######## design 1 ########
Figure 1. Close-up of the layout (design 1).
Window x 56 to 81, y 56 to 81 um. Cells in gray, sequential cells in the stronger gray; small squares are vias.
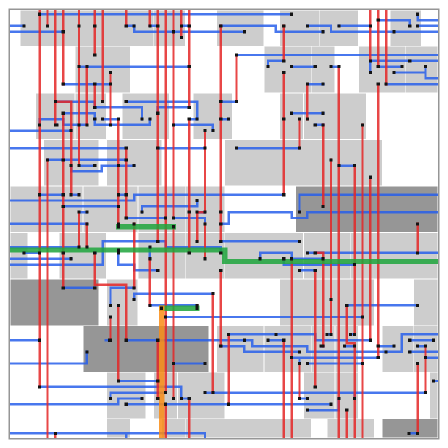

==> src/rtl/piccolo_stream_io.sv <==
// Byte-stream wrapper around the Piccolo core: gathers 8 plaintext bytes, runs the
// core for a fixed number of update cycles, then streams the 8 ciphertext bytes out.
`timescale 1ns/1ps
module piccolo_stream_io #(
  parameter int LAT80  = 4,
  parameter int LAT128 = 5
) (
  input  logic        clk,
  input  logic        reset,
  input  logic        in_valid,
  input  logic [7:0]  in_data,
  input  logic        in_version,
  output logic        in_ready,
  output logic        out_valid,
  output logic [7:0]  out_data,
  output logic        out_last,
  input  logic        out_ready,
  output logic        busy,
  output logic        core_reset,
  output logic        core_version,
  output logic [63:0] core_plaintext,
  input  logic [63:0] core_ciphertext,
  output logic [15:0] blocks_done
);

  typedef enum logic [1:0] {LOAD, KICK, RUN, UNLOAD} state_t;

  // Observable FSM state for checkers.
  state_t      state;
  logic [2:0]  bcnt;
  logic [7:0]  ccnt;
  logic [2:0]  ocnt;
  logic [63:0] sreg;
  logic [7:0]  lat;

  assign lat        = core_version ? 8'(LAT128) : 8'(LAT80);
  assign in_ready   = (state == LOAD);
  assign busy       = (state != LOAD);
  assign core_reset = (state == LOAD) || (state == KICK);

  // Handshakes: a byte transfers on a rising edge where valid and ready are both
  // high; valid/data/last are held unchanged until that edge, and ready/valid
  // never depend combinationally on the other side's signal.
  always_ff @(posedge clk) begin
    if (!reset) begin
      state          <= LOAD;
      bcnt           <= 3'd0;
      ccnt           <= 8'd0;
      ocnt           <= 3'd0;
      sreg           <= 64'd0;
      core_plaintext <= 64'd0;
      core_version   <= 1'b0;
      blocks_done    <= 16'd0;
      out_valid      <= 1'b0;
      out_data       <= 8'h00;
      out_last       <= 1'b0;
    end else begin
      case (state)
        LOAD: begin
          if (in_valid) begin
            // First byte lands in the most significant slot (plaintext[0:7]).
            core_plaintext[{~bcnt, 3'b000} +: 8] <= in_data;
            if (bcnt == 3'd0) core_version <= in_version;
            bcnt <= bcnt + 3'd1;
            if (bcnt == 3'd7) state <= KICK;
          end
        end
        KICK: begin
          ccnt  <= 8'd0;
          state <= RUN;
        end
        RUN: begin
          if (ccnt == lat) begin
            sreg        <= core_ciphertext;
            out_data    <= core_ciphertext[63:56];
            out_valid   <= 1'b1;
            out_last    <= 1'b0;
            ocnt        <= 3'd0;
            blocks_done <= blocks_done + 16'd1;
            state       <= UNLOAD;
          end else begin
            ccnt <= ccnt + 8'd1;
          end
        end
        UNLOAD: begin
          if (out_ready) begin
            if (ocnt == 3'd7) begin
              out_valid <= 1'b0;
              out_last  <= 1'b0;
              ocnt      <= 3'd0;
              state     <= LOAD;
            end else begin
              sreg     <= {sreg[55:0], 8'h00};
              out_data <= sreg[55:48];
              out_last <= (ocnt == 3'd6);
              ocnt     <= ocnt + 3'd1;
            end
          end
        end
        default: state <= LOAD;
      endcase
    end
  end

endmodule

==> config.mk <==
export PLATFORM = sky130hd
export DESIGN_NAME = piccolo_stream_io
export DESIGN_NICKNAME = d
export VERILOG_FILES = /design/src/rtl/piccolo_stream_io.sv
export SDC_FILE = /design/constraint.sdc
export NUM_CORES = 1
export LEC_CHECK = 0
export ABC_CLOCK_PERIOD_IN_PS = 2200
export CORE_MARGIN = 2
export CORE_UTILIZATION = 40
export CTS_BUF_LIST = sky130_fd_sc_hd__clkbuf_4
export DETAILED_ROUTE_END_ITERATION = 6
export PLACE_DENSITY = 0.68
export SLEW_MARGIN = 20
export SYNTH_ARGS = -nofsm -noshare
export SYNTH_HDL_FRONTEND = slang
export SYNTH_SLANG_ARGS = --single-unit
==> constraint.sdc <==
create_clock -name clk -period 2.2 [get_ports clk]
set_clock_uncertainty 0.05 [all_clocks]
set_input_delay 0.33 -clock clk [delete_from_list [all_inputs] [get_ports clk]]
set_output_delay 0.33 -clock clk [all_outputs]
set_load 0.05 [all_outputs]
######## design 2 ########
$ cat config.mk
export PLATFORM = sky130hd
export DESIGN_NAME = gpio_in_cond
export DESIGN_NICKNAME = d
export VERILOG_FILES = /design/src/rtl/gpio_in_cond.sv
export SDC_FILE = /design/constraint.sdc
export NUM_CORES = 1
export LEC_CHECK = 0
export ABC_AREA = 1
export CELL_PAD_IN_SITES_DETAIL_PLACEMENT = 1
export CELL_PAD_IN_SITES_GLOBAL_PLACEMENT = 1
export CORE_UTILIZATION = 47
export DETAILED_ROUTE_END_ITERATION = 7
export PLACE_DENSITY_LB_ADDON = 0.1
export SLEW_MARGIN = 20
export SYNTH_ARGS = -nofsm -noshare
export SYNTH_HDL_FRONTEND = slang
export SYNTH_SLANG_ARGS = --single-unit
$ cat constraint.sdc
create_clock -name wb_clk_i -period 1.9 [get_ports wb_clk_i]
set_input_delay 0.285 -clock wb_clk_i [delete_from_list [all_inputs] [get_ports wb_clk_i]]
set_output_delay 0.285 -clock wb_clk_i [all_outputs]
set_load 0.02 [all_outputs]
$ cat src/rtl/gpio_in_cond.sv
// GPIO input conditioning: 2-flop sync, per-pin debounce, edge detect,
// sticky pending flags and a single interrupt line.
module gpio_in_cond #(
  parameter int N    = 16,
  parameter int DB_W = 16
) (
  input  logic            wb_clk_i,
  input  logic            wb_rst_ni,
  input  logic [N-1:0]    pins_i,
  input  logic [DB_W-1:0] db_limit_i,
  input  logic [N-1:0]    rise_en_i,
  input  logic [N-1:0]    fall_en_i,
  input  logic [N-1:0]    clr_i,
  output logic [N-1:0]    val_o,
  output logic [N-1:0]    pend_o,
  output logic            irq_o
);

  logic [N-1:0]    s1;
  logic [N-1:0]    s2;
  logic [N-1:0]    upd;
  logic [N-1:0]    rise;
  logic [N-1:0]    fall;
  logic [DB_W-1:0] cnt [N];

  always_ff @(posedge wb_clk_i or negedge wb_rst_ni) begin
    if (!wb_rst_ni) begin
      s1 <= '0;
      s2 <= '0;
    end else begin
      s1 <= pins_i;
      s2 <= s1;
    end
  end

  // >= keeps a lowered limit safe mid-count; cnt saturates via update
  always_comb begin
    upd = '0;
    for (int i = 0; i < N; i++) begin
      upd[i] = (s2[i] != val_o[i]) && (cnt[i] >= db_limit_i);
    end
  end

  assign rise = upd &  s2 & rise_en_i;
  assign fall = upd & ~s2 & fall_en_i;

  always_ff @(posedge wb_clk_i or negedge wb_rst_ni) begin
    if (!wb_rst_ni) begin
      val_o <= '0;
      for (int i = 0; i < N; i++) begin
        cnt[i] <= '0;
      end
    end else begin
      for (int i = 0; i < N; i++) begin
        if (s2[i] == val_o[i]) begin
          cnt[i] <= '0;
        end else if (upd[i]) begin
          val_o[i] <= s2[i];
          cnt[i]   <= '0;
        end else begin
          cnt[i] <= cnt[i] + DB_W'(1);
        end
      end
    end
  end

  // new events win over a simultaneous clear
  always_ff @(posedge wb_clk_i or negedge wb_rst_ni) begin
    if (!wb_rst_ni) begin
      pend_o <= '0;
    end else begin
      pend_o <= (pend_o & ~clr_i) | rise | fall;
    end
  end

  assign irq_o = |pend_o;

endmodule

######## design 3 ########
<file path="src/rtl/vpu_pkg.sv">
// Shared opcode/state encodings and sizing defaults for the vector lane sequencer.
package vpu_pkg;

    localparam int unsigned VLEN_MAX_DEF = 8;

    typedef enum logic [3:0] {
        OP_PASS = 4'd0,
        OP_ADD  = 4'd1,
        OP_SUB  = 4'd2,
        OP_AND  = 4'd3,
        OP_OR   = 4'd4,
        OP_XOR  = 4'd5,
        OP_SLT  = 4'd6,
        OP_MAX  = 4'd7,
        OP_MIN  = 4'd8,
        OP_SLL  = 4'd9,
        OP_SRL  = 4'd10,
        OP_SRA  = 4'd11
    } op_e;

    typedef enum logic [1:0] {
        S_IDLE = 2'd0,
        S_EXEC = 2'd1,
        S_DONE = 2'd2
    } state_e;

    function automatic logic op_legal(input logic [3:0] op);
        return op <= 4'd11;
    endfunction

endpackage

</file>
<file path="src/rtl/vpu_lane_seq.sv">
// Sequences one vector op element-by-element through an external 16-bit ALU,
// collecting results into vd and per-element gt flags into cmp_mask.
module vpu_lane_seq
    import vpu_pkg::*;
#(
    parameter int unsigned VLEN_MAX = VLEN_MAX_DEF
) (
    input  logic                    clk,
    input  logic                    rst,
    input  logic                    in_valid,
    output logic                    in_ready,
    input  logic [3:0]              op,
    input  logic [3:0]              vlen,
    input  logic                    vs2_scalar,
    input  logic [16*VLEN_MAX-1:0]  vs1,
    input  logic [16*VLEN_MAX-1:0]  vs2,
    output logic                    alu_enable,
    output logic                    addsel,
    output logic                    subsel,
    output logic                    andsel,
    output logic                    orsel,
    output logic                    xorsel,
    output logic                    sltsel,
    output logic                    maxsel,
    output logic                    minsel,
    output logic                    mulsel,
    output logic                    srasel,
    output logic                    srlsel,
    output logic                    sllsel,
    output logic [15:0]             ds1,
    output logic [15:0]             ds2,
    input  logic [15:0]             alu_data_rd,
    input  logic                    gt,
    input  logic                    eq,
    output logic                    out_valid,
    input  logic                    out_ready,
    output logic [16*VLEN_MAX-1:0]  vd,
    output logic [VLEN_MAX-1:0]     cmp_mask,
    output logic                    err
);

    localparam int unsigned IW = (VLEN_MAX > 1) ? $clog2(VLEN_MAX) : 1;
    localparam int unsigned LW = $clog2(VLEN_MAX + 1);

    state_e                  state_q, state_d;
    op_e                     op_q;
    logic [16*VLEN_MAX-1:0]  vs1_q, vs2_q, vd_q;
    logic [VLEN_MAX-1:0]     cmp_q;
    logic                    scalar_q;
    logic                    err_q;
    logic [LW-1:0]           len_q;
    logic [LW-1:0]           len_eff;
    logic [IW-1:0]           idx_q;
    logic                    last_elem;
    logic [15:0]             wr_data;

    // Out-of-range lengths (0 or beyond the lane count) run the full vector.
    always_comb begin
        if (vlen == 4'd0 || 32'(vlen) > VLEN_MAX)
            len_eff = LW'(VLEN_MAX);
        else
            len_eff = LW'(vlen);
    end

    assign last_elem = (32'(idx_q) + 32'd1) == 32'(len_q);
    assign in_ready  = (state_q == S_IDLE);
    assign out_valid = (state_q == S_DONE);
    assign vd        = vd_q;
    assign cmp_mask  = cmp_q;
    assign err       = err_q;
    assign mulsel    = 1'b0;

    always_ff @(posedge clk or posedge rst) begin
        if (rst)
            state_q <= S_IDLE;
        else
            state_q <= state_d;
    end

    always_comb begin
        state_d = state_q;
        case (state_q)
            S_IDLE: if (in_valid) state_d = op_legal(op) ? S_EXEC : S_DONE;
            S_EXEC: if (last_elem) state_d = S_DONE;
            S_DONE: if (out_ready) state_d = S_IDLE;
            default: state_d = S_IDLE;
        endcase
    end

    always_comb begin
        addsel = 1'b0;
        subsel = 1'b0;
        andsel = 1'b0;
        orsel  = 1'b0;
        xorsel = 1'b0;
        sltsel = 1'b0;
        maxsel = 1'b0;
        minsel = 1'b0;
        srasel = 1'b0;
        srlsel = 1'b0;
        sllsel = 1'b0;
        ds1    = '0;
        ds2    = '0;
        if (state_q == S_EXEC) begin
            ds1 = vs1_q[16*idx_q +: 16];
            ds2 = scalar_q ? vs2_q[15:0] : vs2_q[16*idx_q +: 16];
            case (op_q)
                OP_ADD:  addsel = 1'b1;
                OP_SUB:  subsel = 1'b1;
                OP_AND:  andsel = 1'b1;
                OP_OR:   orsel  = 1'b1;
                OP_XOR:  xorsel = 1'b1;
                OP_SLT:  sltsel = 1'b1;
                OP_MAX:  maxsel = 1'b1;
                OP_MIN:  minsel = 1'b1;
                OP_SLL:  sllsel = 1'b1;
                OP_SRL:  srlsel = 1'b1;
                OP_SRA:  srasel = 1'b1;
                default: ;
            endcase
        end
        alu_enable = addsel | subsel | andsel | orsel | xorsel | sltsel |
                     maxsel | minsel | srasel | srlsel | sllsel;
    end

    // SLT is derived from the comparator flags rather than the ALU data path.
    assign wr_data = (op_q == OP_SLT) ? {15'd0, (!gt && !eq)} : alu_data_rd;

    always_ff @(posedge clk or posedge rst) begin
        if (rst) begin
            op_q     <= OP_PASS;
            vs1_q    <= '0;
            vs2_q    <= '0;
            scalar_q <= 1'b0;
            len_q    <= '0;
            idx_q    <= '0;
            vd_q     <= '0;
            cmp_q    <= '0;
            err_q    <= 1'b0;
        end else begin
            case (state_q)
                S_IDLE: begin
                    if (in_valid) begin
                        op_q     <= op_e'(op);
                        vs1_q    <= vs1;
                        vs2_q    <= vs2;
                        scalar_q <= vs2_scalar;
                        len_q    <= len_eff;
                        idx_q    <= '0;
                        vd_q     <= '0;
                        cmp_q    <= '0;
                        err_q    <= !op_legal(op);
                    end
                end
                S_EXEC: begin
                    vd_q[16*idx_q +: 16] <= wr_data;
                    cmp_q[idx_q]         <= gt;
                    idx_q                <= idx_q + IW'(1);
                end
                S_DONE: begin
                    if (out_ready)
                        err_q <= 1'b0;
                end
                default: ;
            endcase
        end
    end

endmodule

</file>
<file path="config.mk">
export PLATFORM = sky130hd
export DESIGN_NAME = vpu_lane_seq
export DESIGN_NICKNAME = d
export VERILOG_FILES = /design/src/rtl/vpu_pkg.sv /design/src/rtl/vpu_lane_seq.sv
export SDC_FILE = /design/constraint.sdc
export NUM_CORES = 1
export LEC_CHECK = 0
export CORE_UTILIZATION = 40
export CTS_CLUSTER_SIZE = 24
export DETAILED_ROUTE_END_ITERATION = 16
export PLACE_DENSITY = 0.78
export SLEW_MARGIN = 10
export SYNTH_ARGS = -nofsm -noshare
export SYNTH_HDL_FRONTEND = slang
export SYNTH_SLANG_ARGS = --single-unit
</file>
<file path="constraint.sdc">
create_clock -name clk -period 12.8 [get_ports clk]
set_clock_uncertainty 0.05 [all_clocks]
set_input_delay 1.28 -clock clk [delete_from_list [all_inputs] [get_ports clk]]
set_output_delay 1.28 -clock clk [all_outputs]
set_load 0.005 [all_outputs]
</file>

==> layout pictures side by side <==
Placement by cell class.
panel A
Scale: 1.5 px per um. Fill, decap, tap and diode cells in gray.
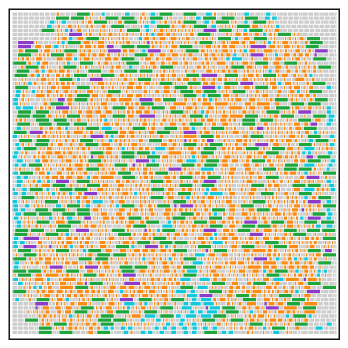
panel B
Scale: 3 px per um. Fill, decap, tap and diode cells in gray.
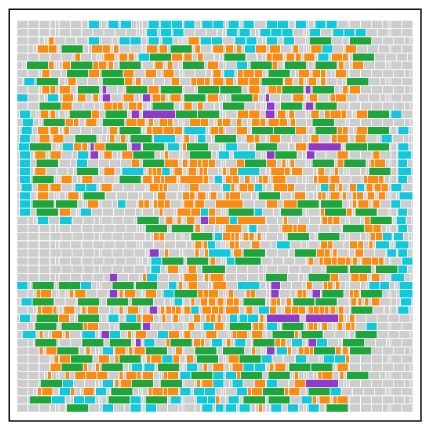
panel C
Scale: 2 px per um. Fill, decap, tap and diode cells in gray.
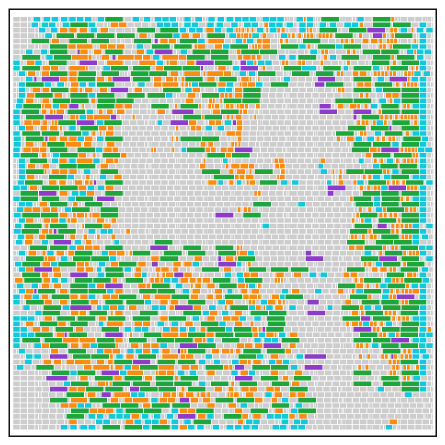
panel C -> design 3
panel B -> design 1
panel A -> design 2
The one with the most cells is panel A.
The one with the smallest die is panel B.

Key to panel A:
- remaining logic cells: orange (cells 2,339)
- remaining buffers and delay cells: cyan (cells 248)
- clock drivers and dummy loads: purple (cells 71)
- sequential cells: green (cells 320)

Figure 2. Clock distribution (design 1).
Scale: 4 px per um.
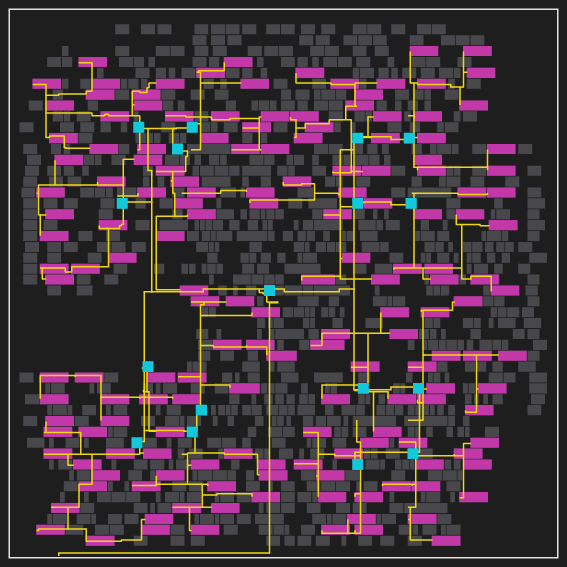
- flip-flops: magenta (count 163)
- clock-net drivers: cyan (count 17)
- clock wires: yellow (length 1,890 um)
- routed clock nets: 18
- flops lie: spread over the die
P_clk: 0.00205 W
Clock power frac: 36.5%
insertion delay to the later sink of the worst-skew pair: 550 ps

## Picture notes: Figure 1
- M2: red
- M3: green
- M1: blue
- M4: orange
- most frequent: buf_4 (7), nand3_1 (3), nor2_1 (3)
- netlist names of flops here include: ccnt (2), state (1)
- cells with their middle in the window: 48
- sequential cells in the window: 3

==> run notes, design 1 <==
The tools report the headroom to the max-slew limit as 62.7%. The run gives 0.00425 W as the internal power. The final instance area was 0.00951 sq mm. The plain and repair buffers instantiated in the layout total 199. The non-clock buffering overhead in the final layout came out at 21.3%. The leakage power total is 3.83 nW. With the overall power of the completed layout at 0.00563 W, the sequential fraction of total cell area is 34.4%. The worst-case reg-to-reg setup slack stands at 80 ps. The via count of the routed design was 6,003. As logged by OpenROAD, the buffers inserted on ports number 170. The cell count after synthesis came out at 741. The run finished with clean final reports.

The synthesized netlist devotes 16.2% of its cell area to compound gates. Per the detail_route log, the uppermost layer with routed signals is met4. Clock tree buffers and inverters occupy 3.59% of the routed design's cell area. In the Yosys report, the sequential cells make up 46.3% of the chip area. The number of ports placed on the die boundary came out at 171. With the synthesized flop and latch total at 163, the number of setup violations in the final report is 0.

Using the TritonRoute via totals, the vias-per-cell ratio works out to 5.25. The finished design was reported to have a net count of 995. Per the GRT log, the top usage layer is met2. Buffers inserted to repair hold after CTS numbered 0. The worst path uses 96.3% of the clock period.

At the end of routability-driven placement, the weighted congestion stood at 0.800. The cell kind with the greatest summed area was multi-input combinational cells. Per the cell usage report, the commonest logic cells after layout are 159 x sky130_fd_sc_hd__dfxtp_1, 142 x sky130_fd_sc_hd__clkdlybuf4s50_1, 114 x sky130_fd_sc_hd__mux2i_1. The number of tap cells added at floorplan is 225, and the cell count of the worst hold path is 2.

In the final layout, the clock buffer count is 17. A synthesized cell averages 9.51 sq um. The sequential cell area in the final layout is 0.00327 sq mm, and the die outline area is 0.0187 sq mm. The tools report the clock tree buffer depth as 2. The flow reports an fmax of 472 MHz.

Endpoint of the worst register-to-register path: sreg[1]$_SDFFE_PN0P_. The worst voltage drop across the vdd grid came out at 306 uV. Yosys reported that registers with async set or reset make up 0%. The number of remaining DRC errors came out at 0. STA puts the critical path data arrival time at 1740 ps.

Per the GRT congestion report, total overflow comes to 0. The run gives 53.3% as the part of the power in registers. For the combinational cell fraction of total power, the log shows 10.2%. 512 cells are multi-input combinational gates. The final routed wire length divided by cell count was 15.8 um.

Setup repair after global routing could not meet its margin everywhere. The row count was 48. The most repeated cell in the gate-level netlist after synthesis was sky130_fd_sc_hd__dfxtp_1.

After synthesis, the largest area contributor takes up 46.3% of total cell area. The core region is 0.0172 sq mm. Checking hold timing, the worst path is listed with class input pin to flop. The layout has 1,605 filler cells. For the met2 routed wirelength, the log shows 8520 um. By startpoint and endpoint, the worst setup path is classified as flop to primary output.

The most numerous logic cell after layout is sky130_fd_sc_hd__dfxtp_1.
Figure 3. Clock wiring as the flow saved it (design 2).
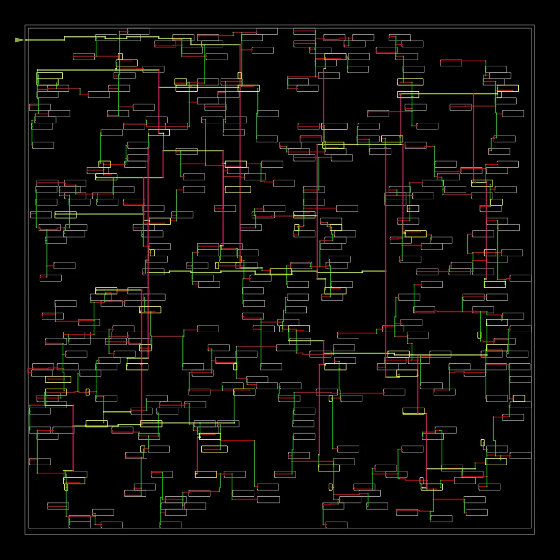
Inserted Clock Buffers: 40
P_clk: 0.00820 W
insertion delay to the later sink of the worst-skew pair: 570 ps
clock skew: 26.7 ps
flip-flop and latch count: 320

Figure 4. Local utilization (design 2).
Scale: 1 px per um. The die is cut into 22 by 22 equal tiles; black is low, pale yellow is high, 0 to 100% covered.
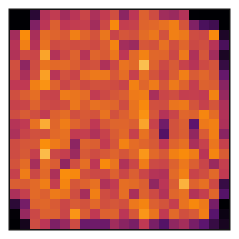
- mean over tiles: 55%
- fullest tile: 86%
- tiles over 75% full: 2.9%
post-route core utilization: 58.5%
Core Util at FP: 47.6%
CORE AREA: 0.0465 sq mm

==> run notes, design 2 <==
The flow ran to the end, but the final reports show violations. The checks that failed: negative setup slack. Overall power consumption after layout is estimated at 0.0170 W. In this run the cell area of the synthesized design comes to 0.0221 sq mm.

The run gives 248 for the non-clock buffer instance count of the final layout. The tools report the beginning of the worst register-to-register path as cnt[214]$_DFF_PN0_. The power report attributes to the clock group a share of 48.1%. Summing the areas of all xor and xnor instances in the mapped netlist gives 7.72% of the synthesized area. For the net count entering floorplan, the log shows 3,022. With the count of port buffers added during placement at 114, the number of global-route vias before repair is 20,654. The via count of the routed design was 19,161. The dominant delay contributor by cell family on the critical path is flip-flops. The routed design uses 34,800 um of met2 wire. Per the layout area report, the sequential fraction of cell area is 29.5%. The combinational gate area is 0.0135 sq mm.

For the part of the Yosys area used for sequential elements, the log shows 36.2%. The final critical-path setup slack was -164 ps. Ranking logic cells in the layout by count gives the top entries 621 x sky130_fd_sc_hd__nand2_1, 313 x sky130_fd_sc_hd__dfrtp_1, 291 x sky130_fd_sc_hd__nor2_1.

The start-to-end type of the worst setup path was flop to primary output. During I/O placement, the number of pins put on the boundary was 115. Detailed placement ended at an HPWL of 45,800 um. The last timing report of the flow puts the setup violation total at 13.

Ranked by total cell area, the synthesized netlist is headed by sky130_fd_sc_hd__dfrtp_1 36%, sky130_fd_sc_hd__ha_1 15%, sky130_fd_sc_hd__nand2_1 11%. Power attributed to combinational cells: 0.00178 W. The main combinational cell family by area after synthesis is simple AND/OR/NAND/NOR gates. Register with the most flip-flops: cnt. Once iteration 0 of detailed routing completed, the report listed 872 DRC markers.

Per the CTS log, the root buffer master is sky130_fd_sc_hd__clkbuf_16.
Figure 5. Clock distribution (design 3).
Scale: 3 px per um.
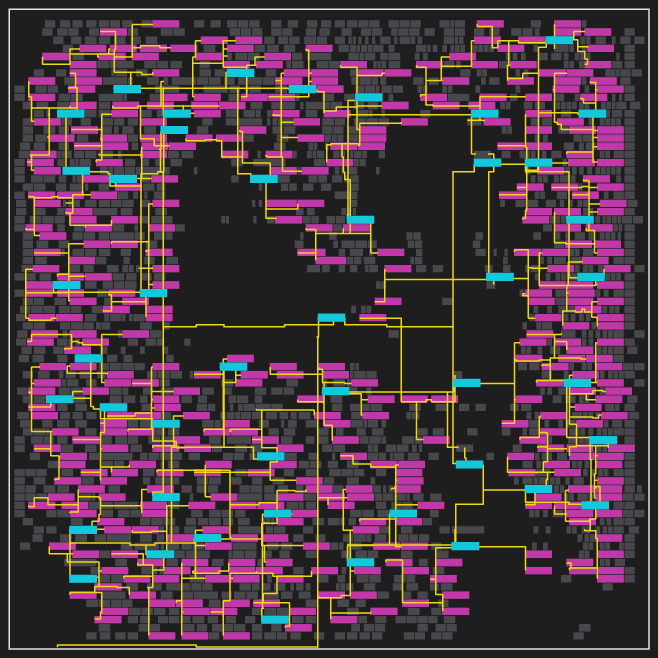
- clock wires: yellow (length 5,190 um)
- flip-flops: magenta (count 407)
- clock-net drivers: cyan (count 45)
- flops lie: spread over the die
P_clk: 0.00133 W
insertion delay to the later sink of the worst-skew pair: 570 ps

Figure 6. Local utilization (design 3).
Scale: 1 px per um. The die is cut into 21 by 21 equal tiles; black is low, pale yellow is high, 0 to 100% covered.
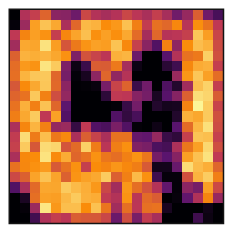
- nearly empty tiles: 12%
- fullest tile: 98%
- mean over tiles: 52%
- tiles over 75% full: 29%
post-route core utilization: 56.1%
CORE AREA: 0.0435 sq mm

==> run notes, design 3 <==
The flow ran to the end, and the final reports show no timing, DRC or antenna violations. The logs give 0 ps for the final total negative setup slack and 7690 ps for the final critical-path setup slack. Leaving out filler cells and counting taps, the final layout contains 2,439.

Synthesized flop and latch total: 407. The tools report the largest net degree at the start of global routing as 181. The XOR/XNOR share of the synthesized area works out to 0.148%.

Hold timing on the final database bottoms out at a slack of 447 ps. The number of warning messages in the yosys log was 0; the area share of the largest cell type after synthesis was 57.3%. With the number of setup violations in the final report at 0, the die boundary height is 213 um.

The clock passes through at most 3 buffers. Looking at the reg2reg group, the worst path ends at vd[26]$_DFFE_PP0P_. For this run, the slowest stage of the critical path takes 940 ps.

The global routing report lists met2 layer usage as 39.5%. In this run the power spent charging and discharging nets is 0.00191 W. The leakage component of the power was reported as 10.0 nW.

At floorplan, the net count of the design was reported as 1,675. The sort of element at the end of the critical path is a primary output. The run gives 0 as the hold violation total from the final report.

Worst setup path startpoint: idx_q[0]$_DFFE_PP0P_. The dominant delay contributor by cell family on the critical path was buffers and inverters. The run gives 196 MHz for the highest achievable clock rate.

######## design 4 ########
Figure 7. Close-up of the layout (design 4).
Window x 71 to 96, y 72 to 97 um. Cells in gray, sequential cells in the stronger gray; small squares are vias.
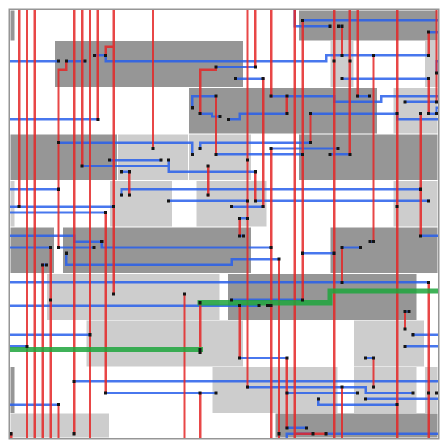

$ cat src/rtl/fetch_unit.sv
// fetch_unit: instruction fetch stage.
// Issues single-outstanding word reads over a req/ack handshake, buffers the
// returned words in a small prefetch FIFO, presents NOP bubbles when empty,
// holds its output on stall and redirects on a taken jump.
module fetch_unit #(
    parameter int unsigned          XLEN         = 32,
    parameter logic [XLEN-1:0]      RESET_VECTOR = '0,
    parameter int unsigned          DEPTH        = 2
) (
    input  logic            clk,
    input  logic            rst,
    input  logic            stall,
    input  logic            je,
    input  logic [XLEN-1:0] ja,
    output logic [29:0]     instr,
    output logic [XLEN-1:0] curr_pc,
    output logic [XLEN-1:0] inc_pc,
    output logic            imem_re,
    output logic [XLEN-1:0] imem_addr,
    input  logic            imem_ack,
    input  logic [31:0]     imem_data
);

    localparam int unsigned AW = $clog2(DEPTH);
    localparam int unsigned CW = AW + 1;
    localparam logic [29:0] NOP_INSTR = 30'h0000004;

    logic [XLEN-1:0] fetch_pc;
    logic [XLEN-1:0] req_addr;
    logic [XLEN-1:0] fifo_pc    [DEPTH];
    logic [29:0]     fifo_instr [DEPTH];
    logic [AW-1:0]   rd_ptr;
    logic [AW-1:0]   wr_ptr;
    logic [CW-1:0]   count;
    logic            pending;
    logic            drop;

    logic            empty;
    logic            ack_ok;
    logic            redirect;
    logic            issue;
    logic            push;
    logic            pop;

    // Handshake qualification, request generation and output selection.
    // The outstanding request keeps its own address register so imem_addr
    // stays stable while a redirect has already moved fetch_pc.
    always_comb begin
        empty     = (count == '0);
        ack_ok    = pending & imem_ack;
        redirect  = je & ~stall;
        imem_re   = ~rst & (pending | (count < CW'(DEPTH)));
        issue     = imem_re & ~pending;
        push      = ack_ok & ~drop & ~redirect;
        pop       = ~empty & ~stall;
        imem_addr = pending ? req_addr : fetch_pc;
        if (empty) begin
            instr   = NOP_INSTR;
            curr_pc = fetch_pc;
        end else begin
            instr   = fifo_instr[rd_ptr];
            curr_pc = fifo_pc[rd_ptr];
        end
        inc_pc = curr_pc + XLEN'(4);
    end

    // Control state: fetch PC, outstanding request, drop flag and FIFO pointers.
    always_ff @(posedge clk) begin
        if (rst) begin
            fetch_pc <= RESET_VECTOR;
            req_addr <= RESET_VECTOR;
            rd_ptr   <= '0;
            wr_ptr   <= '0;
            count    <= '0;
            pending  <= 1'b0;
            drop     <= 1'b0;
        end else begin
            if (ack_ok) begin
                pending <= 1'b0;
            end else if (issue) begin
                pending  <= 1'b1;
                req_addr <= fetch_pc;
            end

            if (redirect) begin
                // Anything still in flight after this edge belongs to the old path,
                // including a request that is being issued in this very cycle.
                fetch_pc <= {ja[XLEN-1:2], 2'b00};
                rd_ptr   <= '0;
                wr_ptr   <= '0;
                count    <= '0;
                drop     <= (pending & ~imem_ack) | issue;
            end else begin
                if (ack_ok) begin
                    drop <= 1'b0;
                end
                if (push) begin
                    fetch_pc <= fetch_pc + XLEN'(4);
                    wr_ptr   <= wr_ptr + AW'(1);
                end
                if (pop) begin
                    rd_ptr <= rd_ptr + AW'(1);
                end
                case ({push, pop})
                    2'b10:   count <= count + CW'(1);
                    2'b01:   count <= count - CW'(1);
                    default: count <= count;
                endcase
            end
        end
    end

    // FIFO storage: {pc, instr[31:2]} written on accepted acks.
    always_ff @(posedge clk) begin
        if (push) begin
            fifo_pc[wr_ptr]    <= fetch_pc;
            fifo_instr[wr_ptr] <= imem_data[31:2];
        end
    end

endmodule

$ cat config.mk
export PLATFORM = sky130hd
export DESIGN_NAME = fetch_unit
export DESIGN_NICKNAME = d
export VERILOG_FILES = /design/src/rtl/fetch_unit.sv
export SDC_FILE = /design/constraint.sdc
export NUM_CORES = 1
export LEC_CHECK = 0
export ABC_CLOCK_PERIOD_IN_PS = 6100
export CAP_MARGIN = 30
export CORE_AREA = 2 2 165 167
export CTS_CLUSTER_SIZE = 16
export DETAILED_ROUTE_END_ITERATION = 10
export DIE_AREA = 0 0 167 169
export DONT_BUFFER_PORTS = 1
export GPL_TIMING_DRIVEN = 0
export PLACE_DENSITY_LB_ADDON = 0.12
export SYNTH_ARGS = -nofsm -noshare
export SYNTH_HDL_FRONTEND = slang
export SYNTH_SLANG_ARGS = --single-unit
$ cat constraint.sdc
create_clock -name clk -period 6.1 [get_ports clk]
set_input_delay 1.525 -clock clk [delete_from_list [all_inputs] [get_ports clk]]
set_output_delay 1.525 -clock clk [all_outputs]
set_load 0.1 [all_outputs]
######## design 5 ########
$ cat config.mk
export PLATFORM = sky130hd
export DESIGN_NAME = mem_arbiter_flat
export DESIGN_NICKNAME = d
export VERILOG_FILES = /design/src/rtl/mem_arbiter_pkg.sv /design/src/rtl/mem_arbiter_if.sv /design/src/rtl/mem_arbiter_rr_arb2.sv /design/src/rtl/mem_arbiter.sv /design/src/flat_wrapper.sv
export SDC_FILE = /design/constraint.sdc
export NUM_CORES = 1
export LEC_CHECK = 0
export CAP_MARGIN = 10
export CORE_ASPECT_RATIO = 0.6
export CORE_MARGIN = 5
export CORE_UTILIZATION = 30
export CTS_CLUSTER_DIAMETER = 30
export DETAILED_ROUTE_END_ITERATION = 12
export GPL_ROUTABILITY_DRIVEN = 0
export PLACE_DENSITY_LB_ADDON = 0.2
export SYNTH_ARGS = -nofsm -noshare
export SYNTH_HDL_FRONTEND = slang
export SYNTH_SLANG_ARGS = --single-unit
$ cat constraint.sdc
create_clock -name clk -period 6.7 [get_ports clk]
set_clock_uncertainty 0.2 [all_clocks]
set_input_delay 1.34 -clock clk [delete_from_list [all_inputs] [get_ports clk]]
set_output_delay 1.34 -clock clk [all_outputs]
set_load 0.01 [all_outputs]
$ cat src/rtl/mem_arbiter_pkg.sv
`default_nettype none
// ============================================================================
// Module  : mem_pkg
// Brief   : Shared types and constants for the two-port RAM arbiter.
// Revision: 1.0 - initial release
// ============================================================================
package mem_pkg;

    typedef enum logic [1:0] {
        IDLE = 2'd0,
        BUSY = 2'd1,
        DONE = 2'd2
    } state_t;

    localparam logic OWN_I = 1'b0;
    localparam logic OWN_D = 1'b1;

    localparam int TIMEOUT_DEF = 16;
    localparam int TO_W        = $clog2(TIMEOUT_DEF);
    localparam int BE_W_DEF    = 4;
    localparam logic [BE_W_DEF-1:0] BE_ALL = '1;

    // Width of a counter that must reach timeout-1.
    function automatic int to_width(input int timeout);
        return $clog2(timeout);
    endfunction

endpackage
`default_nettype wire

$ cat src/rtl/mem_arbiter_if.sv
`default_nettype none
// ============================================================================
// Module  : mem_arbiter_if
// Brief   : Fetch, data and RAM handshake signals seen by the arbiter.
// Revision: 1.0 - initial release
// ============================================================================
interface mem_arbiter_if #(
    parameter int ADDR_W = 32,
    parameter int DATA_W = 32
);
    localparam int BE_W = DATA_W / 8;

    logic              i_req;
    logic [ADDR_W-1:0] i_addr;
    logic [DATA_W-1:0] i_rdata;
    logic              i_done;
    logic              i_err;

    logic              d_req;
    logic              d_we;
    logic [BE_W-1:0]   d_be;
    logic [ADDR_W-1:0] d_addr;
    logic [DATA_W-1:0] d_wdata;
    logic [DATA_W-1:0] d_rdata;
    logic              d_done;
    logic              d_err;

    logic              ram_req;
    logic              ram_we;
    logic [BE_W-1:0]   ram_be;
    logic [ADDR_W-1:0] ram_addr;
    logic [DATA_W-1:0] ram_wdata;
    logic [DATA_W-1:0] ram_rdata;
    logic              ram_ready;

    modport slave (
        input  i_req, i_addr,
        output i_rdata, i_done, i_err,
        input  d_req, d_we, d_be, d_addr, d_wdata,
        output d_rdata, d_done, d_err,
        output ram_req, ram_we, ram_be, ram_addr, ram_wdata,
        input  ram_rdata, ram_ready
    );

    modport master (
        output i_req, i_addr,
        input  i_rdata, i_done, i_err,
        output d_req, d_we, d_be, d_addr, d_wdata,
        input  d_rdata, d_done, d_err,
        input  ram_req, ram_we, ram_be, ram_addr, ram_wdata,
        output ram_rdata, ram_ready
    );

endinterface
`default_nettype wire

$ cat src/rtl/mem_arbiter_rr_arb2.sv
`default_nettype none
// ============================================================================
// Module  : rr_arb2
// Brief   : Two-input round-robin grant with a last-grant register.
// Revision: 1.0 - initial release
// ============================================================================
module rr_arb2
    import mem_pkg::*;
(
    input  wire logic clk,
    input  wire logic rst,
    input  wire logic i_req_f,
    input  wire logic i_req_d,
    input  wire logic i_update,
    output logic      o_grant,
    output logic      o_valid
);

    logic r_last;

    // On a tie the port that did not win last time is favoured.
    always_comb begin
        o_valid = i_req_f | i_req_d;
        if (i_req_f && i_req_d) begin
            o_grant = ~r_last;
        end else if (i_req_d) begin
            o_grant = OWN_D;
        end else begin
            o_grant = OWN_I;
        end
    end

    always_ff @(posedge clk or posedge rst) begin
        if (rst) begin
            r_last <= OWN_I;
        end else if (i_update && o_valid) begin
            r_last <= o_grant;
        end
    end

endmodule
`default_nettype wire

$ cat src/rtl/mem_arbiter.sv
`default_nettype none
// ============================================================================
// Module  : mem_arbiter
// Brief   : Shares one RAM port between fetch and load/store with timeout.
// Revision: 1.0 - initial release
// ============================================================================
module mem_arbiter
    import mem_pkg::*;
#(
    parameter int ADDR_W  = 32,
    parameter int DATA_W  = 32,
    parameter int TIMEOUT = 16
) (
    input wire logic     clk,
    input wire logic     rst,
    mem_arbiter_if.slave bus
);

    localparam int c_be_w  = DATA_W / 8;
    localparam int c_cnt_w = to_width(TIMEOUT);
    localparam logic [c_cnt_w-1:0] c_cnt_last = c_cnt_w'(TIMEOUT - 1);

    state_t              r_state;
    logic                r_owner;
    logic [c_cnt_w-1:0]  r_cnt;
    logic                r_ram_req;
    logic                r_ram_we;
    logic [c_be_w-1:0]   r_ram_be;
    logic [ADDR_W-1:0]   r_ram_addr;
    logic [DATA_W-1:0]   r_ram_wdata;
    logic [DATA_W-1:0]   r_i_rdata;
    logic                r_i_done;
    logic                r_i_err;
    logic [DATA_W-1:0]   r_d_rdata;
    logic                r_d_done;
    logic                r_d_err;

    logic w_grant;
    logic w_valid;

    rr_arb2 u_rr_arb2 (
        .clk      (clk),
        .rst      (rst),
        .i_req_f  (bus.i_req),
        .i_req_d  (bus.d_req),
        .i_update (r_state == IDLE),
        .o_grant  (w_grant),
        .o_valid  (w_valid)
    );

    always_ff @(posedge clk or posedge rst) begin
        if (rst) begin
            r_state     <= IDLE;
            r_owner     <= OWN_I;
            r_cnt       <= '0;
            r_ram_req   <= 1'b0;
            r_ram_we    <= 1'b0;
            r_ram_be    <= '0;
            r_ram_addr  <= '0;
            r_ram_wdata <= '0;
            r_i_rdata   <= '0;
            r_i_done    <= 1'b0;
            r_i_err     <= 1'b0;
            r_d_rdata   <= '0;
            r_d_done    <= 1'b0;
            r_d_err     <= 1'b0;
        end else begin
            case (r_state)
                IDLE: begin
                    if (w_valid) begin
                        r_owner   <= w_grant;
                        r_ram_req <= 1'b1;
                        r_cnt     <= '0;
                        r_state   <= BUSY;
                        if (w_grant == OWN_D) begin
                            r_ram_we    <= bus.d_we;
                            r_ram_be    <= bus.d_be;
                            r_ram_addr  <= bus.d_addr;
                            r_ram_wdata <= bus.d_wdata;
                        end else begin
                            r_ram_we    <= 1'b0;
                            r_ram_be    <= '1;
                            r_ram_addr  <= bus.i_addr;
                            r_ram_wdata <= '0;
                        end
                    end
                end
                BUSY: begin
                    if (bus.ram_ready) begin
                        r_ram_req <= 1'b0;
                        r_state   <= DONE;
                        if (r_owner == OWN_D) begin
                            r_d_done  <= 1'b1;
                            r_d_err   <= 1'b0;
                            r_d_rdata <= r_ram_we ? '0 : bus.ram_rdata;
                        end else begin
                            r_i_done  <= 1'b1;
                            r_i_err   <= 1'b0;
                            r_i_rdata <= bus.ram_rdata;
                        end
                    end else if (r_cnt == c_cnt_last) begin
                        // RAM never answered: abort with an error completion.
                        r_ram_req <= 1'b0;
                        r_state   <= DONE;
                        if (r_owner == OWN_D) begin
                            r_d_done  <= 1'b1;
                            r_d_err   <= 1'b1;
                            r_d_rdata <= '0;
                        end else begin
                            r_i_done  <= 1'b1;
                            r_i_err   <= 1'b1;
                            r_i_rdata <= '0;
                        end
                    end else begin
                        r_cnt <= r_cnt + 1'b1;
                    end
                end
                DONE: begin
                    r_i_done    <= 1'b0;
                    r_i_err     <= 1'b0;
                    r_d_done    <= 1'b0;
                    r_d_err     <= 1'b0;
                    r_ram_we    <= 1'b0;
                    r_ram_be    <= '0;
                    r_ram_addr  <= '0;
                    r_ram_wdata <= '0;
                    r_state     <= IDLE;
                end
                default: r_state <= IDLE;
            endcase
        end
    end

    assign bus.ram_req   = r_ram_req;
    assign bus.ram_we    = r_ram_we;
    assign bus.ram_be    = r_ram_be;
    assign bus.ram_addr  = r_ram_addr;
    assign bus.ram_wdata = r_ram_wdata;
    assign bus.i_rdata   = r_i_rdata;
    assign bus.i_done    = r_i_done;
    assign bus.i_err     = r_i_err;
    assign bus.d_rdata   = r_d_rdata;
    assign bus.d_done    = r_d_done;
    assign bus.d_err     = r_d_err;

endmodule
`default_nettype wire

$ cat src/flat_wrapper.sv
// flat-port wrapper written by rule: the top's interface ports become plain ports
module mem_arbiter_flat import mem_pkg::*;
#(
    parameter int ADDR_W  = 32,
    parameter int DATA_W  = 32,
    parameter int TIMEOUT = 16
)
  (clk, rst, bus_i_req, bus_i_addr, bus_i_rdata, bus_i_done, bus_i_err, bus_d_req, bus_d_we, bus_d_be, bus_d_addr, bus_d_wdata, bus_d_rdata, bus_d_done, bus_d_err, bus_ram_req, bus_ram_we, bus_ram_be, bus_ram_addr, bus_ram_wdata, bus_ram_rdata, bus_ram_ready);
  mem_arbiter_if #(.ADDR_W(ADDR_W), .DATA_W(DATA_W)) bus_i ();
  input wire logic clk;
  input wire logic rst;
  input wire logic [$bits(bus_i.i_req)-1:0] bus_i_req;
  input wire logic [$bits(bus_i.i_addr)-1:0] bus_i_addr;
  output wire logic [$bits(bus_i.i_rdata)-1:0] bus_i_rdata;
  output wire logic [$bits(bus_i.i_done)-1:0] bus_i_done;
  output wire logic [$bits(bus_i.i_err)-1:0] bus_i_err;
  input wire logic [$bits(bus_i.d_req)-1:0] bus_d_req;
  input wire logic [$bits(bus_i.d_we)-1:0] bus_d_we;
  input wire logic [$bits(bus_i.d_be)-1:0] bus_d_be;
  input wire logic [$bits(bus_i.d_addr)-1:0] bus_d_addr;
  input wire logic [$bits(bus_i.d_wdata)-1:0] bus_d_wdata;
  output wire logic [$bits(bus_i.d_rdata)-1:0] bus_d_rdata;
  output wire logic [$bits(bus_i.d_done)-1:0] bus_d_done;
  output wire logic [$bits(bus_i.d_err)-1:0] bus_d_err;
  output wire logic [$bits(bus_i.ram_req)-1:0] bus_ram_req;
  output wire logic [$bits(bus_i.ram_we)-1:0] bus_ram_we;
  output wire logic [$bits(bus_i.ram_be)-1:0] bus_ram_be;
  output wire logic [$bits(bus_i.ram_addr)-1:0] bus_ram_addr;
  output wire logic [$bits(bus_i.ram_wdata)-1:0] bus_ram_wdata;
  input wire logic [$bits(bus_i.ram_rdata)-1:0] bus_ram_rdata;
  input wire logic [$bits(bus_i.ram_ready)-1:0] bus_ram_ready;
  assign bus_i.i_req = bus_i_req;
  assign bus_i.i_addr = bus_i_addr;
  assign bus_i_rdata = bus_i.i_rdata;
  assign bus_i_done = bus_i.i_done;
  assign bus_i_err = bus_i.i_err;
  assign bus_i.d_req = bus_d_req;
  assign bus_i.d_we = bus_d_we;
  assign bus_i.d_be = bus_d_be;
  assign bus_i.d_addr = bus_d_addr;
  assign bus_i.d_wdata = bus_d_wdata;
  assign bus_d_rdata = bus_i.d_rdata;
  assign bus_d_done = bus_i.d_done;
  assign bus_d_err = bus_i.d_err;
  assign bus_ram_req = bus_i.ram_req;
  assign bus_ram_we = bus_i.ram_we;
  assign bus_ram_be = bus_i.ram_be;
  assign bus_ram_addr = bus_i.ram_addr;
  assign bus_ram_wdata = bus_i.ram_wdata;
  assign bus_i.ram_rdata = bus_ram_rdata;
  assign bus_i.ram_ready = bus_ram_ready;
  mem_arbiter #(.ADDR_W(ADDR_W), .DATA_W(DATA_W), .TIMEOUT(TIMEOUT)) u_core (.clk(clk), .rst(rst), .bus(bus_i));
endmodule
######## design 6 ########
`config.mk`:
```
export PLATFORM = sky130hd
export DESIGN_NAME = coord_scan_gen
export DESIGN_NICKNAME = d
export VERILOG_FILES = /design/src/rtl/coord_scan_gen.sv
export SDC_FILE = /design/constraint.sdc
export NUM_CORES = 1
export LEC_CHECK = 0
export CORE_ASPECT_RATIO = 0.5
export CORE_MARGIN = 10
export CORE_UTILIZATION = 40
export DETAILED_ROUTE_END_ITERATION = 16
export GPL_ROUTABILITY_DRIVEN = 0
export RECOVER_POWER = 25
export SLEW_MARGIN = 20
export SYNTH_ARGS = -nofsm -noshare
export SYNTH_HDL_FRONTEND = slang
export SYNTH_SLANG_ARGS = --single-unit
```
`constraint.sdc`:
```
create_clock -name clk_i -period 3.4 [get_ports clk_i]
set_input_delay 0.51 -clock clk_i [delete_from_list [all_inputs] [get_ports clk_i]]
set_output_delay 0.51 -clock clk_i [all_outputs]
set_load 0.005 [all_outputs]
```
`src/rtl/coord_scan_gen.sv`:
```
// coord_scan_gen: streams {y,x} grid coordinates over a band of rows
// starting at a programmable row, in raster or serpentine order, with a
// valid/ready handshake so the downstream datapath can stall the scan.
module coord_scan_gen #(
  parameter int X_SZ   = 4,
  parameter int Y_SZ   = 4,
  parameter int X_MIN  = 1,
  parameter int X_MAX  = 8,
  parameter int Y_MIN  = 1,
  parameter int Y_MAX  = 8,
  parameter int CNT_SZ = 5
) (
  input  logic                 clk_i,
  input  logic                 rst_i,
  input  logic                 start_i,
  input  logic [Y_SZ-1:0]      start_row_i,
  input  logic [CNT_SZ-1:0]    num_rows_i,
  input  logic                 mode_i,
  input  logic                 coord_ready_i,
  output logic                 coord_valid_o,
  output logic [X_SZ+Y_SZ-1:0] coord_o,
  output logic                 busy_o,
  output logic                 done_o
);

  typedef enum logic [1:0] {IDLE, SCAN, DONE} state_t;

  localparam logic [X_SZ-1:0]   XLO  = X_SZ'(X_MIN);
  localparam logic [X_SZ-1:0]   XHI  = X_SZ'(X_MAX);
  localparam logic [Y_SZ-1:0]   YLO  = Y_SZ'(Y_MIN);
  localparam logic [Y_SZ-1:0]   YHI  = Y_SZ'(Y_MAX);
  localparam logic [CNT_SZ-1:0] ONE  = CNT_SZ'(1);
  localparam logic [CNT_SZ-1:0] ZERO = '0;

  state_t              state_q, state_d;
  logic [X_SZ-1:0]     x_q, x_d;
  logic [Y_SZ-1:0]     y_q, y_d;
  logic [CNT_SZ-1:0]   rows_q, rows_d;   // rows still to emit, incl. current
  logic                mode_q, mode_d;   // 1 = serpentine
  logic                dir_q, dir_d;     // 1 = current row runs X_MAX down to X_MIN
  logic                hs;
  logic                end_col;
  logic                nxt_dir;

  assign hs      = (state_q == SCAN) && coord_ready_i;
  assign end_col = dir_q ? (x_q == XLO) : (x_q == XHI);
  // Serpentine flips direction every row; raster always runs ascending.
  assign nxt_dir = mode_q & ~dir_q;

  // State register.
  always_ff @(posedge clk_i or negedge rst_i) begin
    if (!rst_i) state_q <= IDLE;
    else        state_q <= state_d;
  end

  // Next-state and scan-position logic; position only moves on a handshake.
  always_comb begin
    state_d = state_q;
    x_d     = x_q;
    y_d     = y_q;
    rows_d  = rows_q;
    mode_d  = mode_q;
    dir_d   = dir_q;
    case (state_q)
      IDLE: begin
        if (start_i) begin
          state_d = SCAN;
          // Out-of-range start rows fall back to the first row.
          y_d     = ((start_row_i < YLO) || (start_row_i > YHI)) ? YLO : start_row_i;
          rows_d  = (num_rows_i == ZERO) ? ONE : num_rows_i;
          mode_d  = mode_i;
          dir_d   = 1'b0;
          x_d     = XLO;
        end
      end
      SCAN: begin
        if (hs) begin
          if (end_col) begin
            if (rows_q == ONE) begin
              state_d = DONE;
            end else begin
              rows_d = rows_q - ONE;
              y_d    = (y_q == YHI) ? YLO : y_q + 1'b1;
              dir_d  = nxt_dir;
              x_d    = nxt_dir ? XHI : XLO;
            end
          end else begin
            x_d = dir_q ? x_q - 1'b1 : x_q + 1'b1;
          end
        end
      end
      DONE:    state_d = IDLE;
      default: state_d = IDLE;
    endcase
  end

  // Scan position, row counter and latched mode.
  always_ff @(posedge clk_i or negedge rst_i) begin
    if (!rst_i) begin
      x_q    <= '0;
      y_q    <= '0;
      rows_q <= '0;
      mode_q <= 1'b0;
      dir_q  <= 1'b0;
    end else begin
      x_q    <= x_d;
      y_q    <= y_d;
      rows_q <= rows_d;
      mode_q <= mode_d;
      dir_q  <= dir_d;
    end
  end

  assign coord_o       = {y_q, x_q};
  assign coord_valid_o = (state_q == SCAN);
  assign busy_o        = (state_q != IDLE);
  assign done_o        = (state_q == DONE);

endmodule

```
######## design 7 ########
`config.mk`:
```
export PLATFORM = sky130hd
export DESIGN_NAME = ram_bus_arbiter
export DESIGN_NICKNAME = d
export VERILOG_FILES = /design/src/rtl/ram_bus_arbiter_pkg.sv /design/src/rtl/ram_slot_timer.sv /design/src/rtl/ram_bus_arbiter.sv
export SDC_FILE = /design/constraint.sdc
export NUM_CORES = 1
export LEC_CHECK = 0
export CORE_ASPECT_RATIO = 1.2
export CORE_UTILIZATION = 55
export DETAILED_ROUTE_END_ITERATION = 6
export DONT_BUFFER_PORTS = 1
export HOLD_SLACK_MARGIN = 0.12
export PLACE_DENSITY = 0.76
export SLEW_MARGIN = 10
export SYNTH_ARGS = -nofsm -noshare
export SYNTH_HDL_FRONTEND = slang
export SYNTH_SLANG_ARGS = --single-unit
```
`constraint.sdc`:
```
create_clock -name clk -period 1.9 [get_ports clk]
set_input_delay 0.19 -clock clk [delete_from_list [all_inputs] [get_ports clk]]
set_output_delay 0.19 -clock clk [all_outputs]
set_load 0.1 [all_outputs]
```
`src/rtl/ram_bus_arbiter_pkg.sv`:
```
// Shared definitions for the SRAM bus arbiter: owner encoding, slot indices
// and the latched CPU access descriptor.
package ram_bus_arbiter_pkg;

  localparam int unsigned SLOT_LEN_DEF = 4;

  // Bus owner encoding (drives the address/data muxes)
  localparam logic [1:0] OWNER_NONE  = 2'd0;
  localparam logic [1:0] OWNER_CPU   = 2'd1;
  localparam logic [1:0] OWNER_VIDEO = 2'd2;
  localparam logic [1:0] OWNER_SPI   = 2'd3;

  // Slot index within the frame
  localparam logic [1:0] SLOT_VIDEO = 2'd0;
  localparam logic [1:0] SLOT_SPI   = 2'd1;
  localparam logic [1:0] SLOT_CPU   = 2'd2;

  // CPU access attributes captured once per CPU slot
  typedef struct packed {
    logic rw;
    logic enable;
    logic readonly;
    logic mirrored;
  } cpu_req_t;

endpackage

```
`src/rtl/ram_slot_timer.sv`:
```
// Frame counter for the shared SRAM bus. Decodes the *upcoming* cycle into
// slot index, in-slot offset and first/last flags so the arbiter can register
// its outputs aligned with the counter.
// Ports: clk, reset_n (async, active low); slot_c, offset_c, first_c, last_c
// describe the cycle the counter enters at the next clock edge.
module ram_slot_timer
  import ram_bus_arbiter_pkg::*;
#(
  parameter int unsigned SLOT_LEN = SLOT_LEN_DEF,
  localparam int unsigned OW = $clog2(2 * SLOT_LEN)
) (
  input  logic          clk,
  input  logic          reset_n,
  output logic [1:0]    slot_c,
  output logic [OW-1:0] offset_c,
  output logic          first_c,
  output logic          last_c
);

  localparam int unsigned CW = OW + 1;
  localparam int unsigned SW = $clog2(SLOT_LEN);

  logic [CW-1:0] cycle;
  logic [CW-1:0] cycle_nxt;

  // Frame length is a power of two, so the counter wraps naturally
  always_ff @(posedge clk or negedge reset_n) begin
    if (!reset_n) cycle <= '0;
    else          cycle <= cycle_nxt;
  end

  // MSB marks the CPU half of the frame; next bit down splits video/SPI
  always_comb begin
    cycle_nxt = cycle + CW'(1);
    slot_c    = SLOT_VIDEO;
    offset_c  = OW'(cycle_nxt[SW-1:0]);
    if (cycle_nxt[CW-1]) begin
      slot_c   = SLOT_CPU;
      offset_c = cycle_nxt[OW-1:0];
    end else if (cycle_nxt[CW-2]) begin
      slot_c = SLOT_SPI;
    end
    first_c = (offset_c == '0);
    last_c  = (slot_c == SLOT_CPU) ? (offset_c == OW'(2 * SLOT_LEN - 1))
                                   : (offset_c == OW'(SLOT_LEN - 1));
  end

endmodule

```
`src/rtl/ram_bus_arbiter.sv`:
```
// Time-slices the shared SRAM bus between video fetch, the SPI host bridge
// and the 6502 CPU on a fixed frame (video, SPI, then a double-length CPU
// slot). Generates cpu_phi2 and the SRAM strobes; all outputs registered.
// Ports: clk, reset_n; CPU cpu_rw/cpu_halt plus decoder ram_enable,
// is_readonly, is_mirrored; video_req; spi_req/spi_rw. Outputs owner,
// ram_oe_n, ram_we_n, cpu_phi2 and 1-clk pulses cpu_data_strobe, video_ack,
// spi_ack, vram_write.
module ram_bus_arbiter
  import ram_bus_arbiter_pkg::*;
#(
  parameter int unsigned SLOT_LEN = SLOT_LEN_DEF
) (
  input  logic       clk,
  input  logic       reset_n,
  input  logic       cpu_rw,
  input  logic       cpu_halt,
  input  logic       ram_enable,
  input  logic       is_readonly,
  input  logic       is_mirrored,
  input  logic       video_req,
  input  logic       spi_req,
  input  logic       spi_rw,
  output logic [1:0] owner,
  output logic       ram_oe_n,
  output logic       ram_we_n,
  output logic       cpu_phi2,
  output logic       cpu_data_strobe,
  output logic       video_ack,
  output logic       spi_ack,
  output logic       vram_write
);

  localparam int unsigned OW = $clog2(2 * SLOT_LEN);

  logic [1:0]    slot_c;
  logic [OW-1:0] offset_c;
  logic          first_c;
  logic          last_c;

  ram_slot_timer #(.SLOT_LEN(SLOT_LEN)) u_timer (
    .clk      (clk),
    .reset_n  (reset_n),
    .slot_c   (slot_c),
    .offset_c (offset_c),
    .first_c  (first_c),
    .last_c   (last_c)
  );

  logic       spi_rw_q;
  cpu_req_t   cpu_q;

  logic [1:0] owner_nxt;
  logic       oe_n_nxt;
  logic       we_n_nxt;
  logic       phi2_nxt;
  logic       strobe_nxt;
  logic       video_ack_nxt;
  logic       spi_ack_nxt;
  logic       vram_write_nxt;
  logic       spi_rw_nxt;
  cpu_req_t   cpu_nxt;
  cpu_req_t   cpu_cur;
  logic       cpu_wr_ok;

  // State and output registers
  always_ff @(posedge clk or negedge reset_n) begin
    if (!reset_n) begin
      owner           <= OWNER_NONE;
      ram_oe_n        <= 1'b1;
      ram_we_n        <= 1'b1;
      cpu_phi2        <= 1'b0;
      cpu_data_strobe <= 1'b0;
      video_ack       <= 1'b0;
      spi_ack         <= 1'b0;
      vram_write      <= 1'b0;
      spi_rw_q        <= 1'b0;
      cpu_q           <= '0;
    end else begin
      owner           <= owner_nxt;
      ram_oe_n        <= oe_n_nxt;
      ram_we_n        <= we_n_nxt;
      cpu_phi2        <= phi2_nxt;
      cpu_data_strobe <= strobe_nxt;
      video_ack       <= video_ack_nxt;
      spi_ack         <= spi_ack_nxt;
      vram_write      <= vram_write_nxt;
      spi_rw_q        <= spi_rw_nxt;
      cpu_q           <= cpu_nxt;
    end
  end

  // Slot arbitration and strobe generation for the upcoming cycle.
  // Strobes default high, so first/last offsets always turn the bus around.
  always_comb begin
    owner_nxt      = owner;
    oe_n_nxt       = 1'b1;
    we_n_nxt       = 1'b1;
    phi2_nxt       = 1'b0;
    strobe_nxt     = 1'b0;
    video_ack_nxt  = 1'b0;
    spi_ack_nxt    = 1'b0;
    vram_write_nxt = 1'b0;
    spi_rw_nxt     = spi_rw_q;
    cpu_nxt        = cpu_q;
    cpu_cur        = cpu_q;
    cpu_wr_ok      = 1'b0;

    case (slot_c)
      SLOT_VIDEO: begin
        if (first_c) begin
          owner_nxt = video_req ? OWNER_VIDEO : OWNER_NONE;
        end else if (owner == OWNER_VIDEO) begin
          if (last_c) video_ack_nxt = 1'b1;
          else        oe_n_nxt      = 1'b0;
        end
      end
      SLOT_SPI: begin
        if (first_c) begin
          owner_nxt  = spi_req ? OWNER_SPI : OWNER_NONE;
          spi_rw_nxt = spi_rw;
        end else if (owner == OWNER_SPI) begin
          if (last_c)        spi_ack_nxt = 1'b1;
          else if (spi_rw_q) oe_n_nxt    = 1'b0;
          else               we_n_nxt    = 1'b0;
        end
      end
      default: begin
        if (first_c) begin
          owner_nxt = cpu_halt ? OWNER_NONE : OWNER_CPU;
          phi2_nxt  = !cpu_halt;
        end else if (owner == OWNER_CPU) begin
          phi2_nxt = 1'b1;
          // Decoder outputs settle after phi2 rises; capture them at offset 1
          if (offset_c == OW'(1)) begin
            cpu_nxt.rw       = cpu_rw;
            cpu_nxt.enable   = ram_enable;
            cpu_nxt.readonly = is_readonly;
            cpu_nxt.mirrored = is_mirrored;
            cpu_cur          = cpu_nxt;
          end
          // ROM-mapped writes are dropped without any strobe
          cpu_wr_ok = !cpu_cur.rw && cpu_cur.enable && !cpu_cur.readonly;
          if (cpu_cur.rw && cpu_cur.enable && !last_c)
            oe_n_nxt = 1'b0;
          if (cpu_wr_ok && (offset_c >= OW'(SLOT_LEN)) && !last_c)
            we_n_nxt = 1'b0;
          if (offset_c == OW'(2 * SLOT_LEN - 2))
            strobe_nxt = 1'b1;
          if (last_c && cpu_wr_ok && cpu_cur.mirrored)
            vram_write_nxt = 1'b1;
        end
      end
    endcase
  end

endmodule

```

==> layout pictures side by side <==
Local utilization.
Plate I
Scale: 1.5 px per um. The die is cut into 17 by 17 equal tiles; black is low, pale yellow is high, 0 to 100% covered.
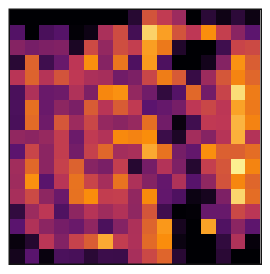
Plate II
Scale: 6 px per um. The die is cut into 8 by 10 equal tiles; black is low, pale yellow is high, 0 to 100% covered.
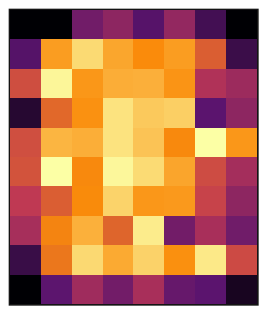
Plate III
Scale: 4 px per um. The die is cut into 10 by 6 equal tiles; black is low, pale yellow is high, 0 to 100% covered.
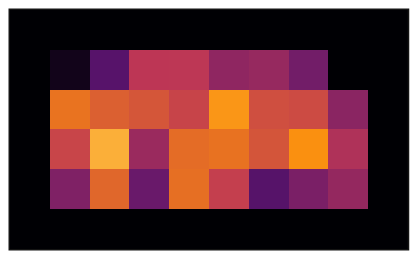
Plate IV
Scale: 2 px per um. The die is cut into 19 by 12 equal tiles; black is low, pale yellow is high, 0 to 100% covered.
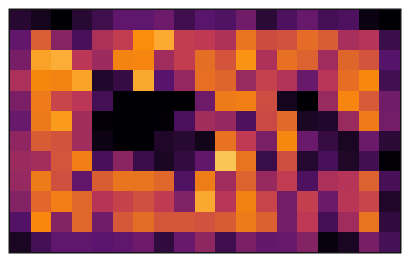
| picture | from |
|---|---|
| Plate I | design 4 |
| Plate IV | design 5 |
| Plate II | design 7 |
| Plate III | design 6 |
The one with the largest die is Plate I.

Figure 8. Placement by cell class (design 5).
Scale: 2 px per um. Fill, decap, tap and diode cells in gray.
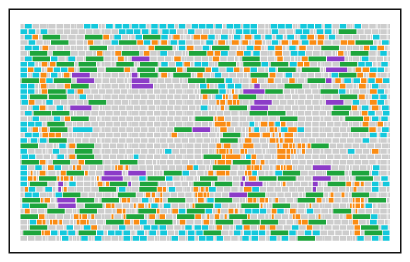
- sequential cells: green (cells 145)
- remaining logic cells: orange (cells 307)
- clock drivers and dummy loads: purple (cells 32)
- remaining buffers and delay cells: cyan (cells 283)
post-route core utilization: 48.3%
register fraction of the total cell area: 37.3%
final std cell area, no fill: 0.00973 sq mm

Figure 9. Clock distribution (design 5).
Scale: 4 px per um.
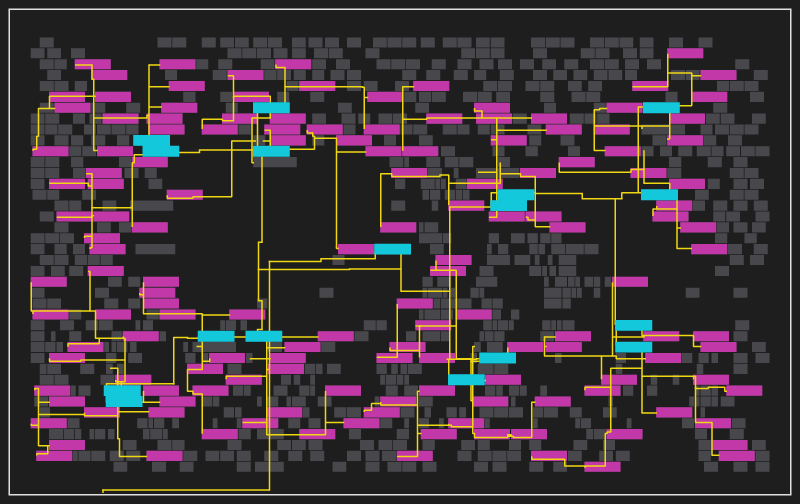
- flip-flops: magenta (count 145)
- clock-net drivers: cyan (count 17)
- clock wires: yellow (length 2,020 um)
- flops lie: spread over the die
- routed clock nets: 18
insertion delay to the later sink of the worst-skew pair: 410 ps
Clock power frac: 23.9%
P_clk: 0.00103 W

==> run notes, design 5 <==
The run finished with clean final reports. Leaving out buffers and inverters, the combinational logic in the layout accounts for 0.00225 sq mm. Per the detailed-route log, wirelength across all metal layers totals 19,000 um. The non-clock buffer instance count of the final layout was 283; the number of buffer and inverter stages on the critical path was 2. The placement-stage worst setup slack is 3000 ps.

When the netlist entered floorplanning its net count stood at 642. The tools report the number of sinks on the clock net as 145. The clock-pin slew reported for the worst setup and hold paths after clock tree synthesis came out at 60 ps. The tools report the tally of max-capacitance violations as 0. For the hold violation total from the final report, the log shows 0.

Of all nets on the critical path, the largest fanout is 69. After Yosys synthesis, XOR and XNOR cells account for 0% of the synthesized area. For this block, the via count after detailed routing is 5,020. Per the final report, the share of cell area in clock cells is 6.60%. Global routing used 16.0% of the available tracks across all layers. After technology mapping, the gate count stands at 498.

The met2 routed wirelength is 9100 um, and the worst voltage drop across the vdd grid is 287 uV. Looking at the global route congestion table, the highest-usage layer is met2. Number of antenna violations at the first check in global routing: 0. The run gives 100 for the largest net degree at the start of global routing.

Internal power: 0.00287 W. The floorplan step set the die width to 195 um. For this run, global-route usage on met3 was measured as 5.13%. The end-of-flow timing check tallies setup violations at 0. The launch point of the worst min-delay path is recorded as u_core.bus.ram_addr[23]$_DFFE_PP0P_. Hold timing on the final database bottoms out at a slack of 283 ps. Per the log, the first TritonRoute iteration ended with a DRC count of 234.

Nets still carrying antenna violations after routing amount to 0. For the tally of non-filler cells in the final layout, the log shows 1,040. The global-route met2 utilization was 25.0%.

The logs give 18.8% for the headroom to the max-slew limit and 1,007 for the instance count after placement with tap cells included. Combinational logic burns 43.1% of the power. The run gives 23.9% for the area fraction in compound gates after synthesis. Synthesized flop and latch total: 145.

Dominant delay contributor by cell family on the critical path: buffers and inverters. Listed in order, past its start point the critical path passes clkdlybuf4s50_1 > or3b_4 > o21ai_4 > buf_4 > a22o_1. The adder-cell area share of the yosys netlist works out to 1.22%. In the setup report, the worst path falls into the class input pin to flop. Setup slack on the worst reg-to-reg path comes out at 4020 ps. The power attributed to combinational cells came out at 0.00186 W. The run gives 23.1% for the logic share of the area. Looking at the max-slew report, the worst-margin pin has a slew of 1220 ps.

The tightest min-delay check is of the flop to flop type. The post-CTS setup buffer count came out at 0. For this floorplan the total number of well-tap instances is 273.

In the synthesized netlist the async set-or-reset flop fraction comes to 100%. STA classifies the critical path endpoint as a flop. The final total negative setup slack was 0 ps.

CTS reports a maximum clock tree buffer depth of 2. The row count is 40, and the overflow left after global routing is 0. For the sequential group, total power comes out at 0.00143 W. The cell kind with the greatest summed area is sequential cells.

The first detailed-routing pass took 4 iterations. The mux contribution to synthesized area came out at 6.07%. The floorplan step defined a core boundary enclosing 0.0201 sq mm. In this run, post-CTS repair resized a total of 0 instances. The number of cells on the worst reg-to-reg path is 6.
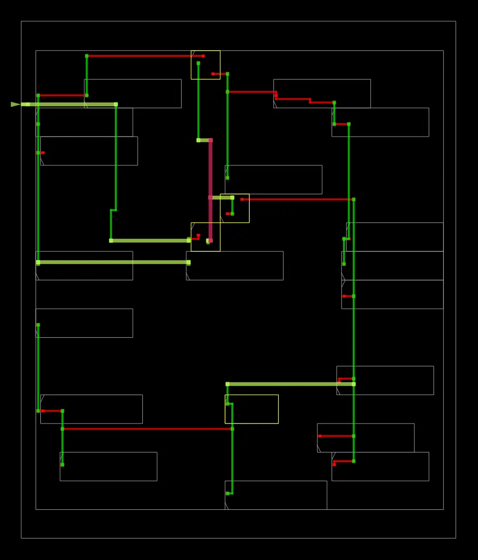
Figure 10: design 7, clock wiring as the flow saved it.
flip-flop and latch count: 18
clock skew: 8.14 ps
P_clk: 0.000244 W
clk sinks: 18
Inserted Clock Buffers: 3

==> run notes, design 7 <==
The logs give 1 for the CTS H-tree depth and 0 for the number of remaining DRC errors. For this floorplan the total number of well-tap instances is 18. In this run the horizontal extent of the chip is 41.2 um.

Of the total standard cell area in the layout, the multi-input combinational portion is 43.3%. The run gives 0 as the number of warning messages in the yosys log. Of all the cell area in the finished design, the clock network holds 2.98%. The clock passes through at most 2 buffers. The run gives 0 as the tally of max-capacitance violations. The flow ran to the end, and the final reports show no timing, DRC or antenna violations. Synthesis produced a netlist with a net count of 113. Of the post-synthesis cell area, the dominant cell type holds 39.5%.

The layout has 136 filler cells. With the part of the Yosys area used for sequential elements at 44.7%, the proportion of layout cells with a drive suffix above 1 is 27.1%. The count of flip-flops with a built-in enable after synthesis is 0. The die covers 0.00202 sq mm. The power attributed to combinational cells was 0.0000498 W. The final layout report lists a clock buffer count of 4.

The report shows a maximum critical-path fanout of 4. In this run the worst setup path terminates at cpu_q[1]$_DFFE_PN0P_. Placer congestion estimate: 0.920. The largest registers in the layout are cpu_q (4), u_timer.cycle (4), owner (2).

For the worst min-delay path, the startpoint reported by OpenROAD is spi_req. Global routing consumed, on the met1 layer, 36.6% of the routing resources. Clock tree synthesis selected as its root buffer the cell sky130_fd_sc_hd__clkbuf_4. Entering global routing, the biggest net connects 19 pins.

The tools report the tally of non-filler cells in the final layout as 136. The clock period minus worst slack works out to 1700 ps. The cell count after synthesis came out at 99. For this run the detailed placement stage logged an HPWL of 1510 um. Summed over all layers, the global routing overflow is 0. Most numerous logic cell after layout: sky130_fd_sc_hd__dfrtp_1.

The logs give 375 uV for the worst voltage drop across the vdd grid and 184 um for the met3 wire length. The tools report the via count of the routed design as 864. The launch point of the worst register-to-register path is recorded as u_timer.cycle[0]$_DFF_PN0_. The tools report the instance area at placement as 0.00111 sq mm. Per the detail_route report, vias per standard cell equal 6.35.

Registers are responsible for 58.3% of the overall power. The tools report the number of setup violations in the final report as 0. The number of different library cells used by synthesis comes to 41. Per STA, the highest per-stage delay on the worst path measures 430 ps.

Before any placement, the netlist area is recorded as 0.00101 sq mm. The count of port buffers added during placement is 0. Looking at area per cell type in the netlist, the leader is sky130_fd_sc_hd__dfrtp_1.

The first detailed-routing pass took 6 iterations. The share of the clock period used by the worst path was 89.3%; the number of global-route vias before repair was 831. Of the total synthesized cell area, the portion taken by AND, OR, NAND and NOR gates is 22.8%. The violation count after the first detailed-routing iteration is 55.
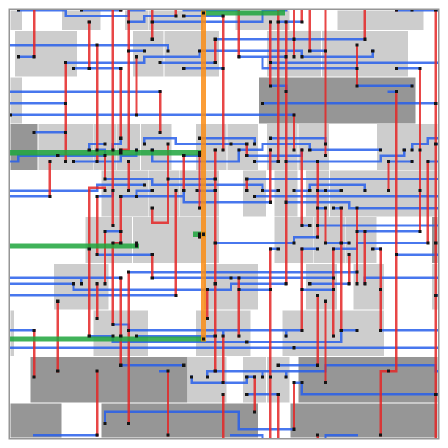
Figure 11: design 6, close-up of the layout.
Window x 37 to 62, y 17 to 42 um. Cells in gray, sequential cells in the stronger gray; small squares are vias.
- M3: green
- M4: orange
- M2: red
- M1: blue
- cells with their middle in the window: 41
- sequential cells in the window: 5
- netlist names of flops here include: rows_q (2), state_q (2)
- most frequent: dfrtp_1 (5)

Figure 12. Placement by cell class (design 6).
Scale: 4 px per um. Fill, decap, tap and diode cells in gray.
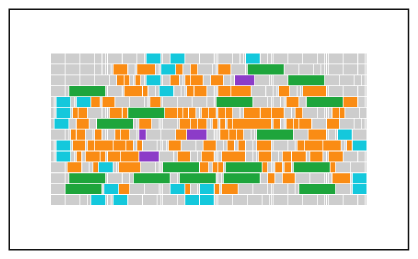
- remaining buffers and delay cells: cyan (cells 24)
- remaining logic cells: orange (cells 112)
- sequential cells: green (cells 17)
- clock drivers and dummy loads: purple (cells 4)
final std cell area, no fill: 0.00158 sq mm
post-route core utilization: 52.3%
CORE AREA: 0.00301 sq mm
number of standard-cell rows in the floorplan: 14

==> run notes, design 6 <==
The global routing report lists combined usage of all routing layers as 11.1%. Measured on the final layout, the clock distribution area share stands at 2.94%. Number of warning messages in the yosys log: 0. Ranking logic cells in the layout by count gives the top entries 23 x sky130_fd_sc_hd__clkdlybuf4s50_1, 17 x sky130_fd_sc_hd__dfrtp_1, 11 x sky130_fd_sc_hd__inv_1, 11 x sky130_fd_sc_hd__a21oi_1. For this sky-water flow run, the detailed-routed wirelength per cell is reported as 15.5 um. The placement report lists the number of port buffers as 24.

For the met1 demand-to-capacity share in global routing, the log shows 14.1%. The signal on the critical path passes through nand2b_1 > clkinv_1 > clkdlybuf4s50_1. Detailed placement reports a standard cell area of 0.00153 sq mm.

For the worst-skew pair later-pin latency, the log shows 260 ps. The number of multi-input logic gates came out at 100. After global routing the overflow that remains totals 0. The worst setup path is launched from a flop. The total inserted antenna cells was 0; the number of setup violations in the final report was 0. The tools report the worst endpoint data arrival time as 2140 ps. Counting every sink on the clock net gives 17. Counting instances in the post-synthesis netlist gives the leading cell types as 17 x sky130_fd_sc_hd__dfrtp_1, 11 x sky130_fd_sc_hd__a21oi_1, 11 x sky130_fd_sc_hd__inv_1. The sequential fraction of total cell area works out to 27.0%. The share of total power dissipated in the clock network is 14.2%.

The met1 layer wirelength in the final routing came out at 1480 um. The run finished with clean final reports. The sequential cell area in the final layout came out at 425 sq um. For this run, the leading register cell type out of synthesis is sky130_fd_sc_hd__dfrtp_1.

Final critical-path setup slack: 748 ps. The number of maximum-capacitance violations recorded for the run is 0. Each instance of the synthesized netlist takes up on average 9.49 sq um.
Figure 13. Clock distribution (design 4).
Scale: 3 px per um.
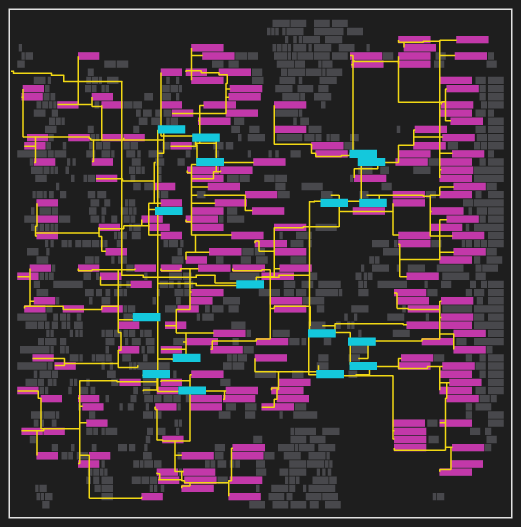
- clock wires: yellow (length 2,380 um)
- clock-net drivers: cyan (count 17)
- flip-flops: magenta (count 187)
- flops lie: spread over the die
- routed clock nets: 18

Notes on Figure 7 above:
- M1: blue
- M3: green
- M2: red
- netlist names of flops here include: fifo_pc (9)
- sequential cells in the window: 9
- most frequent: edfxtp_1 (9), mux2i_1 (3), mux2_2 (2)
- cells with their middle in the window: 21

==> run notes, design 4 <==
The CTS report gives the tree buffer count as 17. For the count of pins over their slew limit, the log shows 0. The run gives 0.00495 sq mm as the sequential cell area in the final layout. Top power consumer group: registers.

The final critical-path setup slack is 123 ps, and the leakage power total is 4.09 nW. By count the netlist is led by 120 x sky130_fd_sc_hd__edfxtp_1, 76 x sky130_fd_sc_hd__nor2_1, 68 x sky130_fd_sc_hd__nand2_1. Placer congestion estimate: 0.799.

The library cells used most frequently in the layout, excluding fill and tap cells, are 120 x sky130_fd_sc_hd__edfxtp_1, 68 x sky130_fd_sc_hd__nand2_1, 66 x sky130_fd_sc_hd__dfxtp_1. Share of async-settable or async-resettable flops after synthesis: 0%. Per the slew report, the remaining headroom to the max-slew limit stands at 32.1%. Wire segments on met3 add up to 1550 um in the final route. The most numerous cell on the critical path is sky130_fd_sc_hd__buf_6. The sort of element at the end of the critical path is a primary output. The pre-antenna-repair detailed-routing pass consisted of 6 iterations. Of all the cell area in the finished design, non-clock buffers hold 14.3%.

The violation count after the first detailed-routing iteration came out at 362. Global routing put the most usage on met2. For this run, the top clock speed supported by timing is 167 MHz.

The report puts the hold buffer count at CTS at 0. The power attributed to combinational cells is 0.00128 W. Global routing used 4.77% of the available met3 tracks. For the CTS H-tree depth, the log shows 4. According to the I/O placement log, the pin count is 196.

The area fraction in compound gates after synthesis is 6.38%. According to the timing report, the critical path is captured at inc_pc[18]. Summing over the stages, the warning tally comes to 30. Overall power consumption after layout is estimated at 0.00384 W. The count of flip-flops with a built-in enable after synthesis is 120. The most frequently used flop master after synthesis is sky130_fd_sc_hd__edfxtp_1. The logs give 6,042 for the via count of the routed design and 0 for the number of setup violations in the final report.

TritonRoute reported its final design rule violation total as 0. The row count was 60; the cell count of the worst hold path was 0. For the internal power, the log shows 0.00232 W. The logs give 33.6% for the effective utilization at floorplan and 12.7 ps for the largest clock skew in the final design. The layout stage reports a final design area of 0.0117 sq mm. With the adder-cell area share of the yosys netlist at 0.422%, the core footprint is 0.0265 sq mm. The non-clock inverter count in the final layout was 24. Cell kind with the greatest summed area: sequential cells. In this run, post-CTS repair resized a total of 0 instances. At the later pin of the worst-skew pair, clock insertion delay measures 430 ps. The synthesized netlist has a Yosys-reported chip area of 0.00890 sq mm. The root buffer cell chosen for the clock tree is sky130_fd_sc_hd__clkbuf_16. The share of the clock period used by the worst path came out at 98.0%. For flop-to-flop paths, the worst setup slack is 3480 ps.

The tally of max-capacitance violations was 0. The flow ran to the end, and the final reports show no timing, DRC or antenna violations. The global-route met2 utilization is 27.9%. In this design, the stage delay of the slowest critical-path cell is 820 ps. Averaged over all synthesized cells, the footprint is 11.5 sq um. 0 antenna diodes ended up in the layout. Among the non-sequential cells, simple AND/OR/NAND/NOR gates take the most area.

The combinational gate area was 0.00394 sq mm. The dominant delay contributor by cell family on the critical path is buffers and inverters. Compared with the post-synthesis result, the final layout area differs by 31.1%. The run gives 0.00152 W as the net switching power.


==> screenshots <==
Clock wiring as the flow saved it.
picture 1
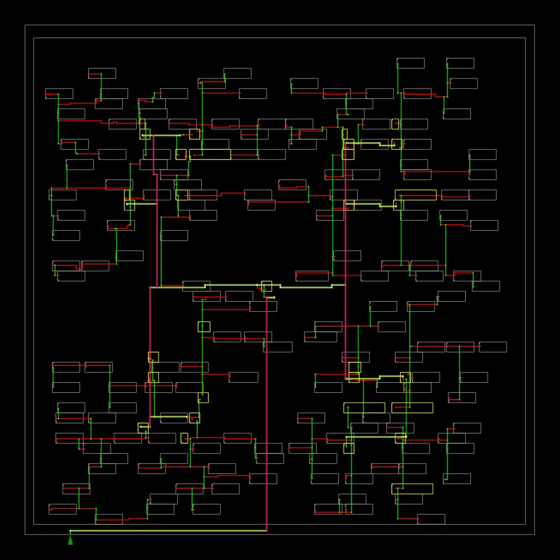
picture 2
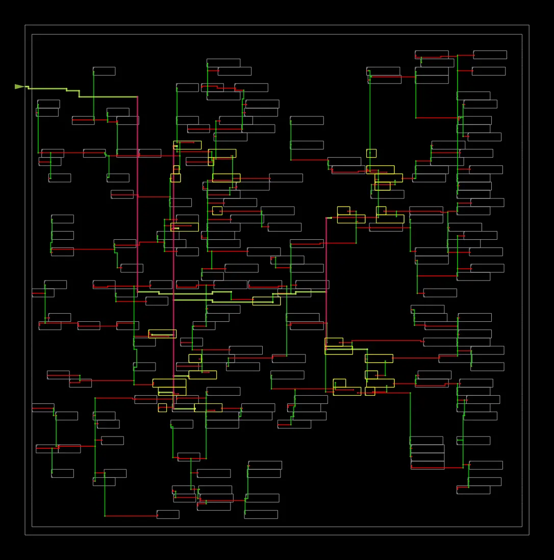
picture 3
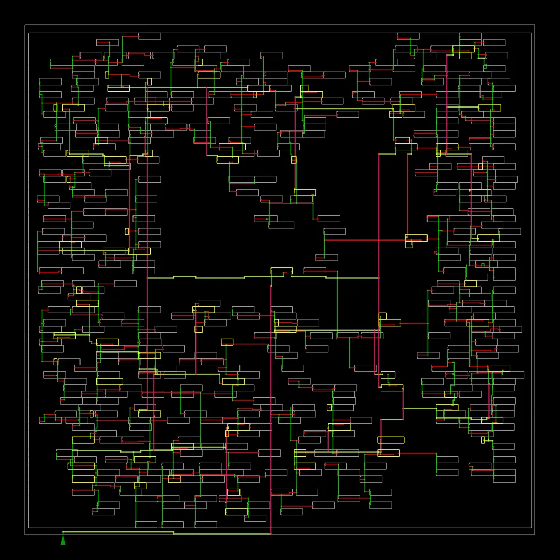
picture 4
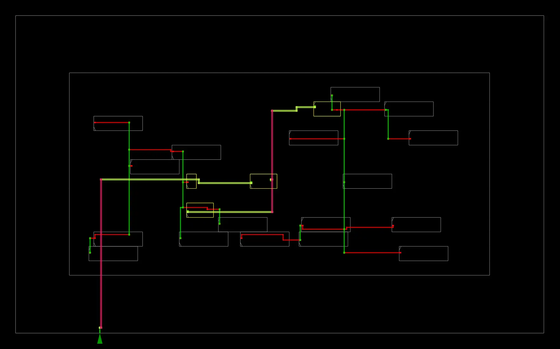
picture 5
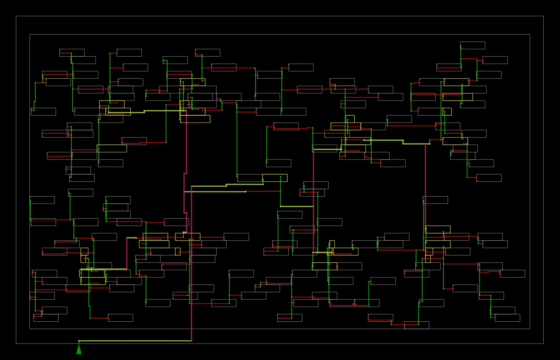
Of these, most sequential cells: picture 3
Of these, fewest clock buffers: picture 4
- picture 2 = design 4
- picture 3 = design 3
- picture 5 = design 5
- picture 1 = design 1
- picture 4 = design 6


==> notes/layouts.md <==
Pictures saved along the way, in no particular order.

Clock distribution.
image #1
Scale: 12 px per um.
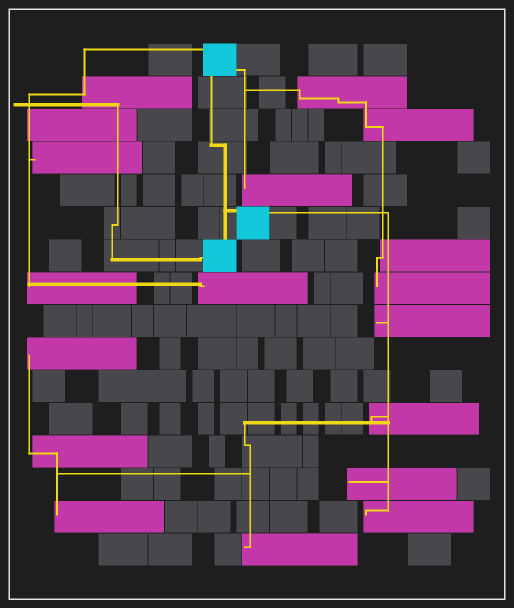
image #2
Scale: 2 px per um.
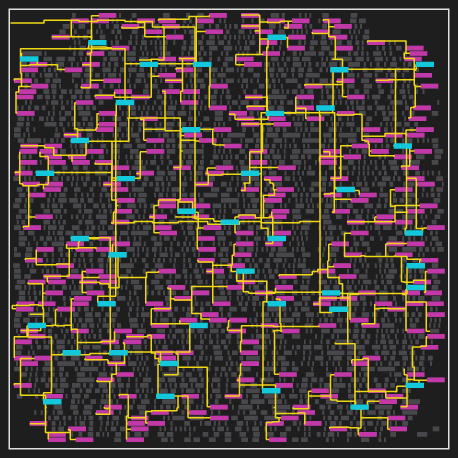
image #3
Scale: 8 px per um.
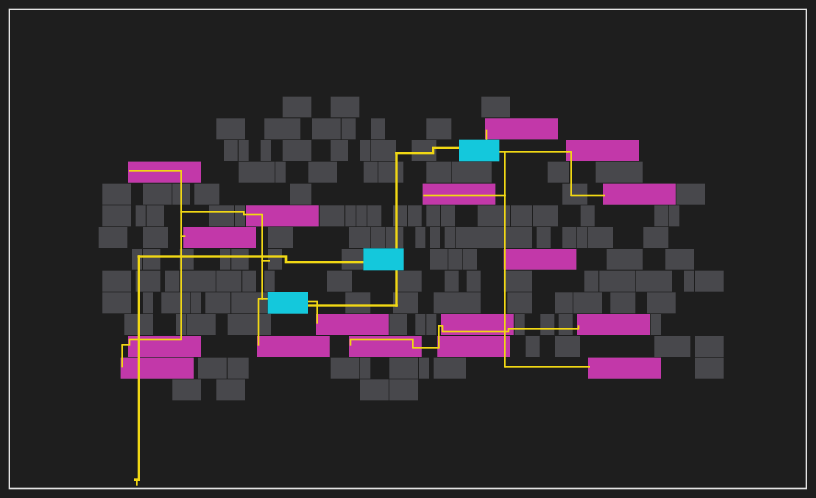
For design 2, see image #2.
For design 7, see image #1.
For design 6, see image #3.
Of these, smallest die: image #1

Key to image #1:
- clock wires: yellow (length 242 um)
- flip-flops: magenta (count 18)
- clock-net drivers: cyan (count 3)
- flops lie: spread over the die
- routed clock nets: 4

No activity file was given, so power comes from the tool's default toggle rates.
